=== hv_alu_ctrl ===
hv_alu_ctrl, routed metal, one colour a layer:
Scale bar: 200 um.
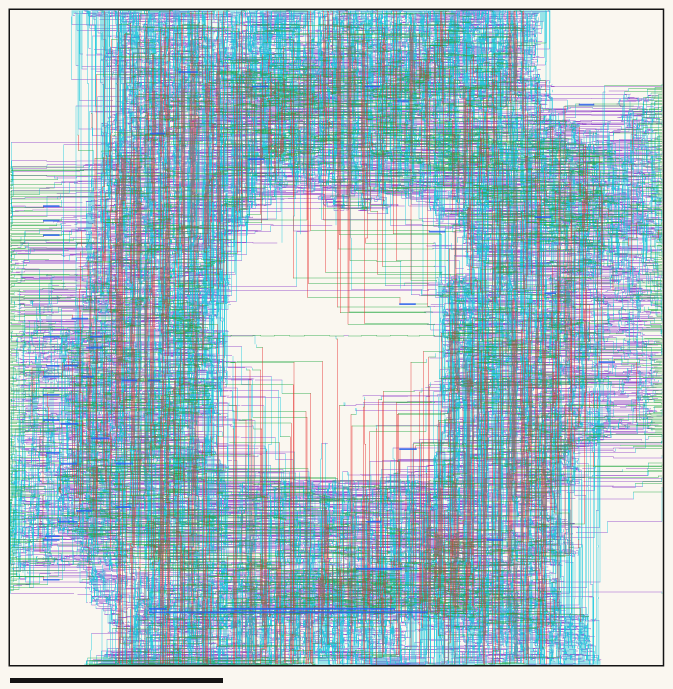
hv_alu_ctrl, layout detail:
Scale bar: 5 um. Window x 296 to 316, y 420 to 440 um. Cells in grey, sequential cells in the stronger grey; small squares are vias.
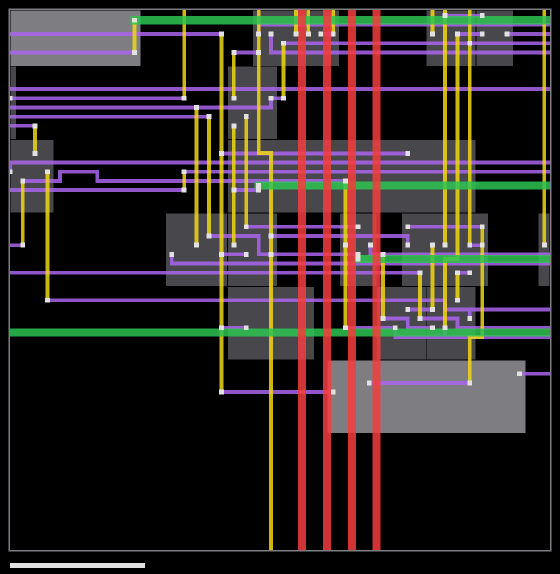
`src/rtl/hv_alu_pkg.sv`:
```
// Shared definitions for the hypervector ALU PE, its sequencer and the encoder decoder.
package hv_alu_pkg;

  // Element-wise ALU operations, encoded as on the command bus.
  typedef enum logic [1:0] {
    ALU_XOR    = 2'd0,
    ALU_PASS_A = 2'd1,
    ALU_PASS_B = 2'd2,
    ALU_CSHIFT = 2'd3
  } alu_op_e;

  // Sequencer states.
  typedef enum logic [1:0] {
    IDLE = 2'd0,
    EXEC = 2'd1,
    DONE = 2'd2
  } ctrl_state_e;

endpackage

```
`src/rtl/hv_alu_pe.sv`:
```
// Combinational hypervector ALU: XOR, pass A, pass B, circular shift right.
module hv_alu_pe
  import hv_alu_pkg::*;
#(
  parameter int HVDimension = 512,
  parameter int NumOps      = 4,
  parameter int MaxShiftAmt = 128,
  parameter int NumOpsWidth = $clog2(NumOps),
  parameter int ShiftWidth  = $clog2(MaxShiftAmt)
) (
  input  logic [HVDimension-1:0] a_i,
  input  logic [HVDimension-1:0] b_i,
  input  logic [NumOpsWidth-1:0] op_i,
  input  logic [ShiftWidth-1:0]  shift_i,
  output logic [HVDimension-1:0] res_o
);

  logic [31:0]              shift_mod;
  logic [2*HVDimension-1:0] rot_wide;

  // Rotation is taken modulo the vector width, so any shift field value is legal.
  assign shift_mod = 32'(shift_i) % 32'(HVDimension);
  assign rot_wide  = {a_i, a_i} >> shift_mod;

  // Operation select.
  always_comb begin
    // NOTE: res_o gets a default first so no path through the case leaves it unassigned (no latch).
    res_o = a_i;
    case (alu_op_e'(op_i))
      ALU_XOR:    res_o = a_i ^ b_i;
      ALU_PASS_A: res_o = a_i;
      ALU_PASS_B: res_o = b_i;
      ALU_CSHIFT: res_o = rot_wide[HVDimension-1:0];
      default:    res_o = a_i;
    endcase
  end

endmodule

```
`src/rtl/hv_alu_ctrl.sv`:
```
// Iterative sequencer: loads A into an accumulator, applies acc = ALU(acc, B) N times,
// then holds the result under valid/ready backpressure.
module hv_alu_ctrl
  import hv_alu_pkg::*;
#(
  parameter int HVDimension = 512,
  parameter int NumOps      = 4,
  parameter int MaxShiftAmt = 128,
  parameter int MaxIter     = 255,
  parameter int NumOpsWidth = $clog2(NumOps),
  parameter int ShiftWidth  = $clog2(MaxShiftAmt),
  parameter int IterWidth   = $clog2(MaxIter + 1)
) (
  input  logic                   clk_i,
  input  logic                   rst_ni,
  input  logic                   clr_i,
  input  logic                   cmd_valid_i,
  output logic                   cmd_ready_o,
  input  logic [NumOpsWidth-1:0] cmd_op_i,
  input  logic [ShiftWidth-1:0]  cmd_shift_amt_i,
  input  logic [IterWidth-1:0]   cmd_iter_i,
  input  logic [HVDimension-1:0] A_i,
  input  logic [HVDimension-1:0] B_i,
  output logic                   res_valid_o,
  input  logic                   res_ready_i,
  output logic [HVDimension-1:0] res_o,
  output logic                   busy_o
);

  ctrl_state_e            state_q;
  logic [HVDimension-1:0] acc_q, acc_d;
  logic [HVDimension-1:0] b_q;
  logic [NumOpsWidth-1:0] op_q;
  logic [ShiftWidth-1:0]  shift_q;
  logic [IterWidth-1:0]   cnt_q;
  logic                   res_valid_q;
  logic                   busy_q;

  // The ALU only ever sees registered operands, so one iteration costs exactly one cycle.
  hv_alu_pe #(
    .HVDimension(HVDimension),
    .NumOps     (NumOps),
    .MaxShiftAmt(MaxShiftAmt)
  ) u_pe (
    .a_i    (acc_q),
    .b_i    (b_q),
    .op_i   (op_q),
    .shift_i(shift_q),
    .res_o  (acc_d)
  );

  // Ready depends only on state and the abort, never on cmd_valid_i.
  assign cmd_ready_o = (state_q == IDLE) && !clr_i;
  assign res_valid_o = res_valid_q;
  assign busy_o      = busy_q;
  assign res_o       = acc_q;

  // Sequencer FSM with accumulator, iteration counter, operand latches and registered flags.
  always_ff @(posedge clk_i) begin
    // NOTE: non-blocking assignments throughout, so every register samples pre-edge values.
    if (!rst_ni) begin
      state_q     <= IDLE;
      acc_q       <= '0;
      b_q         <= '0;
      op_q        <= '0;
      shift_q     <= '0;
      cnt_q       <= '0;
      res_valid_q <= 1'b0;
      busy_q      <= 1'b0;
    end else if (clr_i) begin
      // Abort beats any simultaneous accept or result handshake; acc is kept but stale.
      state_q     <= IDLE;
      cnt_q       <= '0;
      res_valid_q <= 1'b0;
      busy_q      <= 1'b0;
    end else begin
      case (state_q)
        IDLE: begin
          if (cmd_valid_i) begin
            acc_q   <= A_i;
            b_q     <= B_i;
            op_q    <= cmd_op_i;
            shift_q <= cmd_shift_amt_i;
            cnt_q   <= cmd_iter_i;
            busy_q  <= 1'b1;
            if (cmd_iter_i != '0) begin
              state_q <= EXEC;
            end else begin
              state_q     <= DONE;
              res_valid_q <= 1'b1;
            end
          end
        end
        EXEC: begin
          acc_q <= acc_d;
          cnt_q <= cnt_q - IterWidth'(1);
          if (cnt_q == IterWidth'(1)) begin
            state_q     <= DONE;
            res_valid_q <= 1'b1;
          end
        end
        DONE: begin
          if (res_ready_i) begin
            state_q     <= IDLE;
            res_valid_q <= 1'b0;
            busy_q      <= 1'b0;
          end
        end
        default: begin
          state_q     <= IDLE;
          res_valid_q <= 1'b0;
          busy_q      <= 1'b0;
        end
      endcase
    end
  end

endmodule
```
`config.mk`:
```
export PLATFORM = sky130hd
export DESIGN_NAME = hv_alu_ctrl
export DESIGN_NICKNAME = d
export VERILOG_FILES = /design/src/rtl/hv_alu_pkg.sv /design/src/rtl/hv_alu_pe.sv /design/src/rtl/hv_alu_ctrl.sv
export SDC_FILE = /design/constraint.sdc
export NUM_CORES = 2
export LEC_CHECK = 0
export CORE_AREA = 2 2 610 612
export CTS_CLUSTER_DIAMETER = 50
export CTS_CLUSTER_SIZE = 8
export DETAILED_ROUTE_END_ITERATION = 6
export DIE_AREA = 0 0 612 614
export HOLD_SLACK_MARGIN = 0.1
export SLEW_MARGIN = 20
export SYNTH_ARGS = -nofsm -noshare
export SYNTH_HDL_FRONTEND = slang
export SYNTH_SLANG_ARGS = --single-unit
```
`constraint.sdc`:
```
create_clock -name clk_i -period 4.8 [get_ports clk_i]
set_input_delay 0.48 -clock clk_i [delete_from_list [all_inputs] [get_ports clk_i]]
set_output_delay 0.48 -clock clk_i [all_outputs]
set_load 0.1 [all_outputs]
```
==> results.txt <==
Physical implementation status

Leaving out fill and tap cells, the most frequent cells in the layout are o21ai_0 (1539), clkdlybuf4s50_1 (1433), nand2_1 (1051), dfxtp_1 (1039), mux4_2 (1024). In this design, the critical path's most frequently occurring cell is mux4_2. The worst setup path is captured at a register. The run finished, with violations left. Counting the buffers created by CTS gives 207. Summing all multiplexer cells gives an area fraction of 35.2%.

The number of different library cells used by synthesis comes to 37. The final reports fail on DRC. The worst register-to-register path ends at res_o[303]. In the routed design, unresolved DRC markers number 2. By instance count after routing, the leading logic cell type is o21ai_0. In the hold timing report, the worst path depth is 3.

Warnings raised by the tools during the run amount to 85. According to the floorplan report, the die height is 614 um. The via count of the first global-routing pass came to 96647. The number of antenna violations at the first check in global routing was 266. Across the placement rows, the number of tap cells is 4972.

Looking at the max-slew report, the worst-margin pin has a slew of 1270 ps. The wire length of the first global-routing pass stands at 912 mm. In the finished design, the share of the clock period the worst path needs comes to 81.0%.

The antenna diode count stands at 173. The number of setup violations in the final report stands at 0. The routability-driven placement congestion ratio stands at 1.10. In the global route stage, met3 resource usage came out at 12.1%.

At the later pin of the worst-skew pair, clock insertion delay measures 970 ps. The final worst clock skew stands at 117 ps. The post-synth design cell area stands at 0.0966 mm2. For reference, the critical path cell chain is buf_12 > buf_4 > mux4_2 > mux4_2 > mux2i_1 > mux2_2 > o221ai_1.
About 'routed metal, one colour a layer' of hv_alu_ctrl:
Key: cyan = M2 [wire length 286 mm]; purple = M1 [wire length 255 mm]; red = M4 [wire length 75.1 mm]; green = M3 [wire length 82.3 mm]; blue = M5 [wire length 1020 um]
routed wirelength normalized by instance count: 41.4 um
Global Route Usage Sum: 35.6%
total detailed-routing wirelength: 699 mm
via total after detailed routing: 107285

About 'layout detail' of hv_alu_ctrl:
Key: red = M4; green = M3; yellow = M2; purple = M1
Most frequent: o21ai_0 (4). Netlist names of flops here include res_o (2). Sequential cells in the window: 2. 15 logic cells have their middle in the window.


=== ysyx_25030085_alu_arb ===
ysyx_25030085_alu_arb, routed metal, one colour a layer:
Scale bar: 50 um.
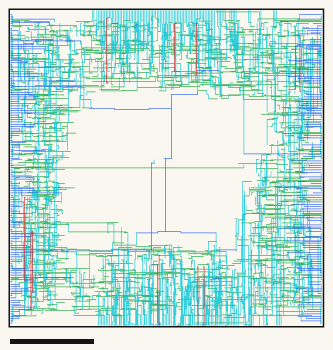
### config.mk
export PLATFORM = sky130hd
export DESIGN_NAME = ysyx_25030085_alu_arb
export DESIGN_NICKNAME = d
export VERILOG_FILES = /design/src/rtl/ysyx_25030085_alu_pkg.sv /design/src/rtl/ysyx_25030085_rr_arb2.sv /design/src/rtl/ysyx_25030085_alu_arb.sv
export SDC_FILE = /design/constraint.sdc
export NUM_CORES = 1
export LEC_CHECK = 0
export ABC_CLOCK_PERIOD_IN_PS = 2000
export CAP_MARGIN = 20
export CORE_AREA = 5 5 181 183
export DETAILED_ROUTE_END_ITERATION = 8
export DIE_AREA = 0 0 186 188
export PLACE_DENSITY = 0.71
export SYNTH_ARGS = -nofsm -noshare
export SYNTH_HDL_FRONTEND = slang
export SYNTH_HIERARCHICAL = 1
export SYNTH_SLANG_ARGS = --single-unit
### constraint.sdc
create_clock -name clk -period 2 [get_ports clk]
set_clock_uncertainty 0.05 [all_clocks]
set_input_delay 0.2 -clock clk [delete_from_list [all_inputs] [get_ports clk]]
set_output_delay 0.2 -clock clk [all_outputs]
set_load 0.02 [all_outputs]
### src/rtl/ysyx_25030085_alu_pkg.sv
// rtl/ysyx_25030085_alu_pkg.sv - shared ALU opcodes, arbiter state encoding and width defaults
package ysyx_25030085_alu_pkg;

    localparam int ALU_DATA_W = 32;
    localparam int ALU_OP_W   = 4;

    localparam logic [3:0] ALU_ADD   = 4'b0000;
    localparam logic [3:0] ALU_SLL   = 4'b0001;
    localparam logic [3:0] ALU_SLT   = 4'b0010;
    localparam logic [3:0] ALU_SLTU  = 4'b0011;
    localparam logic [3:0] ALU_XOR   = 4'b0100;
    localparam logic [3:0] ALU_SRA   = 4'b0101;
    localparam logic [3:0] ALU_SRL   = 4'b0110;
    localparam logic [3:0] ALU_OR    = 4'b0111;
    localparam logic [3:0] ALU_AND   = 4'b1000;
    localparam logic [3:0] ALU_PCADD = 4'b1001;
    localparam logic [3:0] ALU_SUB   = 4'b1010;

    localparam logic [1:0] ST_IDLE = 2'd0;
    localparam logic [1:0] ST_EXEC = 2'd1;
    localparam logic [1:0] ST_RESP = 2'd2;

endpackage

### src/rtl/ysyx_25030085_rr_arb2.sv
// rtl/ysyx_25030085_rr_arb2.sv - combinational 2-way round-robin grant
module ysyx_25030085_rr_arb2
    import ysyx_25030085_alu_pkg::*;
(
    input  logic [1:0] valid,
    input  logic       rr_ptr,
    output logic [1:0] grant,
    output logic       winner
);

    always_comb begin
        winner = 1'b0;
        grant  = 2'b00;
        // rr_ptr only breaks ties; a lone requester always wins.
        if (valid == 2'b11) begin
            winner = rr_ptr;
        end else begin
            winner = valid[1];
        end
        if (valid != 2'b00) begin
            grant = winner ? 2'b10 : 2'b01;
        end
    end

endmodule

### src/rtl/ysyx_25030085_alu_arb.sv
// rtl/ysyx_25030085_alu_arb.sv - round-robin EXU/LSU sharing of one ALU; ALU_ARB_STATS_EN adds counters
module ysyx_25030085_alu_arb
    import ysyx_25030085_alu_pkg::*;
#(
    parameter int DATA_W = ALU_DATA_W,
    parameter int OP_W   = ALU_OP_W
)
(
    input  logic              clk,
    input  logic              rst_n,
    input  logic              req0_valid,
    output logic              req0_ready,
    input  logic [DATA_W-1:0] req0_rs1,
    input  logic [DATA_W-1:0] req0_rs2,
    input  logic [DATA_W-1:0] req0_imm,
    input  logic [DATA_W-1:0] req0_pc,
    input  logic [OP_W-1:0]   req0_aluop,
    input  logic              req0_alusrc,
    input  logic              req1_valid,
    output logic              req1_ready,
    input  logic [DATA_W-1:0] req1_rs1,
    input  logic [DATA_W-1:0] req1_rs2,
    input  logic [DATA_W-1:0] req1_imm,
    input  logic [DATA_W-1:0] req1_pc,
    input  logic [OP_W-1:0]   req1_aluop,
    input  logic              req1_alusrc,
    output logic              rsp0_valid,
    input  logic              rsp0_ready,
    output logic              rsp1_valid,
    input  logic              rsp1_ready,
    output logic [DATA_W-1:0] rsp_result,
    output logic [DATA_W-1:0] alu_rs1,
    output logic [DATA_W-1:0] alu_rs2,
    output logic [DATA_W-1:0] alu_imm,
    output logic [DATA_W-1:0] alu_pc,
    output logic [OP_W-1:0]   alu_op,
    output logic              alu_src,
    input  logic [DATA_W-1:0] alu_result,
`ifdef ALU_ARB_STATS_EN
    output logic [31:0]       stat_grant0,
    output logic [31:0]       stat_grant1,
    output logic [31:0]       stat_conflict,
    output logic [31:0]       stat_rsp_stall,
`endif
    output logic              busy
);

    logic [1:0] state;
    logic       rr_ptr;
    logic       owner;
    logic [1:0] grant;
    logic       winner;
    logic       in_idle;
    logic       in_resp;
    logic       take;
    logic       rsp_take;

    logic [DATA_W-1:0] win_rs1;
    logic [DATA_W-1:0] win_rs2;
    logic [DATA_W-1:0] win_imm;
    logic [DATA_W-1:0] win_pc;
    logic [OP_W-1:0]   win_op;
    logic              win_src;

    logic [DATA_W-1:0] lat_rs1;
    logic [DATA_W-1:0] lat_rs2;
    logic [DATA_W-1:0] lat_imm;
    logic [DATA_W-1:0] lat_pc;
    logic [OP_W-1:0]   lat_op;
    logic              lat_src;

    ysyx_25030085_rr_arb2 u_rr_arb2 (
        .valid  ({req1_valid, req0_valid}),
        .rr_ptr (rr_ptr),
        .grant  (grant),
        .winner (winner)
    );

    assign in_idle  = (state == ST_IDLE);
    assign in_resp  = (state == ST_RESP);
    assign take     = in_idle & (grant != 2'b00);
    assign rsp_take = in_resp & (owner ? rsp1_ready : rsp0_ready);

    assign req0_ready = in_idle & grant[0];
    assign req1_ready = in_idle & grant[1];
    assign rsp0_valid = in_resp & ~owner;
    assign rsp1_valid = in_resp & owner;
    assign busy       = ~in_idle;

    always_comb begin
        win_rs1 = req0_rs1;
        win_rs2 = req0_rs2;
        win_imm = req0_imm;
        win_pc  = req0_pc;
        win_op  = req0_aluop;
        win_src = req0_alusrc;
        if (winner) begin
            win_rs1 = req1_rs1;
            win_rs2 = req1_rs2;
            win_imm = req1_imm;
            win_pc  = req1_pc;
            win_op  = req1_aluop;
            win_src = req1_alusrc;
        end
    end

    // The ALU only ever sees latched operands so requesters may move on after the handshake.
    assign alu_rs1 = lat_rs1;
    assign alu_rs2 = lat_rs2;
    assign alu_imm = lat_imm;
    assign alu_pc  = lat_pc;
    assign alu_op  = lat_op;
    assign alu_src = lat_src;

    always_ff @(posedge clk or negedge rst_n) begin
        if (!rst_n) begin
            state      <= ST_IDLE;
            rr_ptr     <= 1'b0;
            owner      <= 1'b0;
            lat_rs1    <= '0;
            lat_rs2    <= '0;
            lat_imm    <= '0;
            lat_pc     <= '0;
            lat_op     <= '0;
            lat_src    <= 1'b0;
            rsp_result <= '0;
        end else begin
            case (state)
                ST_IDLE: begin
                    if (take) begin
                        lat_rs1 <= win_rs1;
                        lat_rs2 <= win_rs2;
                        lat_imm <= win_imm;
                        lat_pc  <= win_pc;
                        lat_op  <= win_op;
                        lat_src <= win_src;
                        owner   <= winner;
                        rr_ptr  <= ~winner;
                        state   <= ST_EXEC;
                    end
                end
                ST_EXEC: begin
                    rsp_result <= alu_result;
                    state      <= ST_RESP;
                end
                ST_RESP: begin
                    if (rsp_take) begin
                        state <= ST_IDLE;
                    end
                end
                default: state <= ST_IDLE;
            endcase
        end
    end

`ifdef ALU_ARB_STATS_EN
    always_ff @(posedge clk or negedge rst_n) begin
        if (!rst_n) begin
            stat_grant0    <= '0;
            stat_grant1    <= '0;
            stat_conflict  <= '0;
            stat_rsp_stall <= '0;
        end else begin
            if (take && !winner) begin
                stat_grant0 <= stat_grant0 + 32'd1;
            end
            if (take && winner) begin
                stat_grant1 <= stat_grant1 + 32'd1;
            end
            if (take && req0_valid && req1_valid) begin
                stat_conflict <= stat_conflict + 32'd1;
            end
            if (in_resp && !rsp_take) begin
                stat_rsp_stall <= stat_rsp_stall + 32'd1;
            end
        end
    end
`endif

endmodule

==> results.txt <==
Physical implementation status

For the pin with the worst max-slew slack, the measured transition is 458 ps. The width of the die stands at 186 um. The largest net degree at the start of global routing stands at 42. For reference, the post-synthesis area per instance comes to 16.0 um2. The final critical-path setup slack stands at 116 ps. For met3 alone, demand over resource in global routing was 5.94%. Yosys reports the multiplexer fraction of the synthesized area as 44.5%. The maximum single-stage delay on the critical path stands at 390 ps. The buffer-and-inverter tally for the worst setup path stands at 3. The remaining global-route overflow stands at 0. The number of setup violations in the final report stands at 0. The post-route report lists met1 wire length as 9.86 mm. The via count of the first global-routing pass stands at 7120.

Summed over all failing endpoints, the final setup total negative slack is 0 ps. The run finished with clean final reports. The register cell area after layout stands at 0.00423 mm2. The number of pins with negative max-slew slack in the final report stands at 0.

The final period utilization stands at 94.2%. Counting the warning lines in the Yosys log gives 6. The async set-reset flop share out of synthesis stands at 100%.

The floorplan has 65 rows. Post-synth the commonest register cell is dfrtp_1. After clock tree synthesis, the setup repair step added 0 buffers. The capture point of the critical path was reported as alu_pc[6]. TritonCTS built the clock tree. The worst register-to-register path begins at rr_ptr. Setup repair after global routing left no endpoint under its margin. The number of buffers inserted by port buffering stands at 473. The largest individual stage delay along the critical path comes from the cell dfrtp_1.

The final report gives the core utilization as 46.6%.
About 'routed metal, one colour a layer' of ysyx_25030085_alu_arb:
Key: red = M4 [wire length 564 um]; green = M1 [wire length 9860 um]; cyan = M2 [wire length 13700 um]; blue = M3 [wire length 2730 um]
via total after detailed routing: 6212
total detailed-routing wirelength: 26.9 mm
Global Route Usage Sum: 15.0%
routed wirelength normalized by instance count: 18.5 um


=== mem_stage_p ===
mem_stage_p, routing congestion:
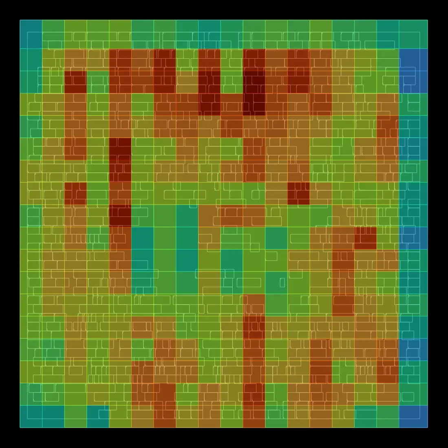
mem_stage_p, routed metal, one colour a layer:
Scale bar: 50 um.
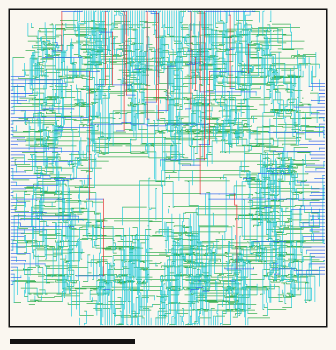
**src/rtl/mem_stage_p.sv**
```systemverilog
// Memory-access stage between execute and write-back.
// ALU results pass in one cycle; loads/stores use a req/gnt/rvalid port.
module mem_stage_p #(
  parameter int DATA_W = 32,
  parameter int ADDR_W = 16,
  parameter int DEST_W = 5,
  parameter int OP_W = 4,
  parameter logic [OP_W-1:0] OP_LOAD = 4'b1000,
  parameter logic [OP_W-1:0] OP_STORE = 4'b1001
) (
  input  logic              clk,
  input  logic              reset,
  input  logic              in_valid,
  output logic              in_ready,
  input  logic [OP_W-1:0]   in_op,
  input  logic [DEST_W-1:0] in_dest,
  input  logic [DATA_W-1:0] in_answer,
  input  logic [DATA_W-1:0] in_value,
  input  logic [1:0]        in_size,
  input  logic              in_signed,
  output logic [DEST_W-1:0] fwd_dest,
  output logic              mem_req,
  output logic              mem_we,
  output logic [ADDR_W-1:0] mem_addr,
  output logic [DATA_W-1:0] mem_wdata,
  output logic [DATA_W/8-1:0] mem_be,
  input  logic              mem_gnt,
  input  logic              mem_rvalid,
  input  logic [DATA_W-1:0] mem_rdata,
  output logic              out_valid,
  input  logic              out_ready,
  output logic [OP_W-1:0]   out_op,
  output logic [DEST_W-1:0] out_dest,
  output logic [DATA_W-1:0] out_answer,
  output logic [DATA_W-1:0] out_mem,
  output logic              out_err
);

  localparam int BE_W = DATA_W / 8;
  localparam int LSB = $clog2(BE_W);

  typedef enum logic [1:0] {IDLE, REQ, WAIT} state_t;

  typedef struct packed {
    logic [OP_W-1:0]   op;
    logic [DEST_W-1:0] dest;
    logic [DATA_W-1:0] answer;
    logic [DATA_W-1:0] value;
    logic [1:0]        size;
    logic              sgn;
  } memOp_t;

  state_t state, stateNext;
  memOp_t pend;

  logic accept, inMem, inMis;
  logic aluDone, storeDone, loadDone;
  logic [LSB-1:0] off;
  logic [DATA_W-1:0] lane, loadData;

  assign fwd_dest = in_valid ? in_dest : '0;
  assign inMem = (in_op == OP_LOAD) || (in_op == OP_STORE);
  assign accept = in_valid && in_ready;
  assign off = pend.answer[LSB-1:0];

  always_comb begin
    inMis = 1'b0;
    unique case (1'b1)
      in_size == 2'b00: inMis = 1'b0;
      in_size == 2'b01: inMis = in_answer[0];
      default: inMis = |in_answer[LSB-1:0];
    endcase
  end

  always_ff @(posedge clk or negedge reset) begin
    if (!reset) state <= IDLE;
    else state <= stateNext;
  end

  always_comb begin
    stateNext = state;
    unique case (state)
      IDLE: if (accept && inMem && !inMis) stateNext = REQ;
      REQ: if (mem_gnt) stateNext = mem_we ? IDLE : WAIT;
      WAIT: if (mem_rvalid) stateNext = IDLE;
      default: stateNext = IDLE;
    endcase
  end

  always_comb begin
    mem_req = (state == REQ);
    in_ready = (state == IDLE) && (!out_valid || out_ready);
  end

  always_ff @(posedge clk or negedge reset) begin
    if (!reset) pend <= '0;
    else if (accept && inMem)
      pend <= '{in_op, in_dest, in_answer, in_value, in_size, in_signed};
  end

  assign mem_we = (pend.op == OP_STORE);
  assign mem_addr = pend.answer[ADDR_W+LSB-1:LSB];

  // Sub-word stores replicate the data so any lane can pick it up.
  always_comb begin
    mem_wdata = pend.value;
    mem_be = '1;
    unique case (1'b1)
      pend.size == 2'b00: begin
        mem_wdata = {BE_W{pend.value[7:0]}};
        mem_be = BE_W'(1) << off;
      end
      pend.size == 2'b01: begin
        mem_wdata = {(BE_W/2){pend.value[15:0]}};
        mem_be = BE_W'(3) << off;
      end
      default: ;
    endcase
  end

  always_comb begin
    lane = mem_rdata >> {off, 3'b000};
    loadData = lane;
    unique case (1'b1)
      pend.size == 2'b00:
        loadData = {{(DATA_W-8){pend.sgn & lane[7]}}, lane[7:0]};
      pend.size == 2'b01:
        loadData = {{(DATA_W-16){pend.sgn & lane[15]}}, lane[15:0]};
      default: ;
    endcase
  end

  assign aluDone = accept && (!inMem || inMis);
  assign storeDone = (state == REQ) && mem_gnt && mem_we;
  assign loadDone = (state == WAIT) && mem_rvalid;

  always_ff @(posedge clk or negedge reset) begin
    if (!reset) begin
      out_valid <= 1'b0;
      out_op <= '0;
      out_dest <= '0;
      out_answer <= '0;
      out_mem <= '0;
      out_err <= 1'b0;
    end else if (aluDone) begin
      out_valid <= 1'b1;
      out_op <= in_op;
      out_dest <= in_dest;
      out_answer <= in_answer;
      out_mem <= '0;
      out_err <= inMem;
    end else if (storeDone || loadDone) begin
      out_valid <= 1'b1;
      out_op <= pend.op;
      out_dest <= pend.dest;
      out_answer <= pend.answer;
      out_mem <= loadDone ? loadData : '0;
      out_err <= 1'b0;
    end else if (out_ready) begin
      out_valid <= 1'b0;
    end
  end

endmodule

```
**config.mk**
```make
export PLATFORM = sky130hd
export DESIGN_NAME = mem_stage_p
export DESIGN_NICKNAME = d
export VERILOG_FILES = /design/src/rtl/mem_stage_p.sv
export SDC_FILE = /design/constraint.sdc
export NUM_CORES = 1
export LEC_CHECK = 0
export CORE_MARGIN = 2
export CORE_UTILIZATION = 50
export CTS_BUF_LIST = sky130_fd_sc_hd__clkbuf_16
export CTS_CLUSTER_SIZE = 28
export DETAILED_ROUTE_END_ITERATION = 8
export PLACE_DENSITY = 0.85
export RECOVER_POWER = 100
export REMOVE_ABC_BUFFERS = 1
export SLEW_MARGIN = 20
export SYNTH_ARGS = -nofsm -noshare
export SYNTH_HDL_FRONTEND = slang
export SYNTH_SLANG_ARGS = --single-unit
```
**constraint.sdc**
```tcl
create_clock -name clk -period 3.9 [get_ports clk]
set_input_delay 1.17 -clock clk [delete_from_list [all_inputs] [get_ports clk]]
set_output_delay 1.17 -clock clk [all_outputs]
set_load 0.005 [all_outputs]
```
==> results.txt <==
Physical implementation status

STA lists the startpoint of the worst register-to-register path as state[0]. The area of the chip stands at 0.0159 mm2. The number of maximum-capacitance violations recorded for the run is 1. The final reports fail on capacitance limit, slew limit.

The cell type that accounts for the most area after synthesis is dfrtp_1. The instance tally after logic synthesis stands at 581. During I/O placement, the number of pins put on the boundary was 249. The per-cell via count in the routed design stands at 5.66. The number of pins with negative max-slew slack in the final report stands at 79. The sequential cell area fraction in the yosys report stands at 51.3%. The flow ran to the end, but the final reports show violations. The data required time reported for the critical path is 2730 ps. The netlist uses 46 different library cells. The per-cell routed wire length stands at 20.3 um. The number of CTS-inserted buffers stands at 17.

The number of multi-input logic gates stands at 355. The clock network consumes a total of 1660 uW. Non-clock inverters in the final layout number 5. Tap insertion was completed with 184 tapcells.
## Picture notes: 'routing congestion' of mem_stage_p
fraction of met1 tracks used by global routing: 31.6%
global route hottest layer: met2
global routing usage on met2: 42.3%
GRT met3 Usage: 7.26%

## Picture notes: 'routed metal, one colour a layer' of mem_stage_p
Key: cyan = M2 [wire length 10100 um]; red = M4 [wire length 631 um]; blue = M3 [wire length 1260 um]; green = M1 [wire length 8140 um]
total detailed-routing wirelength: 20.1 mm
Global Route Usage Sum: 25.5%


=== move_sequencer ===
move_sequencer, layout detail:
Scale bar: 5 um. Window x 42 to 62, y 49 to 69 um. Cells in grey, sequential cells in the stronger grey; small squares are vias.
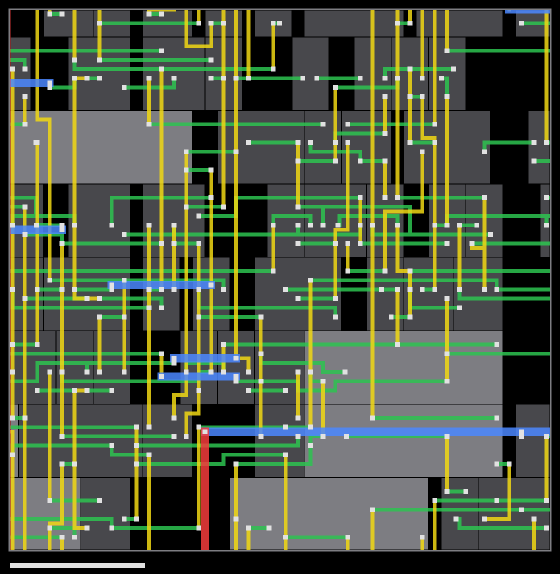
move_sequencer, routing congestion:
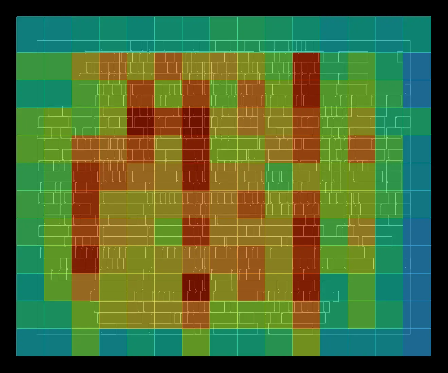
File: src/rtl/rbot_pkg.sv
// rbot_pkg - shared types and constants for the cube-robot motion path.
//
// Contents:
//   NUM_FACES              number of cube faces / stepper drivers
//   DEFAULT_QUARTER_STEPS  default motor steps per 90 degree turn
//   face_t                 face code enum (U=0, D=1, F=2, B=3, L=4, R=5)
//   move_t                 one queued move {face, dir, half}
//   face_onehot()          face code to one-hot driver select
package rbot_pkg;

  localparam int NUM_FACES             = 6;
  localparam int DEFAULT_QUARTER_STEPS = 50;

  typedef enum logic [2:0] {
    FACE_U = 3'd0,
    FACE_D = 3'd1,
    FACE_F = 3'd2,
    FACE_B = 3'd3,
    FACE_L = 3'd4,
    FACE_R = 3'd5
  } face_t;

  typedef struct packed {
    face_t face;
    logic  dir;
    logic  half;
  } move_t;

  function automatic logic [NUM_FACES-1:0] face_onehot(input face_t f);
    logic [NUM_FACES-1:0] v;
    v    = '0;
    v[f] = 1'b1;
    return v;
  endfunction

endpackage

File: src/rtl/move_fifo.sv
// move_fifo - synchronous first-word fall-through FIFO of move_t entries.
//
// Ports:
//   clock, reset   system clock, synchronous active-high reset
//   push           write push_data (ignored while full)
//   push_data      move to enqueue
//   pop            discard the head entry (ignored while empty)
//   head           oldest entry, valid whenever empty is low
//   full, empty    occupancy flags
//   count          current occupancy, 0..DEPTH
//
// DEPTH must be a power of two so the pointers wrap naturally.
module move_fifo
  import rbot_pkg::*;
#(
  parameter int DEPTH = 8
) (
  input  logic                     clock,
  input  logic                     reset,
  input  logic                     push,
  input  move_t                    push_data,
  input  logic                     pop,
  output move_t                    head,
  output logic                     full,
  output logic                     empty,
  output logic [$clog2(DEPTH):0]   count
);

  localparam int AW = $clog2(DEPTH);
  localparam logic [AW:0] DEPTH_V = (AW+1)'(DEPTH);

  move_t           mem [DEPTH];
  logic [AW-1:0]   wr_ptr;
  logic [AW-1:0]   rd_ptr;
  logic            do_push;
  logic            do_pop;

  assign full    = (count == DEPTH_V);
  assign empty   = (count == '0);
  assign do_push = push & ~full;
  assign do_pop  = pop & ~empty;
  assign head    = mem[rd_ptr];

  // Storage carries no reset; only pointers and count define what is valid.
  always_ff @(posedge clock) begin
    if (do_push) begin
      mem[wr_ptr] <= push_data;
    end
  end

  // A simultaneous push and pop leaves the occupancy unchanged.
  always_ff @(posedge clock) begin
    if (reset) begin
      wr_ptr <= '0;
      rd_ptr <= '0;
      count  <= '0;
    end else begin
      if (do_push) begin
        wr_ptr <= wr_ptr + AW'(1);
      end
      if (do_pop) begin
        rd_ptr <= rd_ptr + AW'(1);
      end
      case ({do_push, do_pop})
        2'b10:   count <= count + (AW+1)'(1);
        2'b01:   count <= count - (AW+1)'(1);
        default: count <= count;
      endcase
    end
  end

endmodule

File: src/rtl/move_sequencer.sv
// move_sequencer - queues cube moves and drives the six per-face steppers
// one move at a time.
//
// Ports:
//   clock, reset     system clock, synchronous active-high reset
//   move_valid       command present
//   move_face        face code 0..5 = U,D,F,B,L,R (6,7 illegal)
//   move_dir         0 = clockwise, 1 = counter-clockwise
//   move_half        1 = 180 degree turn
//   move_ready       queue not full; command taken on move_valid & move_ready
//   driver_done      done level from each stepper driver, bit = face code
//   driver_start     one-cycle start pulse to the selected driver
//   driver_dir       direction level per face, held until that face restarts
//   steps            step count for the move being launched, held afterwards
//   busy             queue non-empty or a move/settle gap still in progress
//   queue_count      current queue occupancy
//   moves_done       completed move counter (only with MOVE_SEQ_COUNT_EN)
//   illegal_move     sticky flag, set when an illegal face code is accepted
//
// Build option: define MOVE_SEQ_COUNT_EN to add the 16-bit moves_done port.
module move_sequencer
  import rbot_pkg::*;
#(
  parameter int QUARTER_STEPS = DEFAULT_QUARTER_STEPS,
  parameter int FIFO_DEPTH    = 8,
  parameter int GAP_CYCLES    = 1000
) (
  input  logic                          clock,
  input  logic                          reset,
  input  logic                          move_valid,
  input  logic [2:0]                    move_face,
  input  logic                          move_dir,
  input  logic                          move_half,
  output logic                          move_ready,
  input  logic [NUM_FACES-1:0]          driver_done,
  output logic [NUM_FACES-1:0]          driver_start,
  output logic [NUM_FACES-1:0]          driver_dir,
  output logic [7:0]                    steps,
  output logic                          busy,
  output logic [$clog2(FIFO_DEPTH):0]   queue_count,
`ifdef MOVE_SEQ_COUNT_EN
  output logic [15:0]                   moves_done,
`endif
  output logic                          illegal_move
);

  localparam logic [2:0] S_IDLE   = 3'd0;
  localparam logic [2:0] S_LAUNCH = 3'd1;
  localparam logic [2:0] S_ARM    = 3'd2;
  localparam logic [2:0] S_RUN    = 3'd3;
  localparam logic [2:0] S_GAP    = 3'd4;

  // The gap counter only ever holds GAP_CYCLES-1 down to 0.
  localparam int GW = (GAP_CYCLES > 1) ? $clog2(GAP_CYCLES) : 1;

  localparam logic [7:0] QUARTER8 = 8'(QUARTER_STEPS);
  localparam logic [7:0] HALF8    = 8'(2 * QUARTER_STEPS);

  logic [2:0]     state;
  face_t          cur_face;
  logic [GW-1:0]  gap_count;

  move_t          head;
  move_t          push_data;
  logic           fifo_full;
  logic           fifo_empty;
  logic           accept;
  logic           face_legal;
  logic           push;
  logic           pop;
  logic           move_finished;

  assign move_ready     = ~fifo_full;
  assign accept         = move_valid & move_ready;
  assign face_legal     = (move_face < 3'(NUM_FACES));
  assign push           = accept & face_legal;
  assign push_data.face = face_t'(move_face);
  assign push_data.dir  = move_dir;
  assign push_data.half = move_half;
  assign pop            = (state == S_IDLE) & ~fifo_empty;
  assign busy           = ~fifo_empty | (state != S_IDLE);
  assign move_finished  = (state == S_RUN) & driver_done[cur_face];

  move_fifo #(
    .DEPTH (FIFO_DEPTH)
  ) u_fifo (
    .clock     (clock),
    .reset     (reset),
    .push      (push),
    .push_data (push_data),
    .pop       (pop),
    .head      (head),
    .full      (fifo_full),
    .empty     (fifo_empty),
    .count     (queue_count)
  );

  // Move FSM. The start pulse is registered when the head is popped so it
  // is high for exactly the LAUNCH cycle. ARM waits out the stale done the
  // driver still shows from its previous move before RUN looks for the
  // new rising done.
  always_ff @(posedge clock) begin
    if (reset) begin
      state        <= S_IDLE;
      cur_face     <= FACE_U;
      gap_count    <= '0;
      driver_start <= '0;
      driver_dir   <= '0;
      steps        <= '0;
    end else begin
      driver_start <= '0;
      case (state)
        S_IDLE: begin
          if (!fifo_empty) begin
            cur_face              <= head.face;
            steps                 <= head.half ? HALF8 : QUARTER8;
            driver_dir[head.face] <= head.dir;
            driver_start          <= face_onehot(head.face);
            state                 <= S_LAUNCH;
          end
        end
        S_LAUNCH: begin
          state <= S_ARM;
        end
        S_ARM: begin
          if (!driver_done[cur_face]) begin
            state <= S_RUN;
          end
        end
        S_RUN: begin
          if (driver_done[cur_face]) begin
            gap_count <= GW'(GAP_CYCLES - 1);
            state     <= S_GAP;
          end
        end
        S_GAP: begin
          if (gap_count == '0) begin
            state <= S_IDLE;
          end else begin
            gap_count <= gap_count - GW'(1);
          end
        end
        default: begin
          state <= S_IDLE;
        end
      endcase
    end
  end

  // Illegal face codes are swallowed at the input; the flag stays set
  // until reset so the host can notice it later.
  always_ff @(posedge clock) begin
    if (reset) begin
      illegal_move <= 1'b0;
    end else if (accept && !face_legal) begin
      illegal_move <= 1'b1;
    end
  end

`ifdef MOVE_SEQ_COUNT_EN
  // Counts RUN->GAP transitions; wraps naturally at 16 bits.
  always_ff @(posedge clock) begin
    if (reset) begin
      moves_done <= '0;
    end else if (move_finished) begin
      moves_done <= moves_done + 16'd1;
    end
  end
`endif

endmodule

File: config.mk
export PLATFORM = sky130hd
export DESIGN_NAME = move_sequencer
export DESIGN_NICKNAME = d
export VERILOG_FILES = /design/src/rtl/rbot_pkg.sv /design/src/rtl/move_fifo.sv /design/src/rtl/move_sequencer.sv
export SDC_FILE = /design/constraint.sdc
export NUM_CORES = 1
export LEC_CHECK = 0
export ABC_AREA = 1
export CAP_MARGIN = 5
export CORE_ASPECT_RATIO = 0.8
export CORE_MARGIN = 5
export CORE_UTILIZATION = 57
export DETAILED_ROUTE_END_ITERATION = 10
export PLACE_DENSITY = 0.84
export SYNTH_ARGS = -nofsm -noshare
export SYNTH_HDL_FRONTEND = slang
export SYNTH_SLANG_ARGS = --single-unit
File: constraint.sdc
create_clock -name clock -period 2.5 [get_ports clock]
set_input_delay 0.75 -clock clock [delete_from_list [all_inputs] [get_ports clock]]
set_output_delay 0.75 -clock clock [all_outputs]
set_load 0.01 [all_outputs]
==> results.txt <==
Physical implementation status

Per the synthesis report, the dominant area consumer among library cells is edfxtp_1. The area recorded from the Yosys report for this design is 0.00399 mm2. After synthesis, the largest area contributor takes up 30.1% of total cell area.

Once detailed placement completed, the half-perimeter wirelength came to 6.04 mm. The number of setup buffers added after CTS is 0. In the layout the commonest cells are nand2_1 (103), inv_1 (60), nor2_1 (59), dfxtp_1 (45), edfxtp_1 (40). The flow ran to the end, and the final reports show no timing, DRC or antenna violations.

In the final layout, the registers with the most flip-flops are u_fifo.mem: 40 flops, gap_count: 10 flops. The switching portion of total power stands at 40.3%. The buffer-and-inverter tally for the worst setup path stands at 3. The routed layout has 3188 vias. The worst register-to-register path has a setup slack of 410 ps. The worst hold slack after final layout stands at 463 ps. Counting the warning lines in the Yosys log gives 0. The design draws 5010 uW.

The area of the chip stands at 0.00879 mm2. The placement summary gives the final routability congestion estimate as 0.858. The share of cell area taken by muxes after synthesis stands at 0%.

Among all cell classes, the greatest summed area belongs to registers. In the per-layer breakdown of the detailed-route log, met1 shows 3.86 mm. Per the final layout report, the fraction of cells sized above drive strength 1 comes to 12.4%. The final layout contains 541 nets.
Notes on 'layout detail' of move_sequencer above:
Key: green = M1; red = M4; blue = M3; yellow = M2
Netlist names of flops here include gap_count (2). Sequential cells in the window: 4. 44 logic cells have their middle in the window. Most frequent: nor2_1 (9), nand2_1 (7), inv_1 (5).

Notes on 'routing congestion' of move_sequencer above:
global routing usage on met2: 32.3%
fraction of met1 tracks used by global routing: 25.1%
GRT met3 Usage: 5.48%
Global Route Usage Sum: 19.9%
routed wirelength normalized by instance count: 13.8 um


=== tone_sequencer ===
tone_sequencer, register map, names as in the netlist:
Scale bar: 50 um.
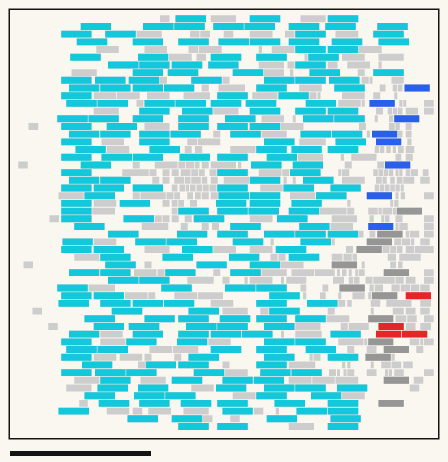
tone_sequencer, routing congestion:
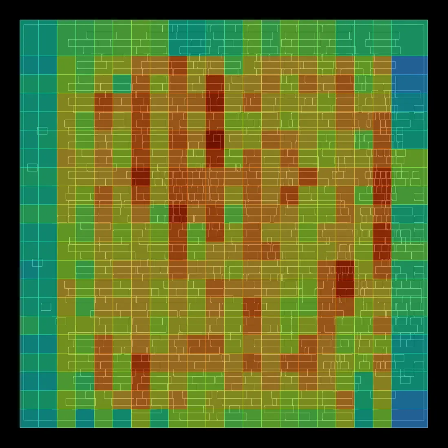
[config.mk]
export PLATFORM = sky130hd
export DESIGN_NAME = tone_sequencer
export DESIGN_NICKNAME = d
export VERILOG_FILES = /design/src/rtl/tone_seq_pkg.sv /design/src/rtl/tone_seq_table.sv /design/src/rtl/tone_sequencer.sv
export SDC_FILE = /design/constraint.sdc
export NUM_CORES = 1
export LEC_CHECK = 0
export CORE_MARGIN = 1
export CORE_UTILIZATION = 50
export CTS_CLUSTER_SIZE = 10
export DETAILED_ROUTE_END_ITERATION = 12
export MAX_ROUTING_LAYER = met4
export PLACE_DENSITY = 0.65
export SLEW_MARGIN = 5
export SYNTH_ARGS = -nofsm -noshare
export SYNTH_HDL_FRONTEND = slang
export SYNTH_HIERARCHICAL = 1
export SYNTH_SLANG_ARGS = --single-unit
[constraint.sdc]
create_clock -name clk -period 3.5 [get_ports clk]
set_input_delay 1.05 -clock clk [delete_from_list [all_inputs] [get_ports clk]]
set_output_delay 1.05 -clock clk [all_outputs]
set_load 0.02 [all_outputs]
[src/rtl/tone_seq_pkg.sv]
// Shared types and widths for the tone sequencer.
// The GAP state is only reachable in builds with TONE_SEQ_GAP_EN defined.
package tone_seq_pkg;

   localparam int FREQ_W    = 8;
   localparam int DUR_W_DEF = 8;

   typedef enum logic [1:0] {
      IDLE = 2'd0,
      PLAY = 2'd1,
      GAP  = 2'd2
   } state_t;

   typedef struct packed {
      logic [FREQ_W-1:0]    freq;
      logic [DUR_W_DEF-1:0] dur;
   } tone_entry_t;

endpackage

[src/rtl/tone_seq_table.sv]
// Step table: DEPTH x {freq, dur} registers, synchronous write, combinational read.
// Contents are deliberately left unreset.
module tone_seq_table
   import tone_seq_pkg::*;
#(
   parameter int DEPTH = 16,
   parameter int DUR_W = DUR_W_DEF
) (
   input  logic                     clk,
   input  logic                     wr_en,
   input  logic [$clog2(DEPTH)-1:0] wr_addr,
   input  logic [FREQ_W-1:0]        wr_freq,
   input  logic [DUR_W-1:0]         wr_dur,
   input  logic [$clog2(DEPTH)-1:0] rd_addr,
   output logic [FREQ_W-1:0]        rd_freq,
   output logic [DUR_W-1:0]         rd_dur
);

   // Local entry type so the duration field follows this instance's DUR_W.
   typedef struct packed {
      logic [FREQ_W-1:0] freq;
      logic [DUR_W-1:0]  dur;
   } entry_t;

   entry_t mem [DEPTH];

   always_ff @(posedge clk) begin
      if (wr_en) mem[wr_addr] <= '{freq: wr_freq, dur: wr_dur};
   end

   assign rd_freq = mem[rd_addr].freq;
   assign rd_dur  = mem[rd_addr].dur;

endmodule

[src/rtl/tone_sequencer.sv]
// Walks a (freq, duration) table and drives the square-wave generator's divisor.
// Define TONE_SEQ_GAP_EN to insert GAP_CYCLES silent cycles between steps.
module tone_sequencer
   import tone_seq_pkg::*;
#(
   parameter int DEPTH      = 16,
   parameter int DUR_W      = DUR_W_DEF,
   parameter int GAP_CYCLES = 2
) (
   input  logic                     clk,
   input  logic                     rst,
   input  logic                     wr_en,
   input  logic [$clog2(DEPTH)-1:0] wr_addr,
   input  logic [FREQ_W-1:0]        wr_freq,
   input  logic [DUR_W-1:0]         wr_dur,
   input  logic [$clog2(DEPTH)-1:0] last_idx,
   input  logic                     loop,
   input  logic                     start,
   input  logic                     stop,
   output logic [FREQ_W-1:0]        freq,
   output logic [$clog2(DEPTH)-1:0] step_idx,
   output logic                     busy,
   output logic                     done
);

   localparam int AW = $clog2(DEPTH);

   if (DEPTH < 2 || GAP_CYCLES < 1) begin : g_bad_param
   end

   state_t            state;
   logic [AW-1:0]     last_q;
   logic [AW-1:0]     nxt_idx;
   logic [AW-1:0]     rd_addr;
   logic [DUR_W-1:0]  cnt;
   logic [DUR_W-1:0]  rd_dur;
   logic [FREQ_W-1:0] rd_freq;
   logic              tbl_we;

`ifdef TONE_SEQ_GAP_EN
   localparam int GW = $clog2(GAP_CYCLES + 1);
   logic [GW-1:0] gcnt;
`endif

   assign tbl_we  = wr_en && (state == IDLE);
   assign nxt_idx = (step_idx == last_q) ? '0 : step_idx + 1'b1;

   // The read port looks ahead to whichever entry the next load will need.
   always_comb begin
      rd_addr = nxt_idx;
      if (state == IDLE)     rd_addr = '0;
      else if (state == GAP) rd_addr = step_idx;
   end

   tone_seq_table #(.DEPTH(DEPTH), .DUR_W(DUR_W)) u_table (
      .clk     (clk),
      .wr_en   (tbl_we),
      .wr_addr (wr_addr),
      .wr_freq (wr_freq),
      .wr_dur  (wr_dur),
      .rd_addr (rd_addr),
      .rd_freq (rd_freq),
      .rd_dur  (rd_dur)
   );

   always_ff @(posedge clk or posedge rst) begin
      if (rst) begin
         state    <= IDLE;
         freq     <= '0;
         step_idx <= '0;
         busy     <= 1'b0;
         done     <= 1'b0;
         cnt      <= '0;
         last_q   <= '0;
`ifdef TONE_SEQ_GAP_EN
         gcnt     <= '0;
`endif
      end else begin
         done <= 1'b0;
         case (state)
            IDLE: begin
               if (start && !stop) begin
                  state    <= PLAY;
                  busy     <= 1'b1;
                  last_q   <= last_idx;
                  step_idx <= '0;
                  freq     <= rd_freq;
                  cnt      <= rd_dur;
               end
            end
            PLAY: begin
               if (stop) begin
                  state    <= IDLE;
                  busy     <= 1'b0;
                  freq     <= '0;
                  step_idx <= '0;
               end else if (cnt != '0) begin
                  cnt <= cnt - 1'b1;
               end else if (step_idx != last_q || loop) begin
                  step_idx <= nxt_idx;
`ifdef TONE_SEQ_GAP_EN
                  state    <= GAP;
                  freq     <= '0;
                  gcnt     <= GW'(GAP_CYCLES - 1);
`else
                  freq     <= rd_freq;
                  cnt      <= rd_dur;
`endif
               end else begin
                  state    <= IDLE;
                  busy     <= 1'b0;
                  freq     <= '0;
                  step_idx <= '0;
                  done     <= 1'b1;
               end
            end
`ifdef TONE_SEQ_GAP_EN
            GAP: begin
               if (stop) begin
                  state    <= IDLE;
                  busy     <= 1'b0;
                  freq     <= '0;
                  step_idx <= '0;
               end else if (gcnt != '0) begin
                  gcnt <= gcnt - 1'b1;
               end else begin
                  state <= PLAY;
                  freq  <= rd_freq;
                  cnt   <= rd_dur;
               end
            end
`endif
            default: begin
               state    <= IDLE;
               busy     <= 1'b0;
               freq     <= '0;
               step_idx <= '0;
            end
         endcase
      end
   end

endmodule

==> results.txt <==
Physical implementation status

Prior to clock tree synthesis, the placed netlist has a worst setup slack of 378 ps. The number of setup violations in the final report stands at 0. The flow ran to the end, and the final reports show no timing, DRC or antenna violations. The cell family contributing the most delay on the critical path is simple AND/OR/NAND/NOR gates.

Gates resized during post-CTS repair numbered 0. The count of final hold-check violations stands at 0. The switching portion of total power stands at 21.0%.

The final design instance area without fill stands at 0.0131 mm2. The number of pins with negative max-slew slack in the final report stands at 0. After technology mapping, the gate count stands at 561. The path with the worst hold slack has its endpoint at cnt[1]. The highest fanout seen on the critical path stands at 10. Across every metal layer, demand over resource in global routing totals 21.7%.

For this run, the post-layout net count is 682. The worst VDD IR drop from the latest analysis is 0.000248 V. Clock network power for this build is 3020 uW. The total I/O pin count stands at 44. After routing, the total negative slack on setup checks comes to 0 ps. The final layout report lists a non-clock inverter count of 5. In the hold timing report, the worst path depth is 1. More flip-flops sit in one register than any other, and that register is u_table/mem.

The filler cells instantiated in the layout total 1551.
Notes on 'register map, names as in the netlist' of tone_sequencer above:
Key: cyan = u_table/mem [flops 256]; blue = cnt [flops 8]; red = last_q [flops 4, where lower right]
post-layout utilization of the core: 60.0%
Seq group: 3810 uW
share of cell area taken by flip-flops and latches: 63.7%
Flop area: 0.00834 mm2

Notes on 'routing congestion' of tone_sequencer above:
global routing usage on met2: 33.7%
fraction of met1 tracks used by global routing: 30.0%
routed wirelength normalized by instance count: 24.3 um
GRT met3 Usage: 3.80%


=== uart_rx_fifo ===
**config.mk**
```make
export PLATFORM = sky130hd
export DESIGN_NAME = uart_rx_fifo
export DESIGN_NICKNAME = d
export VERILOG_FILES = /design/src/rtl/uart_rx_fifo.sv
export SDC_FILE = /design/constraint.sdc
export NUM_CORES = 1
export LEC_CHECK = 0
export ABC_AREA = 1
export CORE_UTILIZATION = 57
export DETAILED_ROUTE_END_ITERATION = 10
export PLACE_DENSITY = 0.77
export SETUP_SLACK_MARGIN = 0.4
export SLEW_MARGIN = 20
export SYNTH_ARGS = -nofsm -noshare
export SYNTH_HDL_FRONTEND = slang
export SYNTH_SLANG_ARGS = --single-unit
export TNS_END_PERCENT = 5
```
**constraint.sdc**
```tcl
create_clock -name clk -period 2.9 [get_ports clk]
set_input_delay 0.58 -clock clk [delete_from_list [all_inputs] [get_ports clk]]
set_output_delay 0.58 -clock clk [all_outputs]
set_load 0.03 [all_outputs]
```
**src/rtl/uart_rx_fifo.sv**
```systemverilog
// 8N1 UART receiver with mid-bit sampling, framing-error detection and a
// show-ahead synchronous FIFO presenting received bytes on a valid/ready port.
module uart_rx_fifo #(
    parameter int unsigned CLK_DIV    = 868,
    parameter int unsigned FIFO_DEPTH = 8
) (
    input  logic                          clk,
    input  logic                          rst,
    input  logic                          rx_serial,
    output logic [7:0]                    m_data,
    output logic                          m_valid,
    input  logic                          m_ready,
    output logic                          frame_err,
    output logic                          overrun,
    input  logic                          clr_overrun,
    output logic [$clog2(FIFO_DEPTH):0]   fifo_count
);

    localparam int unsigned AW        = $clog2(FIFO_DEPTH);
    localparam logic [15:0] DIV_LAST  = 16'(CLK_DIV - 1);
    localparam logic [15:0] HALF_LAST = 16'((CLK_DIV / 2) - 1);
    localparam logic [AW:0] FULL_CNT  = (AW + 1)'(FIFO_DEPTH);
    localparam logic [AW-1:0] PTR_ONE = AW'(1);

    typedef enum logic [2:0] {
        S_IDLE,
        S_START,
        S_DATA,
        S_STOP,
        S_BREAK
    } state_t;

    // ------------------------------------------------------------------
    // Input synchronizer; preset to the idle-high line level.
    // ------------------------------------------------------------------
    logic [1:0] sync_q;
    logic       rxs;

    // NOTE: sequential state uses non-blocking (<=) so every flop samples
    // pre-edge values regardless of process evaluation order.
    always_ff @(posedge clk) begin
        if (rst) begin
            sync_q <= 2'b11;
        end else begin
            sync_q <= {sync_q[0], rx_serial};
        end
    end

    assign rxs = sync_q[1];

    // ------------------------------------------------------------------
    // Receive FSM
    // ------------------------------------------------------------------
    state_t      state_q, state_d;
    logic [15:0] cnt_q, cnt_d;
    logic [2:0]  bit_q, bit_d;
    logic [7:0]  shift_q, shift_d;
    logic        push_req;
    logic        ferr_set;

    always_ff @(posedge clk) begin
        if (rst) begin
            state_q <= S_IDLE;
            cnt_q   <= '0;
            bit_q   <= '0;
            shift_q <= '0;
        end else begin
            state_q <= state_d;
            cnt_q   <= cnt_d;
            bit_q   <= bit_d;
            shift_q <= shift_d;
        end
    end

    // NOTE: every output of this block is given a default first, so no path
    // leaves a signal unassigned and no latch is inferred.
    always_comb begin
        state_d  = state_q;
        cnt_d    = cnt_q;
        bit_d    = bit_q;
        shift_d  = shift_q;
        push_req = 1'b0;
        ferr_set = 1'b0;

        case (state_q)
            S_IDLE: begin
                if (!rxs) begin
                    state_d = S_START;
                    cnt_d   = '0;
                end
            end

            // Re-check the start bit half a period in; a high line here is a glitch.
            S_START: begin
                if (cnt_q == HALF_LAST) begin
                    cnt_d   = '0;
                    bit_d   = '0;
                    state_d = rxs ? S_IDLE : S_DATA;
                end else begin
                    cnt_d = cnt_q + 16'd1;
                end
            end

            S_DATA: begin
                if (cnt_q == DIV_LAST) begin
                    cnt_d          = '0;
                    shift_d[bit_q] = rxs;
                    if (bit_q == 3'd7) begin
                        state_d = S_STOP;
                    end else begin
                        bit_d = bit_q + 3'd1;
                    end
                end else begin
                    cnt_d = cnt_q + 16'd1;
                end
            end

            S_STOP: begin
                if (cnt_q == DIV_LAST) begin
                    cnt_d = '0;
                    if (rxs) begin
                        push_req = 1'b1;
                        state_d  = S_IDLE;
                    end else begin
                        ferr_set = 1'b1;
                        state_d  = S_BREAK;
                    end
                end else begin
                    cnt_d = cnt_q + 16'd1;
                end
            end

            // Held-low line: wait for idle so a break reports only one error.
            S_BREAK: begin
                if (rxs) begin
                    state_d = S_IDLE;
                end
            end

            default: state_d = S_IDLE;
        endcase
    end

    // ------------------------------------------------------------------
    // Show-ahead FIFO
    // ------------------------------------------------------------------
    logic [7:0]    mem [FIFO_DEPTH];
    logic [AW-1:0] wr_ptr, rd_ptr;
    logic [AW:0]   count;
    logic          full;
    logic          pop;
    logic          push;
    logic          drop;

    assign full    = (count == FULL_CNT);
    assign m_valid = (count != '0);
    assign pop     = m_valid && m_ready;
    // A pop in the same cycle frees the slot the push lands in.
    assign push    = push_req && (!full || pop);
    assign drop    = push_req && !push;

    // NOTE: the storage array has no reset; occupancy is tracked by count and
    // m_data is forced to zero while empty, so stale contents are never seen.
    always_ff @(posedge clk) begin
        if (push) begin
            mem[wr_ptr] <= shift_q;
        end
    end

    always_ff @(posedge clk) begin
        if (rst) begin
            wr_ptr <= '0;
            rd_ptr <= '0;
            count  <= '0;
        end else begin
            if (push) begin
                wr_ptr <= wr_ptr + PTR_ONE;
            end
            if (pop) begin
                rd_ptr <= rd_ptr + PTR_ONE;
            end
            case ({push, pop})
                2'b10:   count <= count + 1'b1;
                2'b01:   count <= count - 1'b1;
                default: count <= count;
            endcase
        end
    end

    assign m_data     = m_valid ? mem[rd_ptr] : 8'h00;
    assign fifo_count = count;

    // ------------------------------------------------------------------
    // Status flags; a new drop wins over a simultaneous clear.
    // ------------------------------------------------------------------
    always_ff @(posedge clk) begin
        if (rst) begin
            overrun   <= 1'b0;
            frame_err <= 1'b0;
        end else begin
            frame_err <= ferr_set;
            if (drop) begin
                overrun <= 1'b1;
            end else if (clr_overrun) begin
                overrun <= 1'b0;
            end
        end
    end

endmodule

```
==> results.txt <==
Physical implementation status

The final design instance area without fill stands at 0.00561 mm2. The run finished with clean final reports. Dividing the final minimum period by the clock period gives 86.9%. TritonCTS built the clock tree. The actual slew at the worst max-slew pin stands at 809 ps. Detailed routing placed a total of 420 um of wire on met3. The share of cell area taken by muxes after synthesis stands at 0%. STA classifies the critical path startpoint as a register.

The worst setup path is of the reg2out kind. Timing would allow up to 0.397 GHz. The final-layout non-clock buffer area share stands at 5.40%. The maximum ir drop on the vdd rail stands at 0.000380 V. The xor and xnor fraction of the mapped netlist area stands at 0.876%.

Setup repair after global routing could not meet its margin everywhere. The number of buffers between clock root and the deepest sink stands at 2. The worst hold slack after final layout stands at 420 ps. The total I/O pin count stands at 20. In the Yosys stats the netlist draws on 32 distinct library cells.
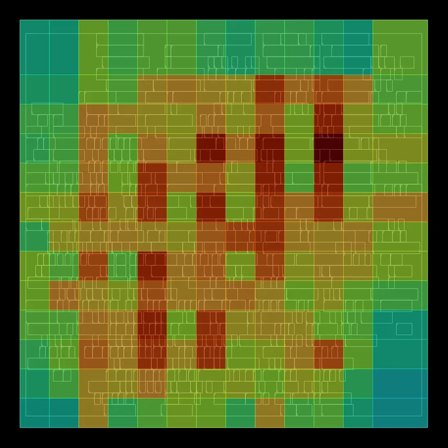
uart_rx_fifo: routing congestion
fraction of met1 tracks used by global routing: 33.6%
GRT met3 Usage: 4.70%

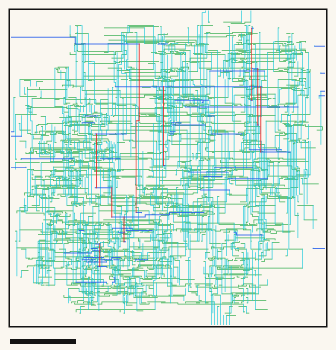
uart_rx_fifo: routed metal, one colour a layer
Scale bar: 20 um.
Key: cyan = M2 [wire length 5020 um]; red = M4 [wire length 174 um]; blue = M3 [wire length 420 um]; green = M1 [wire length 4830 um]
via total after detailed routing: 3904
total detailed-routing wirelength: 10.4 mm
routed wirelength normalized by instance count: 14.9 um
Global Route Usage Sum: 25.2%

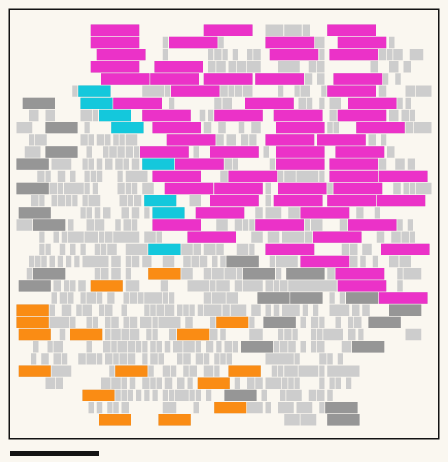
uart_rx_fifo: register map, names as in the netlist
Scale bar: 20 um.
Key: orange = cnt_q [flops 16]; cyan = shift_q [flops 8]; magenta = mem [flops 64]
post-layout utilization of the core: 67.3%
Flop area: 0.00287 mm2


=== booth_divider4_flat ===
$ cat src/rtl/mul_div_pkg.sv
// Shared definitions for the multiplier/divider family.
//  - DEF_WIDTH / DEF_CNT_W : default operand width and matching iteration-counter width
//  - div_state_t           : sequencer states of the sequential divider
//  - cond_neg()            : conditional two's-complement negate (absolute value / sign restore)
package mul_div_pkg;

    localparam int DEF_WIDTH = 4;
    localparam int DEF_CNT_W = $clog2(DEF_WIDTH) + 1;

    typedef enum logic [1:0] {
        IDLE,
        ITER,
        FIX
    } div_state_t;

    // Negates v when neg is set. Callers pass a zero-extended operand and
    // truncate the result back to their own width, so the result is correct
    // modulo 2^width for any width up to 32. This also covers |min|: negating
    // the most negative value yields the same bit pattern, which read as
    // unsigned is exactly 2^(width-1).
    function automatic logic [31:0] cond_neg(input logic [31:0] v, input logic neg);
        return neg ? (~v + 32'd1) : v;
    endfunction

endpackage

$ cat src/rtl/booth_divider4_if.sv
// Operand/result bundle of the sequential divider.
//  master : requester (drives start/dvd/dvs, observes results and status)
//  slave  : divider   (samples the request, drives quot/rem/busy/done/flags)
interface booth_divider4_if #(
    parameter int WIDTH = mul_div_pkg::DEF_WIDTH
);
    logic             start;
    logic [WIDTH-1:0] dvd;
    logic [WIDTH-1:0] dvs;
    logic [WIDTH-1:0] quot;
    logic [WIDTH-1:0] rem;
    logic             busy;
    logic             done;
    logic             div_by_zero;
    logic             ovf;

    modport master (
        output start, dvd, dvs,
        input  quot, rem, busy, done, div_by_zero, ovf
    );

    modport slave (
        input  start, dvd, dvs,
        output quot, rem, busy, done, div_by_zero, ovf
    );
endinterface

$ cat src/rtl/booth_divider4.sv
// Sequential signed two's-complement divider, non-restoring, one quotient bit
// per clock. Quotient truncates toward zero, remainder takes the dividend's sign.
// Ports:
//  clk    : rising-edge clock
//  rst_n  : asynchronous active-low reset (aborts any operation, no done)
//  bus    : booth_divider4_if.slave
//           start/dvd/dvs sampled in IDLE only; quot/rem/div_by_zero/ovf are
//           registered and held, updated together with a one-cycle done pulse;
//           busy high for WIDTH+1 cycles of a non-zero-divisor operation.
module booth_divider4
    import mul_div_pkg::*;
#(
    parameter int WIDTH = DEF_WIDTH
) (
    input  logic                 clk,
    input  logic                 rst_n,
    booth_divider4_if.slave      bus
);

    localparam int            CW   = $clog2(WIDTH) + 1;
    localparam logic [CW-1:0] LAST = CW'(WIDTH - 1);

    div_state_t       state;
    logic [CW-1:0]    count;
    logic [WIDTH:0]   acc;       // partial remainder A, signed WIDTH+1 bits
    logic [WIDTH-1:0] q_reg;     // |dividend| shifting out, quotient bits shifting in
    logic [WIDTH-1:0] m_reg;     // |divisor|, unsigned
    logic             sign_q;
    logic             sign_r;
    logic             ovf_pend;  // min / -1 detected at launch, reported at FIX

    logic [WIDTH-1:0] abs_dvd;
    logic [WIDTH-1:0] abs_dvs;
    logic [WIDTH:0]   a_sh;
    logic [WIDTH:0]   a_new;
    logic [WIDTH:0]   a_fix;
    logic [WIDTH-1:0] quot_fix;
    logic [WIDTH-1:0] rem_fix;
    logic             is_ovf;

    always_comb begin
        abs_dvd  = WIDTH'(cond_neg(32'(bus.dvd), bus.dvd[WIDTH-1]));
        abs_dvs  = WIDTH'(cond_neg(32'(bus.dvs), bus.dvs[WIDTH-1]));
        is_ovf   = (bus.dvd == {1'b1, {(WIDTH-1){1'b0}}}) && (bus.dvs == '1);

        // {A,Q} << 1, then add or subtract M depending on the sign of the
        // previous A. A stays within [-M, M), so WIDTH+1 bits are enough even
        // for M = 2^(WIDTH-1).
        a_sh     = {acc[WIDTH-1:0], q_reg[WIDTH-1]};
        a_new    = acc[WIDTH] ? (a_sh + {1'b0, m_reg}) : (a_sh - {1'b0, m_reg});

        // Final restore of a negative partial remainder.
        a_fix    = acc[WIDTH] ? (acc + {1'b0, m_reg}) : acc;
        quot_fix = WIDTH'(cond_neg(32'(q_reg), sign_q));
        rem_fix  = WIDTH'(cond_neg(32'(a_fix[WIDTH-1:0]), sign_r));
    end

    always_ff @(posedge clk or negedge rst_n) begin
        if (!rst_n) begin
            state           <= IDLE;
            count           <= '0;
            acc             <= '0;
            q_reg           <= '0;
            m_reg           <= '0;
            sign_q          <= 1'b0;
            sign_r          <= 1'b0;
            ovf_pend        <= 1'b0;
            bus.quot        <= '0;
            bus.rem         <= '0;
            bus.busy        <= 1'b0;
            bus.done        <= 1'b0;
            bus.div_by_zero <= 1'b0;
            bus.ovf         <= 1'b0;
        end else begin
            bus.done <= 1'b0;
            case (state)
                IDLE: begin
                    if (bus.start) begin
                        if (bus.dvs == '0) begin
                            // Resolved immediately; never becomes busy.
                            bus.quot        <= '1;
                            bus.rem         <= bus.dvd;
                            bus.div_by_zero <= 1'b1;
                            bus.ovf         <= 1'b0;
                            bus.done        <= 1'b1;
                        end else begin
                            q_reg    <= abs_dvd;
                            m_reg    <= abs_dvs;
                            sign_q   <= bus.dvd[WIDTH-1] ^ bus.dvs[WIDTH-1];
                            sign_r   <= bus.dvd[WIDTH-1];
                            ovf_pend <= is_ovf;
                            acc      <= '0;
                            count    <= '0;
                            bus.busy <= 1'b1;
                            state    <= ITER;
                        end
                    end
                end
                ITER: begin
                    acc   <= a_new;
                    q_reg <= {q_reg[WIDTH-2:0], ~a_new[WIDTH]};
                    count <= count + CW'(1);
                    if (count == LAST) begin
                        state <= FIX;
                    end
                end
                FIX: begin
                    bus.quot        <= quot_fix;
                    bus.rem         <= rem_fix;
                    bus.ovf         <= ovf_pend;
                    bus.div_by_zero <= 1'b0;
                    bus.done        <= 1'b1;
                    bus.busy        <= 1'b0;
                    count           <= '0;
                    state           <= IDLE;
                end
                default: state <= IDLE;
            endcase
        end
    end

endmodule

$ cat src/flat_wrapper.sv
// flat-port wrapper written by rule: the top's interface ports become plain ports
module booth_divider4_flat import mul_div_pkg::*;
#(
    parameter int WIDTH = DEF_WIDTH
)
  (clk, rst_n, bus_start, bus_dvd, bus_dvs, bus_quot, bus_rem, bus_busy, bus_done, bus_div_by_zero, bus_ovf);
  booth_divider4_if #(.WIDTH(WIDTH)) bus_i ();
  input  logic clk;
  input  logic rst_n;
  input wire logic [$bits(bus_i.start)-1:0] bus_start;
  input wire logic [$bits(bus_i.dvd)-1:0] bus_dvd;
  input wire logic [$bits(bus_i.dvs)-1:0] bus_dvs;
  output wire logic [$bits(bus_i.quot)-1:0] bus_quot;
  output wire logic [$bits(bus_i.rem)-1:0] bus_rem;
  output wire logic [$bits(bus_i.busy)-1:0] bus_busy;
  output wire logic [$bits(bus_i.done)-1:0] bus_done;
  output wire logic [$bits(bus_i.div_by_zero)-1:0] bus_div_by_zero;
  output wire logic [$bits(bus_i.ovf)-1:0] bus_ovf;
  assign bus_i.start = bus_start;
  assign bus_i.dvd = bus_dvd;
  assign bus_i.dvs = bus_dvs;
  assign bus_quot = bus_i.quot;
  assign bus_rem = bus_i.rem;
  assign bus_busy = bus_i.busy;
  assign bus_done = bus_i.done;
  assign bus_div_by_zero = bus_i.div_by_zero;
  assign bus_ovf = bus_i.ovf;
  booth_divider4 #(.WIDTH(WIDTH)) u_core (.clk(clk), .rst_n(rst_n), .bus(bus_i));
endmodule
$ cat config.mk
export PLATFORM = sky130hd
export DESIGN_NAME = booth_divider4_flat
export DESIGN_NICKNAME = d
export VERILOG_FILES = /design/src/rtl/mul_div_pkg.sv /design/src/rtl/booth_divider4_if.sv /design/src/rtl/booth_divider4.sv /design/src/flat_wrapper.sv
export SDC_FILE = /design/constraint.sdc
export NUM_CORES = 1
export LEC_CHECK = 0
export CORE_ASPECT_RATIO = 2
export CORE_MARGIN = 1.5
export CORE_UTILIZATION = 25
export DETAILED_ROUTE_END_ITERATION = 7
export MAX_ROUTING_LAYER = met4
export PLACE_DENSITY = 0.41
export SLEW_MARGIN = 10
export SYNTH_ARGS = -nofsm -noshare
export SYNTH_HDL_FRONTEND = slang
export SYNTH_SLANG_ARGS = --single-unit
$ cat constraint.sdc
create_clock -name clk -period 2.6 [get_ports clk]
set_input_delay 0.52 -clock clk [delete_from_list [all_inputs] [get_ports clk]]
set_output_delay 0.52 -clock clk [all_outputs]
set_load 0.01 [all_outputs]
==> results.txt <==
Physical implementation status

In the final timing run, aggregate negative setup slack is 0 ps. 0 antenna diodes ended up in the layout. 23 I/O pins were placed. Counting endpoints that fail hold in the final report gives 0. The capture point of the worst register-to-register path is recorded as u_core.bus.rem[1]. After detailed routing, the number of remaining DRC violations is 0. For the pin with the worst max-slew slack, the measured transition is 486 ps. The flow ran to the end, and the final reports show no timing, DRC or antenna violations. Hold timing on the final database bottoms out at a slack of 482 ps.

The count of clock buffers in the final design stands at 5. The post-CTS setup buffer count stands at 0. The clock network latency to the later pin of the worst-skew pair stands at 280 ps.

The critical path crosses 9 cells after its start point. The critical path ends at u_core.bus.rem[1]. The worst hold path belongs to the class reg2reg. Looking at the setup timing report, the critical path kind is reg2reg. The number of CTS-inserted buffers stands at 5. Max-cap violations in this run came to 0. Global routing used 1.92% of the available met3 tracks. The placement stage leaves a total instance area of 0.00234 mm2.

The combinational group share of total power stands at 53.5%. The maximum single-stage delay on the critical path stands at 400 ps. The slowest stage of the critical path belongs to the cell fa_1. Setup repair after global routing left no endpoint under its margin. Routed signal wires occupy layers up through met4. The clock group share of total power stands at 17.5%.
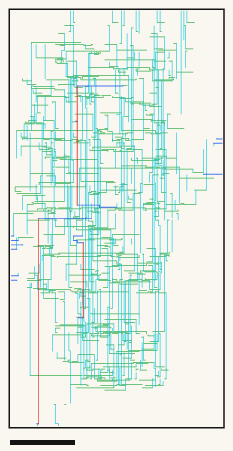
booth_divider4_flat: routed metal, one colour a layer
Scale bar: 20 um.
Key: blue = M3 [wire length 73.1 um]; green = M1 [wire length 1870 um]; cyan = M2 [wire length 2940 um]; red = M4 [wire length 123 um]
total detailed-routing wirelength: 5.01 mm
routed wirelength normalized by instance count: 15.0 um

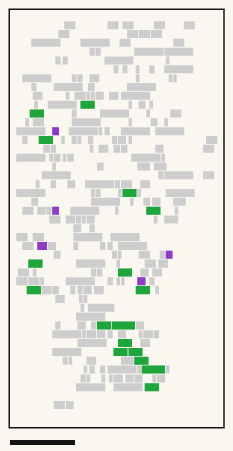
booth_divider4_flat: selected gate families
Scale bar: 20 um.
Key: green = fa/ha/maj cells [cells 17, most used ha_1]; purple = and/or cells [cells 5, most used and3_1]
Final Non-Filler Cells: 333
most frequent logic cell in the layout: dfrtp_1
multi-input logic portion of the cell area: 42.8%

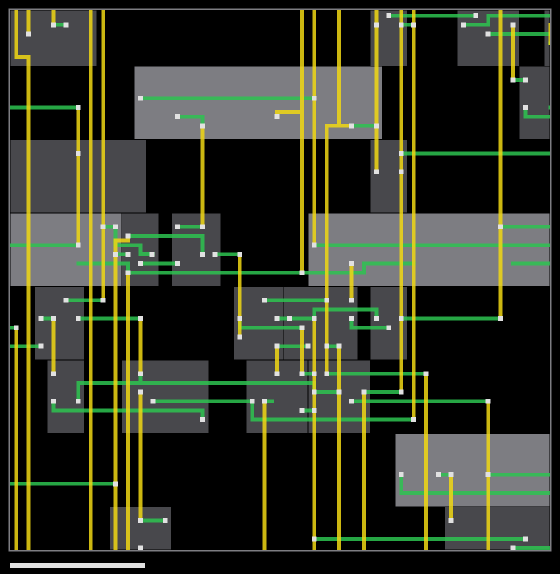
booth_divider4_flat: layout detail
Scale bar: 5 um. Window x 23 to 43, y 80 to 100 um. Cells in grey, sequential cells in the stronger grey; small squares are vias.
Key: yellow = M2; green = M1
21 logic cells have their middle in the window. Sequential cells in the window: 3.


=== tile_pick_input ===
**src/rtl/tile_pick_input.sv**
```systemverilog
// tile_pick_input: conditions the raw select key and tile switches into
// validated, handshaked first/second tile-pick events for the in-game FSM.
// The select key is synchronised and debounced, each clean press samples SW,
// and illegal selections produce a one-cycle pick_error pulse.
// Optional feature macro: PICK_TIMEOUT_EN (abandon a held first pick after
// TIMEOUT_CYCLES in WAIT2). With the macro undefined no timer is built.
module tile_pick_input #(
  parameter int unsigned NUM_TILES       = 10,
  parameter int unsigned DEBOUNCE_CYCLES = 500000,
  parameter int unsigned TIMEOUT_CYCLES  = 250000000
) (
  input  logic                 CLOCK_50,
  input  logic                 userquit,
  input  logic                 ingameOn,
  input  logic                 select_raw,
  input  logic [NUM_TILES-1:0] SW,
  input  logic [NUM_TILES-1:0] matched_mask,
  input  logic                 pick_ready,
  output logic                 pick_valid,
  output logic [3:0]           pick_index,
  output logic                 pick_second,
  output logic                 first_held,
  output logic [3:0]           first_index,
  output logic                 pick_error
);

  if (NUM_TILES < 2 || NUM_TILES > 16 || DEBOUNCE_CYCLES < 2 || TIMEOUT_CYCLES < 2) begin : g_param_check
    $error("tile_pick_input: parameter out of range");
  end

  localparam int unsigned DB_W = $clog2(DEBOUNCE_CYCLES);
  localparam logic [DB_W-1:0] DB_MAX = DB_W'(DEBOUNCE_CYCLES - 1);

  typedef enum logic [1:0] {
    IDLE   = 2'd0,
    OFFER1 = 2'd1,
    WAIT2  = 2'd2,
    OFFER2 = 2'd3
  } state_t;

  state_t state, state_n;

  logic            sync1, sync2;
  logic            deb, deb_q;
  logic [DB_W-1:0] db_cnt;
  logic            press;

  logic            err_n;
  logic            load_pick;
  logic            load_first;
  logic [3:0]      sel_idx;
  logic            sw_onehot;
  logic            sw_ok;

  // 2-FF synchroniser for the asynchronous select key
  always_ff @(posedge CLOCK_50 or posedge userquit) begin
    if (userquit) begin
      sync1 <= 1'b0;
      sync2 <= 1'b0;
    end else begin
      sync1 <= select_raw;
      sync2 <= sync1;
    end
  end

  // Debouncer: level flips after DEBOUNCE_CYCLES consecutive disagreeing cycles
  always_ff @(posedge CLOCK_50 or posedge userquit) begin
    if (userquit) begin
      deb    <= 1'b0;
      deb_q  <= 1'b0;
      db_cnt <= '0;
    end else begin
      deb_q <= deb;
      if (sync2 != deb) begin
        if (db_cnt == DB_MAX) begin
          deb    <= sync2;
          db_cnt <= '0;
        end else begin
          db_cnt <= db_cnt + DB_W'(1);
        end
      end else begin
        db_cnt <= '0;
      end
    end
  end

  assign press = deb & ~deb_q;

  // Decode the switch vector: one-hot check, not-yet-matched check, bit position
  always_comb begin
    sel_idx = '0;
    for (int unsigned i = 0; i < NUM_TILES; i++) begin
      if (SW[i]) sel_idx = 4'(i);
    end
    sw_onehot = (SW != '0) && ((SW & (SW - NUM_TILES'(1))) == '0);
    sw_ok     = sw_onehot && ((SW & matched_mask) == '0);
  end

`ifdef PICK_TIMEOUT_EN
  localparam int unsigned TO_W = $clog2(TIMEOUT_CYCLES);
  localparam logic [TO_W-1:0] TO_MAX = TO_W'(TIMEOUT_CYCLES - 1);

  logic [TO_W-1:0] to_cnt;
  logic            to_hit;

  // Second-pick timer: runs only while waiting in WAIT2
  always_ff @(posedge CLOCK_50 or posedge userquit) begin
    if (userquit) begin
      to_cnt <= '0;
    end else if (state == WAIT2 && state_n == WAIT2) begin
      to_cnt <= to_cnt + TO_W'(1);
    end else begin
      to_cnt <= '0;
    end
  end

  assign to_hit = (to_cnt == TO_MAX);
`endif

  // Next-state and pick-load decisions
  always_comb begin
    state_n    = state;
    err_n      = 1'b0;
    load_pick  = 1'b0;
    load_first = 1'b0;
    if (!ingameOn) begin
      state_n = IDLE;
    end else begin
      unique case (state)
        IDLE: begin
          if (press) begin
            if (sw_ok) begin
              state_n   = OFFER1;
              load_pick = 1'b1;
            end else begin
              err_n = 1'b1;
            end
          end
        end
        OFFER1: begin
          if (pick_ready) begin
            state_n    = WAIT2;
            load_first = 1'b1;
          end
        end
        WAIT2: begin
          // A valid press beats a simultaneous timeout
          if (press && sw_ok && (sel_idx != first_index)) begin
            state_n   = OFFER2;
            load_pick = 1'b1;
          end else begin
            if (press) err_n = 1'b1;
`ifdef PICK_TIMEOUT_EN
            if (to_hit) begin
              state_n = IDLE;
              err_n   = 1'b1;
            end
`endif
          end
        end
        OFFER2: begin
          if (pick_ready) state_n = IDLE;
        end
        default: state_n = IDLE;
      endcase
    end
  end

  // State, offered index, held first index and error pulse registers
  always_ff @(posedge CLOCK_50 or posedge userquit) begin
    if (userquit) begin
      state       <= IDLE;
      pick_index  <= '0;
      first_index <= '0;
      pick_error  <= 1'b0;
    end else begin
      state      <= state_n;
      pick_error <= err_n;
      if (load_pick)  pick_index  <= sel_idx;
      if (load_first) first_index <= pick_index;
    end
  end

  assign pick_valid  = (state == OFFER1) || (state == OFFER2);
  assign pick_second = (state == OFFER2);
  assign first_held  = (state == WAIT2) || (state == OFFER2);

endmodule
```
**config.mk**
```make
export PLATFORM = sky130hd
export DESIGN_NAME = tile_pick_input
export DESIGN_NICKNAME = d
export VERILOG_FILES = /design/src/rtl/tile_pick_input.sv
export SDC_FILE = /design/constraint.sdc
export NUM_CORES = 1
export LEC_CHECK = 0
export CAP_MARGIN = 40
export CORE_ASPECT_RATIO = 0.8
export CORE_MARGIN = 5
export CORE_UTILIZATION = 50
export DETAILED_ROUTE_END_ITERATION = 8
export PLACE_DENSITY = 0.83
export SETUP_SLACK_MARGIN = 0.05
export SLEW_MARGIN = 20
export SYNTH_ARGS = -nofsm -noshare
export SYNTH_HDL_FRONTEND = slang
export SYNTH_SLANG_ARGS = --single-unit
export TNS_END_PERCENT = 20
```
**constraint.sdc**
```tcl
create_clock -name CLOCK_50 -period 6.55 [get_ports CLOCK_50]
set_clock_uncertainty 0.2 [all_clocks]
set_input_delay 0.9825 -clock CLOCK_50 [delete_from_list [all_inputs] [get_ports CLOCK_50]]
set_output_delay 0.9825 -clock CLOCK_50 [all_outputs]
set_load 0.01 [all_outputs]
```
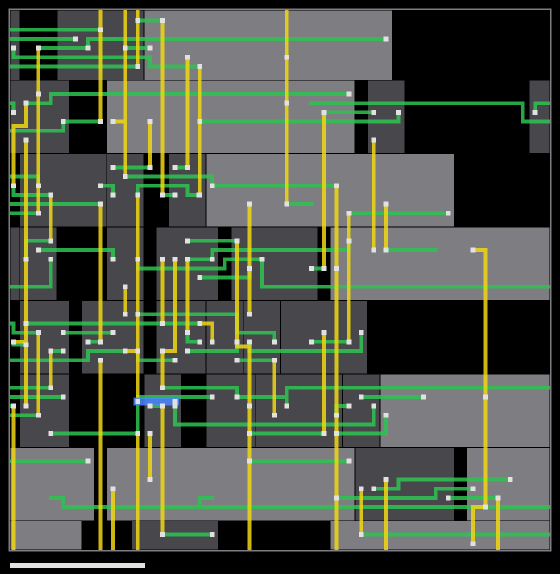
tile_pick_input: layout detail
Scale bar: 5 um. Window x 30 to 50, y 37 to 57 um. Cells in grey, sequential cells in the stronger grey; small squares are vias.
Key: blue = M3; green = M1; yellow = M2
Sequential cells in the window: 6. Netlist names of flops here include db_cnt (6). Most frequent: nor2_1 (7), dfrtp_1 (6), xor2_1 (5). 28 logic cells have their middle in the window.

==> results.txt <==
Physical implementation status

The flow ran to the end, and the final reports show no timing, DRC or antenna violations. The post-synth design cell area stands at 0.00200 mm2. Counting every net in the synthesized netlist gives 231.

The net switching power of the design stands at 92.2 uW. The number of distinct library cells after synthesis stands at 53. Ranked by flip-flop count, first place goes to db_cnt. Detailed placement reports a standard cell area of 0.00238 mm2. The share of cell area taken by multi-input logic gates stands at 43.0%.

The total number of yosys warnings stands at 0. The met3 wire length stands at 222 um. The number of flip-flops and latches in the synthesized netlist stands at 34. The core area stands at 0.00383 mm2. The placed wire-length estimate after detailed placement stands at 3.08 mm.

The global-route usage over all layers stands at 16.8%. The clock H-tree reported by CTS has 2 levels. In the final timing run, aggregate negative setup slack is 0 ps.

=== median_window_feed_flat ===
$ cat src/rtl/median_window_feed_if.sv
// Bundled sample-in / window-out handshake for median_window_feed.
// The slave modport is the window builder itself; master is the surrounding environment.
interface median_window_feed_if #(
  parameter int WIDTH = 8
);
  logic             in_valid;
  logic             in_ready;
  logic [WIDTH-1:0] in_data;
  logic             in_last;
  logic             out_valid;
  logic             out_ready;
  logic [WIDTH-1:0] a0;
  logic [WIDTH-1:0] a1;
  logic [WIDTH-1:0] a2;
  logic             out_last;

  modport slave (
    input  in_valid, in_data, in_last, out_ready,
    output in_ready, out_valid, a0, a1, a2, out_last
  );

  modport master (
    output in_valid, in_data, in_last, out_ready,
    input  in_ready, out_valid, a0, a1, a2, out_last
  );
endinterface

$ cat src/rtl/median_window_feed.sv
// Builds 3-sample sliding windows (x[i-1], x[i], x[i+1]) per line for a median stage.
// Borders replicate the edge sample; define MEDWIN_ZERO_PAD_EN to pad with zeros instead.
module median_window_feed #(
  parameter int WIDTH = 8
) (
  input  logic                clk,
  input  logic                rst_n,
  median_window_feed_if.slave bus,
  output logic                busy,
  output logic [1:0]          dbg_state
);

  // Handshake: a transfer happens on any cycle where valid && ready are both high
  // at the rising edge; once out_valid is set, a0/a1/a2/out_last hold until taken.

`ifdef MEDWIN_ZERO_PAD_EN
  localparam bit ZERO_PAD = 1'b1;
`else
  localparam bit ZERO_PAD = 1'b0;
`endif

  typedef enum logic [1:0] {
    EMPTY = 2'd0,
    HAVE  = 2'd1,
    FLUSH = 2'd2
  } state_t;

  state_t           state_q, state_d;
  logic [WIDTH-1:0] prev_q, prev_d;
  logic [WIDTH-1:0] cur_q, cur_d;
  logic [WIDTH-1:0] a0_q, a0_d;
  logic [WIDTH-1:0] a1_q, a1_d;
  logic [WIDTH-1:0] a2_q, a2_d;
  logic             out_valid_q, out_valid_d;
  logic             out_last_q, out_last_d;

  logic             slot_free;
  logic             in_ready;
  logic             accept;
  logic [WIDTH-1:0] s;

  assign slot_free = !out_valid_q || bus.out_ready;
  assign in_ready  = rst_n && slot_free && (state_q != FLUSH);
  assign accept    = bus.in_valid && in_ready;
  assign s         = bus.in_data;

  always_comb begin
    state_d     = state_q;
    prev_d      = prev_q;
    cur_d       = cur_q;
    a0_d        = a0_q;
    a1_d        = a1_q;
    a2_d        = a2_q;
    out_last_d  = out_last_q;
    out_valid_d = out_valid_q;

    if (out_valid_q && bus.out_ready) begin
      out_valid_d = 1'b0;
    end

    unique case (state_q)
      EMPTY: begin
        if (accept) begin
          if (bus.in_last) begin
            out_valid_d = 1'b1;
            out_last_d  = 1'b1;
            a0_d        = ZERO_PAD ? '0 : s;
            a1_d        = s;
            a2_d        = ZERO_PAD ? '0 : s;
          end else begin
            // Seeding prev with the border value lets HAVE emit the first window unchanged.
            prev_d  = ZERO_PAD ? '0 : s;
            cur_d   = s;
            state_d = HAVE;
          end
        end
      end
      HAVE: begin
        if (accept) begin
          out_valid_d = 1'b1;
          out_last_d  = 1'b0;
          a0_d        = prev_q;
          a1_d        = cur_q;
          a2_d        = s;
          prev_d      = cur_q;
          cur_d       = s;
          state_d     = bus.in_last ? FLUSH : HAVE;
        end
      end
      FLUSH: begin
        if (slot_free) begin
          out_valid_d = 1'b1;
          out_last_d  = 1'b1;
          a0_d        = prev_q;
          a1_d        = cur_q;
          a2_d        = ZERO_PAD ? '0 : cur_q;
          state_d     = EMPTY;
        end
      end
      default: begin
        state_d = EMPTY;
      end
    endcase
  end

  always_ff @(posedge clk or negedge rst_n) begin
    if (!rst_n) begin
      state_q     <= EMPTY;
      prev_q      <= '0;
      cur_q       <= '0;
      a0_q        <= '0;
      a1_q        <= '0;
      a2_q        <= '0;
      out_valid_q <= 1'b0;
      out_last_q  <= 1'b0;
    end else begin
      state_q     <= state_d;
      prev_q      <= prev_d;
      cur_q       <= cur_d;
      a0_q        <= a0_d;
      a1_q        <= a1_d;
      a2_q        <= a2_d;
      out_valid_q <= out_valid_d;
      out_last_q  <= out_last_d;
    end
  end

  assign bus.in_ready  = in_ready;
  assign bus.out_valid = out_valid_q;
  assign bus.out_last  = out_last_q;
  assign bus.a0        = a0_q;
  assign bus.a1        = a1_q;
  assign bus.a2        = a2_q;
  assign busy          = (state_q != EMPTY) || out_valid_q;
  assign dbg_state     = state_q;

endmodule

$ cat src/flat_wrapper.sv
// flat-port wrapper written by rule: the top's interface ports become plain ports
module median_window_feed_flat 
#(
  parameter int WIDTH = 8
)
  (clk, rst_n, busy, dbg_state, bus_in_valid, bus_in_data, bus_in_last, bus_out_ready, bus_in_ready, bus_out_valid, bus_a0, bus_a1, bus_a2, bus_out_last);
  median_window_feed_if #(.WIDTH(WIDTH)) bus_i ();
  input  logic clk;
  input  logic rst_n;
  output logic busy;
  output logic [1:0] dbg_state;
  input wire logic [$bits(bus_i.in_valid)-1:0] bus_in_valid;
  input wire logic [$bits(bus_i.in_data)-1:0] bus_in_data;
  input wire logic [$bits(bus_i.in_last)-1:0] bus_in_last;
  input wire logic [$bits(bus_i.out_ready)-1:0] bus_out_ready;
  output wire logic [$bits(bus_i.in_ready)-1:0] bus_in_ready;
  output wire logic [$bits(bus_i.out_valid)-1:0] bus_out_valid;
  output wire logic [$bits(bus_i.a0)-1:0] bus_a0;
  output wire logic [$bits(bus_i.a1)-1:0] bus_a1;
  output wire logic [$bits(bus_i.a2)-1:0] bus_a2;
  output wire logic [$bits(bus_i.out_last)-1:0] bus_out_last;
  assign bus_i.in_valid = bus_in_valid;
  assign bus_i.in_data = bus_in_data;
  assign bus_i.in_last = bus_in_last;
  assign bus_i.out_ready = bus_out_ready;
  assign bus_in_ready = bus_i.in_ready;
  assign bus_out_valid = bus_i.out_valid;
  assign bus_a0 = bus_i.a0;
  assign bus_a1 = bus_i.a1;
  assign bus_a2 = bus_i.a2;
  assign bus_out_last = bus_i.out_last;
  median_window_feed #(.WIDTH(WIDTH)) u_core (.clk(clk), .rst_n(rst_n), .bus(bus_i), .busy(busy), .dbg_state(dbg_state));
endmodule
$ cat config.mk
export PLATFORM = sky130hd
export DESIGN_NAME = median_window_feed_flat
export DESIGN_NICKNAME = d
export VERILOG_FILES = /design/src/rtl/median_window_feed_if.sv /design/src/rtl/median_window_feed.sv /design/src/flat_wrapper.sv
export SDC_FILE = /design/constraint.sdc
export NUM_CORES = 1
export LEC_CHECK = 0
export ABC_CLOCK_PERIOD_IN_PS = 2000
export CORE_MARGIN = 3
export CORE_UTILIZATION = 46
export DETAILED_ROUTE_END_ITERATION = 16
export GPL_TIMING_DRIVEN = 0
export PLACE_DENSITY = 0.78
export SETUP_SLACK_MARGIN = 0.3
export SLEW_MARGIN = 20
export SYNTH_ARGS = -nofsm -noshare
export SYNTH_HDL_FRONTEND = slang
export SYNTH_SLANG_ARGS = --single-unit
$ cat constraint.sdc
create_clock -name clk -period 2 [get_ports clk]
set_input_delay 0.3 -clock clk [delete_from_list [all_inputs] [get_ports clk]]
set_output_delay 0.3 -clock clk [all_outputs]
set_load 0.005 [all_outputs]
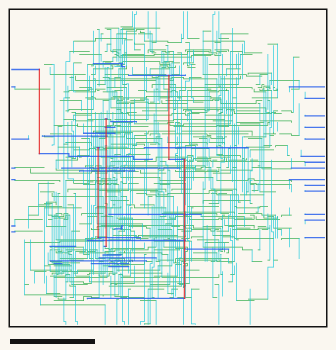
median_window_feed_flat: routed metal, one colour a layer
Scale bar: 20 um.
Key: blue = M3 [wire length 389 um]; cyan = M2 [wire length 3150 um]; red = M4 [wire length 123 um]; green = M1 [wire length 2650 um]
total detailed-routing wirelength: 6.31 mm
routed wirelength normalized by instance count: 19.9 um
via total after detailed routing: 1864
Global Route Usage Sum: 23.7%

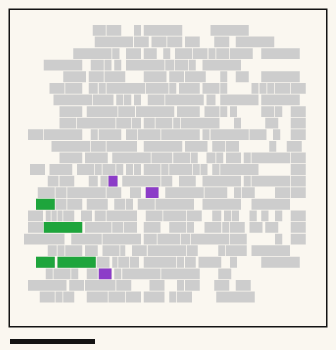
median_window_feed_flat: selected gate families
Scale bar: 20 um.
Key: green = fa/ha/maj cells [cells 4, where lower left]; purple = and/or cells [cells 3]
most frequent logic cell in the layout: dfrtp_1
Final Non-Filler Cells: 317

==> results.txt <==
Physical implementation status

The flow ran to the end, and the final reports show no timing, DRC or antenna violations. The fraction of final layout cells with drive strength greater than 1 stands at 38.1%. The post-place setup slack stands at -397 ps. The final hold violation count recorded for this run is 0.

The remaining global-route overflow stands at 0. The number of flip-flops and latches in the synthesized netlist stands at 44. The maximum ir drop on the vdd rail stands at 0.00101 V. After routing the design area is 0.00319 mm2. The worst setup path is captured at a register. The power report puts the net switching power at 2310 uW.

The chip occupies 0.00550 mm2. The clock network contribution to total cell area stands at 2.90%. The filler cell count stands at 311. The number of instances resized during post-cts repair stands at 93. The count of clock buffers in the final design stands at 6.

=== dr_adder_sched ===
===== src/rtl/dr_adder_sched.sv =====
// dr_adder_sched: round-robin front end running a dual-rail adder through data and spacer phases
module dr_adder_sched #(
    parameter int W = 4,
    parameter int SYNC_STAGES = 2,
    parameter int TIMEOUT = 15
) (
    input  logic         clk,
    input  logic         reset,
    input  logic         req0_valid,
    input  logic         req1_valid,
    output logic         req0_ready,
    output logic         req1_ready,
    input  logic [W-1:0] req0_a,
    input  logic [W-1:0] req0_b,
    input  logic [W-1:0] req1_a,
    input  logic [W-1:0] req1_b,
    output logic         rsp_valid,
    input  logic         rsp_ready,
    output logic         rsp_id,
    output logic [W:0]   rsp_sum,
    output logic         rsp_err,
    output logic [W-1:0] a_1,
    output logic [W-1:0] a_0,
    output logic [W-1:0] b_1,
    output logic [W-1:0] b_0,
    input  logic [W:0]   s_1,
    input  logic [W:0]   s_0,
    output logic         go,
    input  logic         done,
    output logic         adder_reset
);
    localparam int CW = $clog2(TIMEOUT + 1);
    typedef enum logic [2:0] {IDLE, DATA, SPACER, RECOVER, RESP} state_t;
    state_t state, nxt;
    logic [SYNC_STAGES-1:0] sync;
    logic [CW-1:0] cnt;
    logic [W-1:0] op_a, op_b, a_n, b_n;
    logic done_s, timeout, pick, take, rr, rst_d;

    assign done_s = sync[SYNC_STAGES-1];
    assign timeout = cnt == CW'(TIMEOUT - 1);
    assign pick = (req0_valid && req1_valid) ? rr : req1_valid;
    assign take = state == IDLE && !reset && (req0_valid || req1_valid);
    assign req0_ready = take && !pick;
    assign req1_ready = take && pick;
    assign a_n = take ? (pick ? req1_a : req0_a) : op_a;
    assign b_n = take ? (pick ? req1_b : req0_b) : op_b;

    // Bring the asynchronous completion flag into the clock domain
    always_ff @(posedge clk) begin
        if (reset)
            sync <= '0;
        else
            sync <= {sync[SYNC_STAGES-2:0], done};
    end

    // Phase sequencing: leave on completion edges, fall back to recovery on timeout
    always_comb begin
        nxt = state;
        case (state)
            IDLE:    nxt = take ? DATA : IDLE;
            DATA:    nxt = done_s ? SPACER : timeout ? RECOVER : DATA;
            SPACER:  nxt = !done_s ? RESP : timeout ? RECOVER : SPACER;
            RECOVER: nxt = ((cnt != '0 && !done_s) || timeout) ? RESP : RECOVER;
            RESP:    nxt = rsp_ready ? IDLE : RESP;
            default: nxt = IDLE;
        endcase
    end

    // State, operands, rails/go registered from the next state, and result capture
    always_ff @(posedge clk) begin
        if (reset) begin
            state <= IDLE;
            rr <= 1'b0;
            cnt <= '0;
            op_a <= '0;
            op_b <= '0;
            a_1 <= '0;
            a_0 <= '0;
            b_1 <= '0;
            b_0 <= '0;
            go <= 1'b0;
            rsp_valid <= 1'b0;
            rsp_id <= 1'b0;
            rsp_sum <= '0;
            rsp_err <= 1'b0;
            rst_d <= 1'b1;
            adder_reset <= 1'b1;
        end else begin
            state <= nxt;
            cnt <= (nxt != state) ? '0 : cnt + 1'b1;
            op_a <= a_n;
            op_b <= b_n;
            a_1 <= (nxt == DATA) ? a_n : '0;
            a_0 <= (nxt == DATA) ? ~a_n : '0;
            b_1 <= (nxt == DATA) ? b_n : '0;
            b_0 <= (nxt == DATA) ? ~b_n : '0;
            go <= nxt == DATA;
            rsp_valid <= nxt == RESP;
            rst_d <= 1'b0;
            adder_reset <= rst_d || nxt == RECOVER;
            if (take) begin
                rr <= !pick;
                rsp_id <= pick;
                rsp_sum <= '0;
                rsp_err <= 1'b0;
            end
            if (state == DATA && done_s) begin
                rsp_sum <= s_1;
                rsp_err <= (s_1 ^ s_0) != '1;
            end else if (nxt == RECOVER) begin
                rsp_err <= 1'b1;
                if (state == DATA)
                    rsp_sum <= '0;
            end
        end
    end
endmodule


===== config.mk =====
export PLATFORM = sky130hd
export DESIGN_NAME = dr_adder_sched
export DESIGN_NICKNAME = d
export VERILOG_FILES = /design/src/rtl/dr_adder_sched.sv
export SDC_FILE = /design/constraint.sdc
export NUM_CORES = 1
export LEC_CHECK = 0
export CAP_MARGIN = 20
export CORE_MARGIN = 3
export CORE_UTILIZATION = 47
export DETAILED_ROUTE_END_ITERATION = 10
export PLACE_DENSITY = 0.79
export SLEW_MARGIN = 20
export SYNTH_ARGS = -nofsm -noshare
export SYNTH_HDL_FRONTEND = slang
export SYNTH_SLANG_ARGS = --single-unit
export TNS_END_PERCENT = 100

===== constraint.sdc =====
create_clock -name clk -period 1.93 [get_ports clk]
set_input_delay 0.193 -clock clk [delete_from_list [all_inputs] [get_ports clk]]
set_output_delay 0.193 -clock clk [all_outputs]
set_load 0.005 [all_outputs]

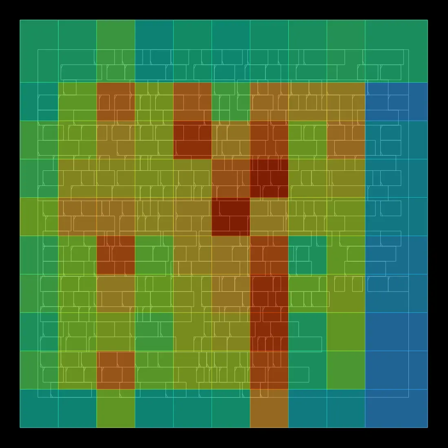
dr_adder_sched: routing congestion
fraction of met1 tracks used by global routing: 25.2%
post-layout utilization of the core: 70.6%
global routing usage on met2: 31.1%
global route hottest layer: met2
routed wirelength normalized by instance count: 14.7 um

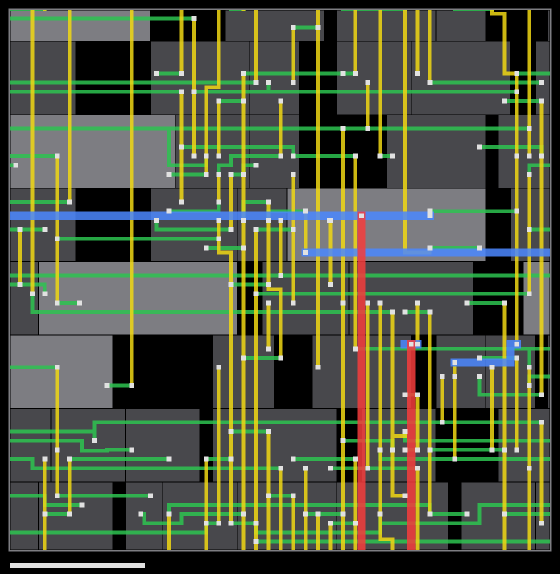
dr_adder_sched: layout detail
Scale bar: 5 um. Window x 27 to 47, y 41 to 61 um. Cells in grey, sequential cells in the stronger grey; small squares are vias.
Key: red = M4; blue = M3; green = M1; yellow = M2
31 logic cells have their middle in the window. Netlist names of flops here include a_0 (2). Most frequent: buf_4 (6), dfxtp_1 (4), clkdlybuf4s50_1 (4). Sequential cells in the window: 4.

==> results.txt <==
Physical implementation status

The row count stands at 23. Max-slew check failures listed in the final report amount to 0. The clock network contribution to total cell area stands at 3.57%. The number of antenna violations at the first check in global routing stands at 0. The post-place setup slack stands at 29.8 ps.

The area growth from synthesis to layout is 38.2%. For hold timing, the worst endpoint is rst_d. The total negative slack for setup checks stands at 0 ps. The run finished with clean final reports.

For this design, Yosys synthesis ends with a cell count of 214. The highest fanout seen on the critical path stands at 9. STA lists the startpoint of the worst register-to-register path as cnt[0]. In the final layout, flip-flops and latches take up 31.0% of the cell area.

The count of final hold-check violations stands at 0. Per the layout report, the design carries 8 non-clock inverters. Entering global routing, the biggest net connects 25 pins. In the power breakdown, the biggest contributor is registers. The tool warning count stands at 28. Per the CTS log, the root buffer master is clkbuf_8.

The hold path depth stands at 2. The average size of a mapped cell stands at 9.96 um2. The via total after detailed routing stands at 1822. The total nets after synthesis stands at 249. The number of multi-input logic gates stands at 148.

=== mcycle_unit ===
**config.mk**
```make
export PLATFORM = sky130hd
export DESIGN_NAME = mcycle_unit
export DESIGN_NICKNAME = d
export VERILOG_FILES = /design/src/rtl/mcycle_unit_pkg.sv /design/src/rtl/mcycle_div_step.sv /design/src/rtl/mcycle_unit.sv
export SDC_FILE = /design/constraint.sdc
export NUM_CORES = 1
export LEC_CHECK = 0
export CORE_ASPECT_RATIO = 0.5
export CORE_MARGIN = 2
export CORE_UTILIZATION = 30
export DETAILED_ROUTE_END_ITERATION = 10
export DONT_BUFFER_PORTS = 1
export GPL_TIMING_DRIVEN = 0
export PLACE_DENSITY_LB_ADDON = 0.12
export SLEW_MARGIN = 10
export SYNTH_ARGS = -nofsm -noshare
export SYNTH_HDL_FRONTEND = slang
export SYNTH_SLANG_ARGS = --single-unit
```
**constraint.sdc**
```tcl
create_clock -name CLK -period 2.95 [get_ports CLK]
set_clock_uncertainty 0.05 [all_clocks]
set_input_delay 0.59 -clock CLK [delete_from_list [all_inputs] [get_ports CLK]]
set_output_delay 0.59 -clock CLK [all_outputs]
set_load 0.02 [all_outputs]
```
**src/rtl/mcycle_unit_pkg.sv**
```systemverilog
// Shared encodings for the multi-cycle multiply/divide unit.
package mcycle_unit_pkg;

  typedef enum logic [1:0] {
    MC_IDLE      = 2'b00,
    MC_COMPUTING = 2'b01,
    MC_DONE      = 2'b10
  } mc_state_e;

  localparam logic MC_OP_MUL = 1'b0;
  localparam logic MC_OP_DIV = 1'b1;

endpackage

```
**src/rtl/mcycle_div_step.sv**
```systemverilog
// One restoring-division iteration: shift {rem, quot} left, trial-subtract divisor.
module mcycle_div_step #(
  parameter int unsigned WIDTH = 32
) (
  input  logic [WIDTH:0]   rem_in,
  input  logic [WIDTH-1:0] quot_in,
  input  logic [WIDTH-1:0] divisor,
  output logic [WIDTH:0]   rem_out,
  output logic [WIDTH-1:0] quot_out
);

  logic [WIDTH+1:0] shifted;
  logic [WIDTH+1:0] diff;

  // Top bit of diff is the borrow of the trial subtraction.
  always_comb begin
    shifted = {rem_in, quot_in[WIDTH-1]};
    diff    = shifted - {2'b00, divisor};
    if (diff[WIDTH+1]) begin
      rem_out  = shifted[WIDTH:0];
      quot_out = {quot_in[WIDTH-2:0], 1'b0};
    end else begin
      rem_out  = diff[WIDTH:0];
      quot_out = {quot_in[WIDTH-2:0], 1'b1};
    end
  end

endmodule

```
**src/rtl/mcycle_unit.sv**
```systemverilog
// Multi-cycle unsigned multiply / divide unit, one bit per cycle.
module mcycle_unit
  import mcycle_unit_pkg::*;
#(
  parameter int unsigned WIDTH = 32
) (
  input  logic             CLK,
  input  logic             RESET,
  input  logic             Start,
  input  logic             MCycleOp,
  input  logic [WIDTH-1:0] Operand1,
  input  logic [WIDTH-1:0] Operand2,
  output logic [WIDTH-1:0] Result1,
  output logic [WIDTH-1:0] Result2,
  output logic             Busy,
  output logic             Done
);

  localparam int unsigned CW = (WIDTH > 1) ? $clog2(WIDTH) : 1;

  mc_state_e        state_q, state_d;
  logic [CW-1:0]    count_q, count_d;
  logic             op_q, op_d;
  // Multiplicand (MUL) or divisor (DIV).
  logic [WIDTH-1:0] opnd_q, opnd_d;
  // Upper product half (MUL) or partial remainder (DIV).
  logic [WIDTH:0]   acc_q, acc_d;
  // Lower product half / multiplier (MUL) or quotient / dividend (DIV).
  logic [WIDTH-1:0] lo_q, lo_d;
  logic [WIDTH-1:0] result1_q, result1_d;
  logic [WIDTH-1:0] result2_q, result2_d;

  logic [WIDTH:0]   mul_sum;
  logic [WIDTH:0]   div_rem;
  logic [WIDTH-1:0] div_quot;
  logic             last_iter;

  mcycle_div_step #(
    .WIDTH(WIDTH)
  ) u_div_step (
    .rem_in  (acc_q),
    .quot_in (lo_q),
    .divisor (opnd_q),
    .rem_out (div_rem),
    .quot_out(div_quot)
  );

  // Next-state, datapath iteration and Busy/Done decode.
  always_comb begin
    state_d   = state_q;
    count_d   = count_q;
    op_d      = op_q;
    opnd_d    = opnd_q;
    acc_d     = acc_q;
    lo_d      = lo_q;
    result1_d = result1_q;
    result2_d = result2_q;
    Busy      = 1'b0;
    Done      = 1'b0;
    last_iter = (count_q == CW'(WIDTH - 1));
    mul_sum   = {1'b0, acc_q[WIDTH-1:0]} + (lo_q[0] ? {1'b0, opnd_q} : '0);

    case (state_q)
      MC_IDLE: begin
        Busy = Start;
        if (Start) begin
          op_d    = MCycleOp;
          opnd_d  = (MCycleOp == MC_OP_MUL) ? Operand1 : Operand2;
          lo_d    = (MCycleOp == MC_OP_MUL) ? Operand2 : Operand1;
          acc_d   = '0;
          count_d = '0;
          state_d = MC_COMPUTING;
        end
      end
      MC_COMPUTING: begin
        Busy = 1'b1;
        if (op_q == MC_OP_DIV) begin
          acc_d = div_rem;
          lo_d  = div_quot;
        end else begin
          acc_d = {1'b0, mul_sum[WIDTH:1]};
          lo_d  = {mul_sum[0], lo_q[WIDTH-1:1]};
        end
        count_d = count_q + CW'(1);
        if (last_iter) begin
          result1_d = lo_d;
          result2_d = acc_d[WIDTH-1:0];
          state_d   = MC_DONE;
        end
      end
      MC_DONE: begin
        Done    = 1'b1;
        state_d = MC_IDLE;
      end
      default: state_d = MC_IDLE;
    endcase
  end

  // State and datapath registers with synchronous reset.
  always_ff @(posedge CLK) begin
    if (RESET) begin
      state_q   <= MC_IDLE;
      count_q   <= '0;
      op_q      <= 1'b0;
      opnd_q    <= '0;
      acc_q     <= '0;
      lo_q      <= '0;
      result1_q <= '0;
      result2_q <= '0;
    end else begin
      state_q   <= state_d;
      count_q   <= count_d;
      op_q      <= op_d;
      opnd_q    <= opnd_d;
      acc_q     <= acc_d;
      lo_q      <= lo_d;
      result1_q <= result1_d;
      result2_q <= result2_d;
    end
  end

  assign Result1 = result1_q;
  assign Result2 = result2_q;

endmodule

```
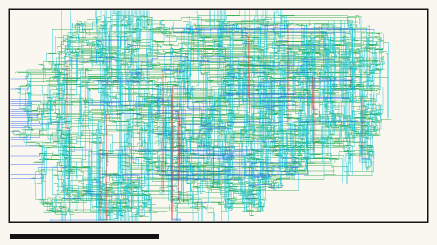
mcycle_unit: routed metal, one colour a layer
Scale bar: 100 um.
Key: cyan = M2 [wire length 22.9 mm]; red = M4 [wire length 1040 um]; blue = M3 [wire length 3450 um]; green = M1 [wire length 23.8 mm]
total detailed-routing wirelength: 51.2 mm
via total after detailed routing: 11679
Global Route Usage Sum: 25.8%
routed wirelength normalized by instance count: 25.3 um

==> results.txt <==
Physical implementation status

Looking at the clock tree report, the root buffer type is clkbuf_16. The timing report attributes the biggest portion of critical-path delay to simple AND/OR/NAND/NOR gates. TritonCTS built the clock tree. The area of the chip stands at 0.0396 mm2. The vertical die dimension stands at 142 um. The worst setup path is launched from a register.

The worst hold slack after final layout stands at 311 ps. The largest cell class by area is logic gates. The sum of met2 wire segment lengths after detailed routing stands at 22.9 mm. Across all setup checks in the final design, the least slack found is -389 ps. The endpoint of the worst hold path is reported as opnd_q[13]. The final max-slew violation count recorded for this run is 0. In this run the number of H-tree levels came out at 4. The first global-routing pass estimated 75.7 mm of wire.

The width of the die stands at 279 um. The run finished, with violations left. Before placement the cells fill 30.4% of the core. The number of buffers inserted by port buffering stands at 0.

In the final routing, the length of wire on met1 measures 23.8 mm. The sequential cell area fraction in the yosys report stands at 29.7%. The final reports fail on setup timing. The end-of-flow timing check tallies setup violations at 67.

For reference, the top cells by count after synthesis are nor2_1 (170), dfxtp_1 (169), a21oi_1 (109), mux2i_1 (109), nand2_1 (89). Per the OpenROAD timing report, the critical path contains 13 cells. The endpoint identified for the worst register-to-register timing path is Result2[1].

=== cache_mem_arbiter ===
cache_mem_arbiter, I/O nets highlighted:
Scale bar: 100 um.
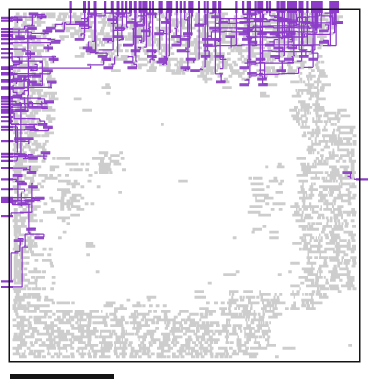
cache_mem_arbiter, routing congestion:
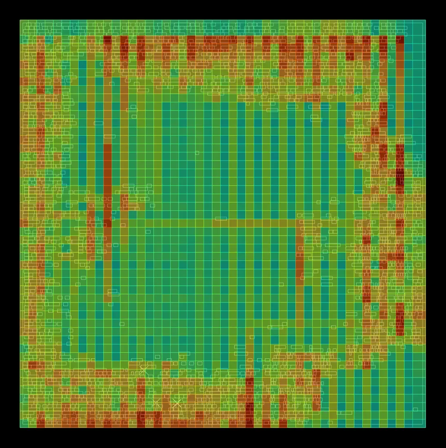
cache_mem_arbiter, routed metal, one colour a layer:
Scale bar: 100 um.
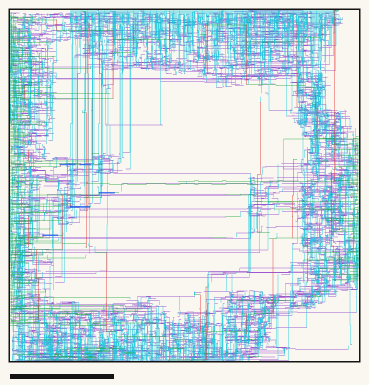
[src/rtl/cache_mem_arbiter.sv]
// Round-robin arbiter sharing one line-wide memory port between I-cache and D-cache refill/writeback.
// Latency: req in IDLE -> gnt next cycle -> done one cycle after mem_ack (or after TIMEOUT BUSY cycles); requesters hold req until done.
module cache_mem_arbiter #(
  parameter int ADDR_W  = 32,
  parameter int LINE_W  = 128,
  parameter int CNT_W   = 32,
  parameter int TIMEOUT = 64
) (
  input  logic              clk,
  input  logic              rst_n,
  input  logic              ic_req,
  input  logic [ADDR_W-1:0] ic_addr,
  output logic              ic_gnt,
  output logic              ic_done,
  output logic [LINE_W-1:0] ic_rdata,
  input  logic              dc_req,
  input  logic              dc_we,
  input  logic [ADDR_W-1:0] dc_addr,
  input  logic [LINE_W-1:0] dc_wdata,
  output logic              dc_gnt,
  output logic              dc_done,
  output logic [LINE_W-1:0] dc_rdata,
  output logic              mem_req,
  output logic              mem_we,
  output logic [ADDR_W-1:0] mem_addr,
  output logic [LINE_W-1:0] mem_wdata,
  input  logic [LINE_W-1:0] mem_rdata,
  input  logic              mem_ack,
  output logic              stall_ic,
  output logic              stall_dc,
  output logic              timeout,
  input  logic              clr_cnt,
  output logic [CNT_W-1:0]  cnt_ic,
  output logic [CNT_W-1:0]  cnt_dc,
  output logic [CNT_W-1:0]  cnt_wait
);

  localparam int WC_W = (TIMEOUT > 2) ? $clog2(TIMEOUT) : 1;
  localparam logic [WC_W-1:0] WC_LAST = WC_W'(TIMEOUT - 1);

  typedef enum logic [1:0] {
    S_IDLE,
    S_BUSY,
    S_RESP
  } state_t;

  state_t            r_state;
  state_t            w_state_nxt;
  logic              r_sel;      // 0 = IC, 1 = DC
  logic              r_rr_last;
  logic              r_ic_gnt;
  logic              r_dc_gnt;
  logic [WC_W-1:0]   r_wcnt;
  logic              r_mem_we;
  logic [ADDR_W-1:0] r_mem_addr;
  logic [LINE_W-1:0] r_mem_wdata;
  logic [LINE_W-1:0] r_ic_rdata;
  logic [LINE_W-1:0] r_dc_rdata;
  logic [CNT_W-1:0]  r_cnt_ic;
  logic [CNT_W-1:0]  r_cnt_dc;
  logic [CNT_W-1:0]  r_cnt_wait;

  logic w_any_req;
  logic w_sel;
  logic w_timeout;
  logic w_ic_done;
  logic w_dc_done;
  logic w_other_wait;

  function automatic logic [CNT_W-1:0] sat_inc(input logic [CNT_W-1:0] v);
    return (&v) ? v : v + CNT_W'(1);
  endfunction

  always_comb begin
    w_any_req    = ic_req | dc_req;
    // On contention the requester that was not served last wins.
    w_sel        = (ic_req && dc_req) ? ~r_rr_last : dc_req;
    w_timeout    = (r_state == S_BUSY) && !mem_ack && (r_wcnt == WC_LAST);
    w_ic_done    = (r_state == S_RESP) && !r_sel;
    w_dc_done    = (r_state == S_RESP) && r_sel;
    w_other_wait = ((r_state == S_BUSY) || (r_state == S_RESP)) &&
                   (r_sel ? ic_req : dc_req);
  end

  always_comb begin
    w_state_nxt = r_state;
    case (r_state)
      S_IDLE:  if (w_any_req) w_state_nxt = S_BUSY;
      S_BUSY:  if (mem_ack || w_timeout) w_state_nxt = S_RESP;
      S_RESP:  w_state_nxt = S_IDLE;
      default: w_state_nxt = S_IDLE;
    endcase
  end

  always_ff @(posedge clk or negedge rst_n) begin
    if (!rst_n) begin
      r_state     <= S_IDLE;
      r_sel       <= 1'b0;
      r_rr_last   <= 1'b0;
      r_ic_gnt    <= 1'b0;
      r_dc_gnt    <= 1'b0;
      r_wcnt      <= '0;
      r_mem_we    <= 1'b0;
      r_mem_addr  <= '0;
      r_mem_wdata <= '0;
      r_ic_rdata  <= '0;
      r_dc_rdata  <= '0;
    end else begin
      r_state  <= w_state_nxt;
      r_ic_gnt <= 1'b0;
      r_dc_gnt <= 1'b0;
      case (r_state)
        S_IDLE: begin
          if (w_any_req) begin
            r_sel       <= w_sel;
            r_rr_last   <= w_sel;
            r_ic_gnt    <= ~w_sel;
            r_dc_gnt    <= w_sel;
            r_wcnt      <= '0;
            r_mem_we    <= w_sel & dc_we;
            r_mem_addr  <= w_sel ? dc_addr : ic_addr;
            r_mem_wdata <= w_sel ? dc_wdata : '0;
          end
        end
        S_BUSY: begin
          r_wcnt <= r_wcnt + WC_W'(1);
          // A DC writeback still takes the ack but must not disturb dc_rdata.
          if (mem_ack) begin
            if (!r_sel)
              r_ic_rdata <= mem_rdata;
            else if (!r_mem_we)
              r_dc_rdata <= mem_rdata;
          end
        end
        default: ;
      endcase
    end
  end

  always_ff @(posedge clk or negedge rst_n) begin
    if (!rst_n) begin
      r_cnt_ic   <= '0;
      r_cnt_dc   <= '0;
      r_cnt_wait <= '0;
    end else if (clr_cnt) begin
      r_cnt_ic   <= '0;
      r_cnt_dc   <= '0;
      r_cnt_wait <= '0;
    end else begin
      if (r_ic_gnt)     r_cnt_ic   <= sat_inc(r_cnt_ic);
      if (r_dc_gnt)     r_cnt_dc   <= sat_inc(r_cnt_dc);
      if (w_other_wait) r_cnt_wait <= sat_inc(r_cnt_wait);
    end
  end

  assign ic_gnt    = r_ic_gnt;
  assign dc_gnt    = r_dc_gnt;
  assign ic_done   = w_ic_done;
  assign dc_done   = w_dc_done;
  assign ic_rdata  = r_ic_rdata;
  assign dc_rdata  = r_dc_rdata;
  assign mem_req   = (r_state == S_BUSY);
  assign mem_we    = r_mem_we;
  assign mem_addr  = r_mem_addr;
  assign mem_wdata = r_mem_wdata;
  assign stall_ic  = ic_req & ~w_ic_done;
  assign stall_dc  = dc_req & ~w_dc_done;
  assign timeout   = w_timeout;
  assign cnt_ic    = r_cnt_ic;
  assign cnt_dc    = r_cnt_dc;
  assign cnt_wait  = r_cnt_wait;

endmodule
[config.mk]
export PLATFORM = sky130hd
export DESIGN_NAME = cache_mem_arbiter
export DESIGN_NICKNAME = d
export VERILOG_FILES = /design/src/rtl/cache_mem_arbiter.sv
export SDC_FILE = /design/constraint.sdc
export NUM_CORES = 1
export LEC_CHECK = 0
export CAP_MARGIN = 20
export CORE_AREA = 2 2 333 335
export DETAILED_ROUTE_END_ITERATION = 6
export DIE_AREA = 0 0 335 337
export SLEW_MARGIN = 20
export SYNTH_ARGS = -nofsm -noshare
export SYNTH_HDL_FRONTEND = slang
export SYNTH_SLANG_ARGS = --single-unit
[constraint.sdc]
create_clock -name clk -period 6.4 [get_ports clk]
set_clock_uncertainty 0.1 [all_clocks]
set_input_delay 0.96 -clock clk [delete_from_list [all_inputs] [get_ports clk]]
set_output_delay 0.96 -clock clk [all_outputs]
set_load 0.05 [all_outputs]
==> results.txt <==
Physical implementation status

The flow ran to the end, but the final reports show violations. The number of hold buffers added after CTS stands at 0. The first-pass iteration count of the detailed router stands at 7. The via count of the first global-routing pass stands at 16763. The power report shows net switching accounting for 46.9% of the total. Sequential power for this build is 5460 uW. In the routed design, unresolved DRC markers number 8. Per the post-synthesis report, the nets total 1910.

Per the repair_timing log after CTS, setup buffers inserted total 0. The combinational group share of total power stands at 53.6%. The final reports fail on DRC.

By startpoint and endpoint, the worst setup path is classified as reg2out. On the critical path the data arrives at 2850 ps. OpenSTA lists the critical path endpoint as timeout. The main area contributors are dfrtp_1 (62%), mux2_2 (14%), a22o_1 (5.4%). The buffer-and-inverter tally for the worst setup path stands at 2. The final design instance area without fill stands at 0.0332 mm2. The flow reports that the clock network draws 18.2% of the design power. In the synthesis report, Yosys lists the chip area as 0.0211 mm2. Looking at the max-slew report, the worst-margin pin has a slew of 1210 ps.
## Picture notes: 'I/O nets highlighted' of cache_mem_arbiter
Key: purple = dc_rdata [direction output, end cells 128, buffers 128, wire 6580 um]
count of input and output buffers: 847
number of placed I/O pins: 848

## Picture notes: 'routing congestion' of cache_mem_arbiter
global routing usage on met2: 23.4%
Global Route Usage Sum: 14.4%

## Picture notes: 'routed metal, one colour a layer' of cache_mem_arbiter
Key: purple = M1 [wire length 35.3 mm]; green = M3 [wire length 6730 um]; blue = M5 [wire length 68.1 um]; cyan = M2 [wire length 40.8 mm]; red = M4 [wire length 2120 um]
total detailed-routing wirelength: 85.0 mm
via total after detailed routing: 16727
routed wirelength normalized by instance count: 21.8 um


=== mips_mem_arbiter ===
mips_mem_arbiter, layout detail:
Scale bar: 5 um. Window x 46 to 66, y 68 to 88 um. Cells in grey, sequential cells in the stronger grey; small squares are vias.
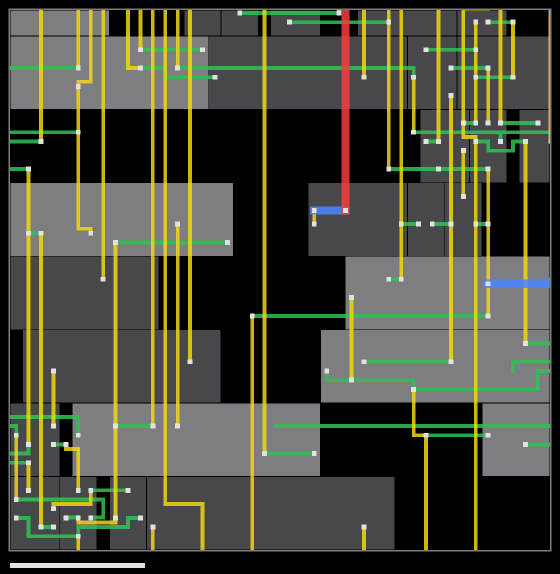
mips_mem_arbiter, selected gate families:
Scale bar: 20 um.
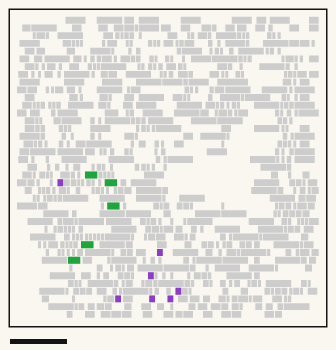
mips_mem_arbiter, routed metal, one colour a layer:
Scale bar: 20 um.
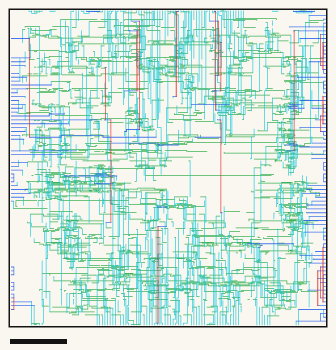
## src/rtl/mips_bus_pkg.sv

```systemverilog
// Shared bus definitions for the instruction/data memory arbiter.
package mips_bus_pkg;

  localparam int unsigned ADDR_W   = 32;
  localparam int unsigned DATA_W   = 32;
  localparam int unsigned BE_W     = 4;
  localparam int unsigned STREAK_W = 4;

  localparam logic [BE_W-1:0] BYTEEN_ALL = 4'hF;

  typedef enum logic [1:0] {
    IDLE   = 2'd0,
    LOCK_I = 2'd1,
    LOCK_D = 2'd2
  } arb_state_t;

  // One memory-port transfer as seen by the arbiter.
  typedef struct packed {
    logic [ADDR_W-1:0] address;
    logic [DATA_W-1:0] writedata;
    logic [BE_W-1:0]   byteenable;
    logic              write;
  } bus_req_t;

endpackage

```

## src/rtl/arb_starve_counter.sv

```systemverilog
// Saturating count of consecutive data grants while a fetch waits.
module arb_starve_counter
  import mips_bus_pkg::*;
#(
  parameter int unsigned LIMIT = 4
) (
  input  logic clk,
  input  logic reset,
  input  logic clr,
  input  logic inc,
  output logic at_limit
);

  localparam logic [STREAK_W-1:0] LIMIT_V = STREAK_W'(LIMIT);

  logic [STREAK_W-1:0] count;
  logic [STREAK_W-1:0] count_next;

  // Clear dominates; increment saturates at the limit.
  always_comb begin
    count_next = count;
    if (clr) begin
      count_next = '0;
    end else if (inc && (count != LIMIT_V)) begin
      count_next = count + STREAK_W'(1);
    end
  end

  // Counter and registered limit flag.
  always_ff @(posedge clk or negedge reset) begin
    if (!reset) begin
      count    <= '0;
      at_limit <= 1'b0;
    end else begin
      count    <= count_next;
      at_limit <= (count_next == LIMIT_V);
    end
  end

endmodule

```

## src/rtl/mips_mem_arbiter.sv

```systemverilog
// Two-master (fetch/data) to one-slave memory arbiter with transfer locking.
module mips_mem_arbiter
  import mips_bus_pkg::*;
#(
  parameter int unsigned STARVE_LIMIT = 4
) (
  input  logic              clk,
  input  logic              reset,
  input  logic              instr_read,
  input  logic [ADDR_W-1:0] instr_address,
  output logic [DATA_W-1:0] instr_readdata,
  output logic              instr_waitrequest,
  input  logic              data_read,
  input  logic              data_write,
  input  logic [ADDR_W-1:0] data_address,
  input  logic [DATA_W-1:0] data_writedata,
  input  logic [BE_W-1:0]   data_byteenable,
  output logic [DATA_W-1:0] data_readdata,
  output logic              data_waitrequest,
  output logic [ADDR_W-1:0] mem_address,
  output logic              mem_read,
  output logic              mem_write,
  output logic [DATA_W-1:0] mem_writedata,
  output logic [BE_W-1:0]   mem_byteenable,
  input  logic [DATA_W-1:0] mem_readdata,
  input  logic              mem_waitrequest
);

  arb_state_t state;
  arb_state_t state_next;
  bus_req_t   hold;
  bus_req_t   live_req;
  bus_req_t   bus;
  logic       grant_i;
  logic       grant_d;
  logic       owner_i;
  logic       owner_d;
  logic       done;
  logic       at_limit;

  // Idle arbitration: data first unless the fetch has waited long enough.
  always_comb begin
    grant_d  = (state == IDLE) && (data_read || data_write) && !(instr_read && at_limit);
    grant_i  = (state == IDLE) && instr_read && !grant_d;
    owner_i  = grant_i || (state == LOCK_I);
    owner_d  = grant_d || (state == LOCK_D);
    done     = (owner_i || owner_d) && !mem_waitrequest;
    live_req = '{address: instr_address, writedata: '0,
                 byteenable: BYTEEN_ALL, write: 1'b0};
    if (grant_d) begin
      live_req = '{address: data_address, writedata: data_writedata,
                   byteenable: data_byteenable, write: data_write};
    end
  end

  // State register.
  always_ff @(posedge clk or negedge reset) begin
    if (!reset) begin
      state <= IDLE;
    end else begin
      state <= state_next;
    end
  end

  // Next state: lock on a stalled grant, release on completion.
  always_comb begin
    state_next = state;
    case (state)
      IDLE: begin
        if (grant_d && mem_waitrequest) begin
          state_next = LOCK_D;
        end else if (grant_i && mem_waitrequest) begin
          state_next = LOCK_I;
        end
      end
      LOCK_I, LOCK_D: begin
        if (!mem_waitrequest) begin
          state_next = IDLE;
        end
      end
      default: state_next = IDLE;
    endcase
  end

  // Memory port and per-master stalls; reset forces the port quiet.
  always_comb begin
    bus               = (state == IDLE) ? live_req : hold;
    mem_address       = bus.address;
    mem_writedata     = bus.writedata;
    mem_byteenable    = bus.byteenable;
    mem_read          = 1'b0;
    mem_write         = 1'b0;
    instr_waitrequest = 1'b1;
    data_waitrequest  = 1'b1;
    instr_readdata    = mem_readdata;
    data_readdata     = mem_readdata;
    if (reset && (owner_i || owner_d)) begin
      mem_read          = !bus.write;
      mem_write         = bus.write;
      instr_waitrequest = !(owner_i && !mem_waitrequest);
      data_waitrequest  = !(owner_d && !mem_waitrequest);
    end
  end

  // Capture the granted request so a locked transfer ignores live inputs.
  always_ff @(posedge clk or negedge reset) begin
    if (!reset) begin
      hold <= '0;
    end else if (grant_i || grant_d) begin
      hold <= live_req;
    end
  end

  arb_starve_counter #(
    .LIMIT(STARVE_LIMIT)
  ) u_streak (
    .clk     (clk),
    .reset   (reset),
    .clr     (!instr_read || (owner_i && done)),
    .inc     (owner_d && done && instr_read),
    .at_limit(at_limit)
  );

endmodule

```

## config.mk

```make
export PLATFORM = sky130hd
export DESIGN_NAME = mips_mem_arbiter
export DESIGN_NICKNAME = d
export VERILOG_FILES = /design/src/rtl/mips_bus_pkg.sv /design/src/rtl/arb_starve_counter.sv /design/src/rtl/mips_mem_arbiter.sv
export SDC_FILE = /design/constraint.sdc
export NUM_CORES = 1
export LEC_CHECK = 0
export ABC_AREA = 1
export CORE_MARGIN = 2
export CORE_UTILIZATION = 42
export CTS_CLUSTER_SIZE = 14
export DETAILED_ROUTE_END_ITERATION = 7
export HOLD_SLACK_MARGIN = 0.12
export PLACE_DENSITY_LB_ADDON = 0.15
export SLEW_MARGIN = 30
export SYNTH_ARGS = -nofsm -noshare
export SYNTH_HDL_FRONTEND = slang
export SYNTH_HIERARCHICAL = 1
export SYNTH_SLANG_ARGS = --single-unit
```

## constraint.sdc

```tcl
create_clock -name clk -period 5.38 [get_ports clk]
set_input_delay 1.076 -clock clk [delete_from_list [all_inputs] [get_ports clk]]
set_output_delay 1.076 -clock clk [all_outputs]
set_load 0.05 [all_outputs]
```

==> results.txt <==
Physical implementation status

In this run the critical register-to-register path is captured at u_streak/at_limit. The maximum ir drop on the vdd rail stands at 0.000554 V. Wire segments on met3 add up to 777 um in the final route. The slack of the worst reg-to-reg path stands at 3000 ps. The synthesized design contains 0 enable-type register cells. The complex-gate fraction of the synthesized area stands at 21.3%.

The endpoint required time on the critical path stands at 4300 ps. The xor and xnor fraction of the mapped netlist area stands at 0%. The maximum single-stage delay on the critical path stands at 480 ps. After synthesis, the share of flip-flops with an asynchronous set or reset is 100%. The per-cell via count in the routed design stands at 4.92.

Clock skew on the completed layout was measured at 7.48 ps. The register cell area after layout stands at 0.00190 mm2. The flow ran to the end, and the final reports show no timing, DRC or antenna violations. The detailed-route DRC error count stands at 0. The final core area utilization stands at 58.9%. The row count stands at 39. The first-pass iteration count of the detailed router stands at 4. The initial standard-cell utilization of the core stands at 42.7%. The registers reported with the highest flop counts are hold: 69 flops, u_streak/count: 4 flops, state: 2 flops. For reference, the clock transition at the flip-flops on the worst setup and hold paths is 50 ps.
## Picture notes: 'layout detail' of mips_mem_arbiter
Key: green = M1; blue = M3; red = M4; yellow = M2
Sequential cells in the window: 5. Most frequent: nand2_1 (5), dfrtp_1 (5), o21ai_1 (4). 20 logic cells have their middle in the window. Netlist names of flops here include hold (5).

## Picture notes: 'selected gate families' of mips_mem_arbiter
Key: purple = and/or cells [cells 7, most used or2_2, where bottom centre]; green = fa/ha/maj cells [cells 5, most used ha_1]
most frequent logic cell in the layout: nand2_1
multi-input logic portion of the cell area: 26.0%
Final Non-Filler Cells: 879

## Picture notes: 'routed metal, one colour a layer' of mips_mem_arbiter
Key: blue = M3 [wire length 778 um]; cyan = M2 [wire length 5960 um]; red = M4 [wire length 439 um]; green = M1 [wire length 4830 um]
routed wirelength normalized by instance count: 13.7 um
via total after detailed routing: 4321
Global Route Usage Sum: 19.8%
total detailed-routing wirelength: 12.0 mm



==> notes/layouts.md <==
Pictures saved along the way, in no particular order.

Layout detail.
picture 1
Scale bar: 5 um. Window x 53 to 73, y 78 to 98 um. Cells in grey, sequential cells in the stronger grey; small squares are vias.
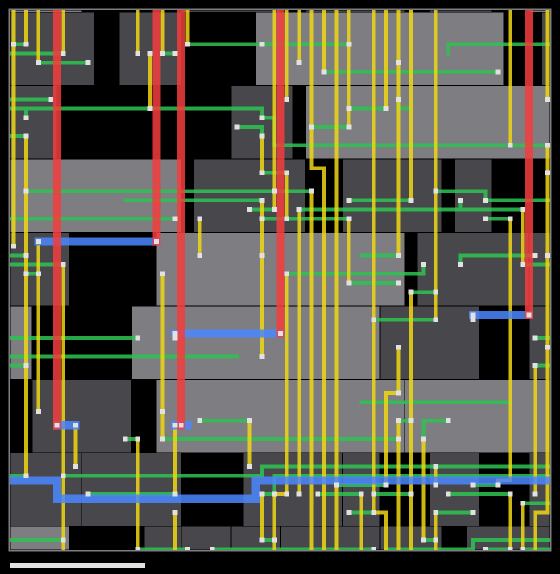
picture 2
Scale bar: 5 um. Window x 130 to 150, y 89 to 109 um. Cells in grey, sequential cells in the stronger grey; small squares are vias.
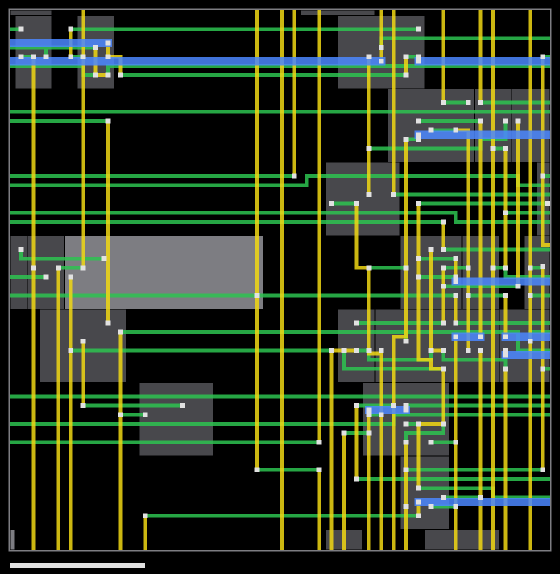
picture 3
Scale bar: 5 um. Window x 38 to 58, y 57 to 77 um. Cells in grey, sequential cells in the stronger grey; small squares are vias.
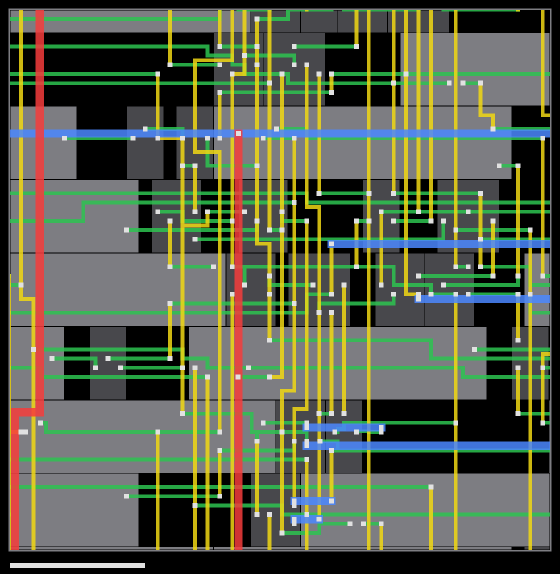
picture 4
Scale bar: 5 um. Window x 66 to 86, y 96 to 116 um. Cells in grey, sequential cells in the stronger grey; small squares are vias.
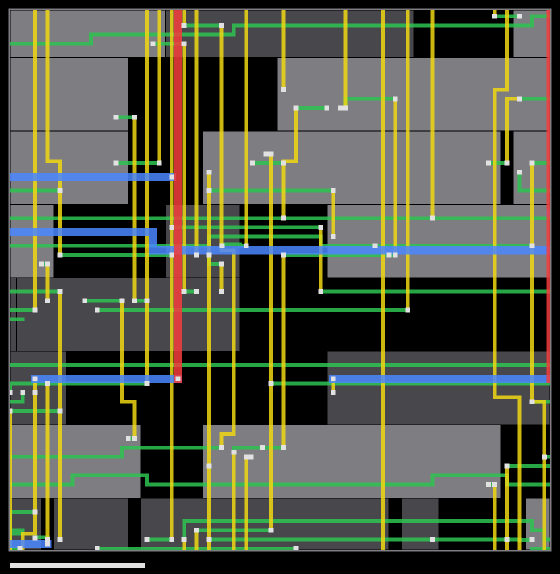
picture 5
Scale bar: 5 um. Window x 27 to 47, y 42 to 62 um. Cells in grey, sequential cells in the stronger grey; small squares are vias.
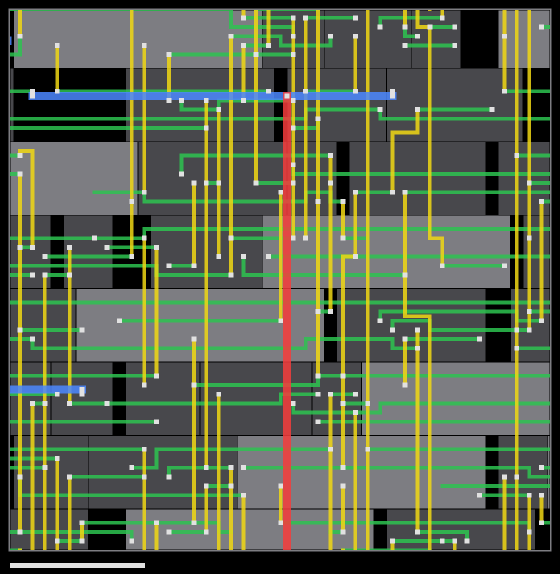
- uart_rx_fifo = picture 3
- median_window_feed_flat = picture 5
- mem_stage_p = picture 1
- mcycle_unit = picture 2
- tone_sequencer = picture 4


==> gallery <==
Selected gate families.
shot_01.png
Scale bar: 50 um.
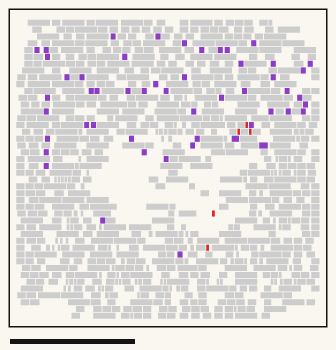
shot_02.png
Scale bar: 50 um.
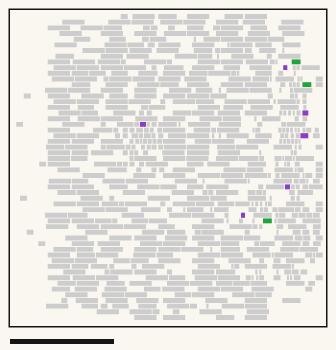
shot_03.png
Scale bar: 20 um.
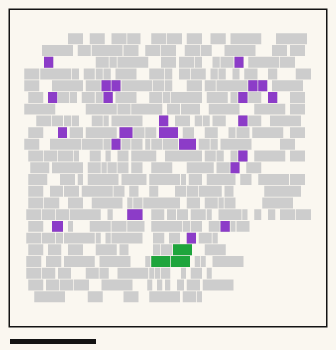
shot_04.png
Scale bar: 20 um.
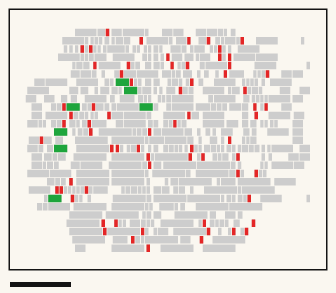
shot_05.png
Scale bar: 50 um.
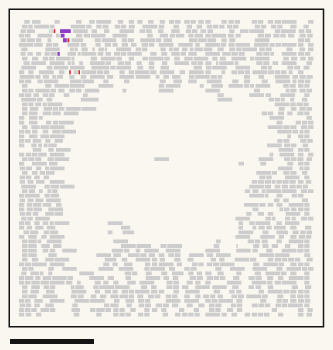
shot_06.png
Scale bar: 100 um.
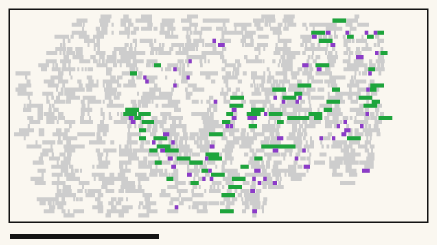
shot_06.png -> mcycle_unit
shot_05.png -> ysyx_25030085_alu_arb
shot_02.png -> tone_sequencer
shot_04.png -> move_sequencer
shot_03.png -> dr_adder_sched
shot_01.png -> mem_stage_p
The one with the smallest die is shot_03.png.
The one with the fewest cells is shot_03.png.

Power figures rest on the tool's default switching activity, not on a simulated workload.
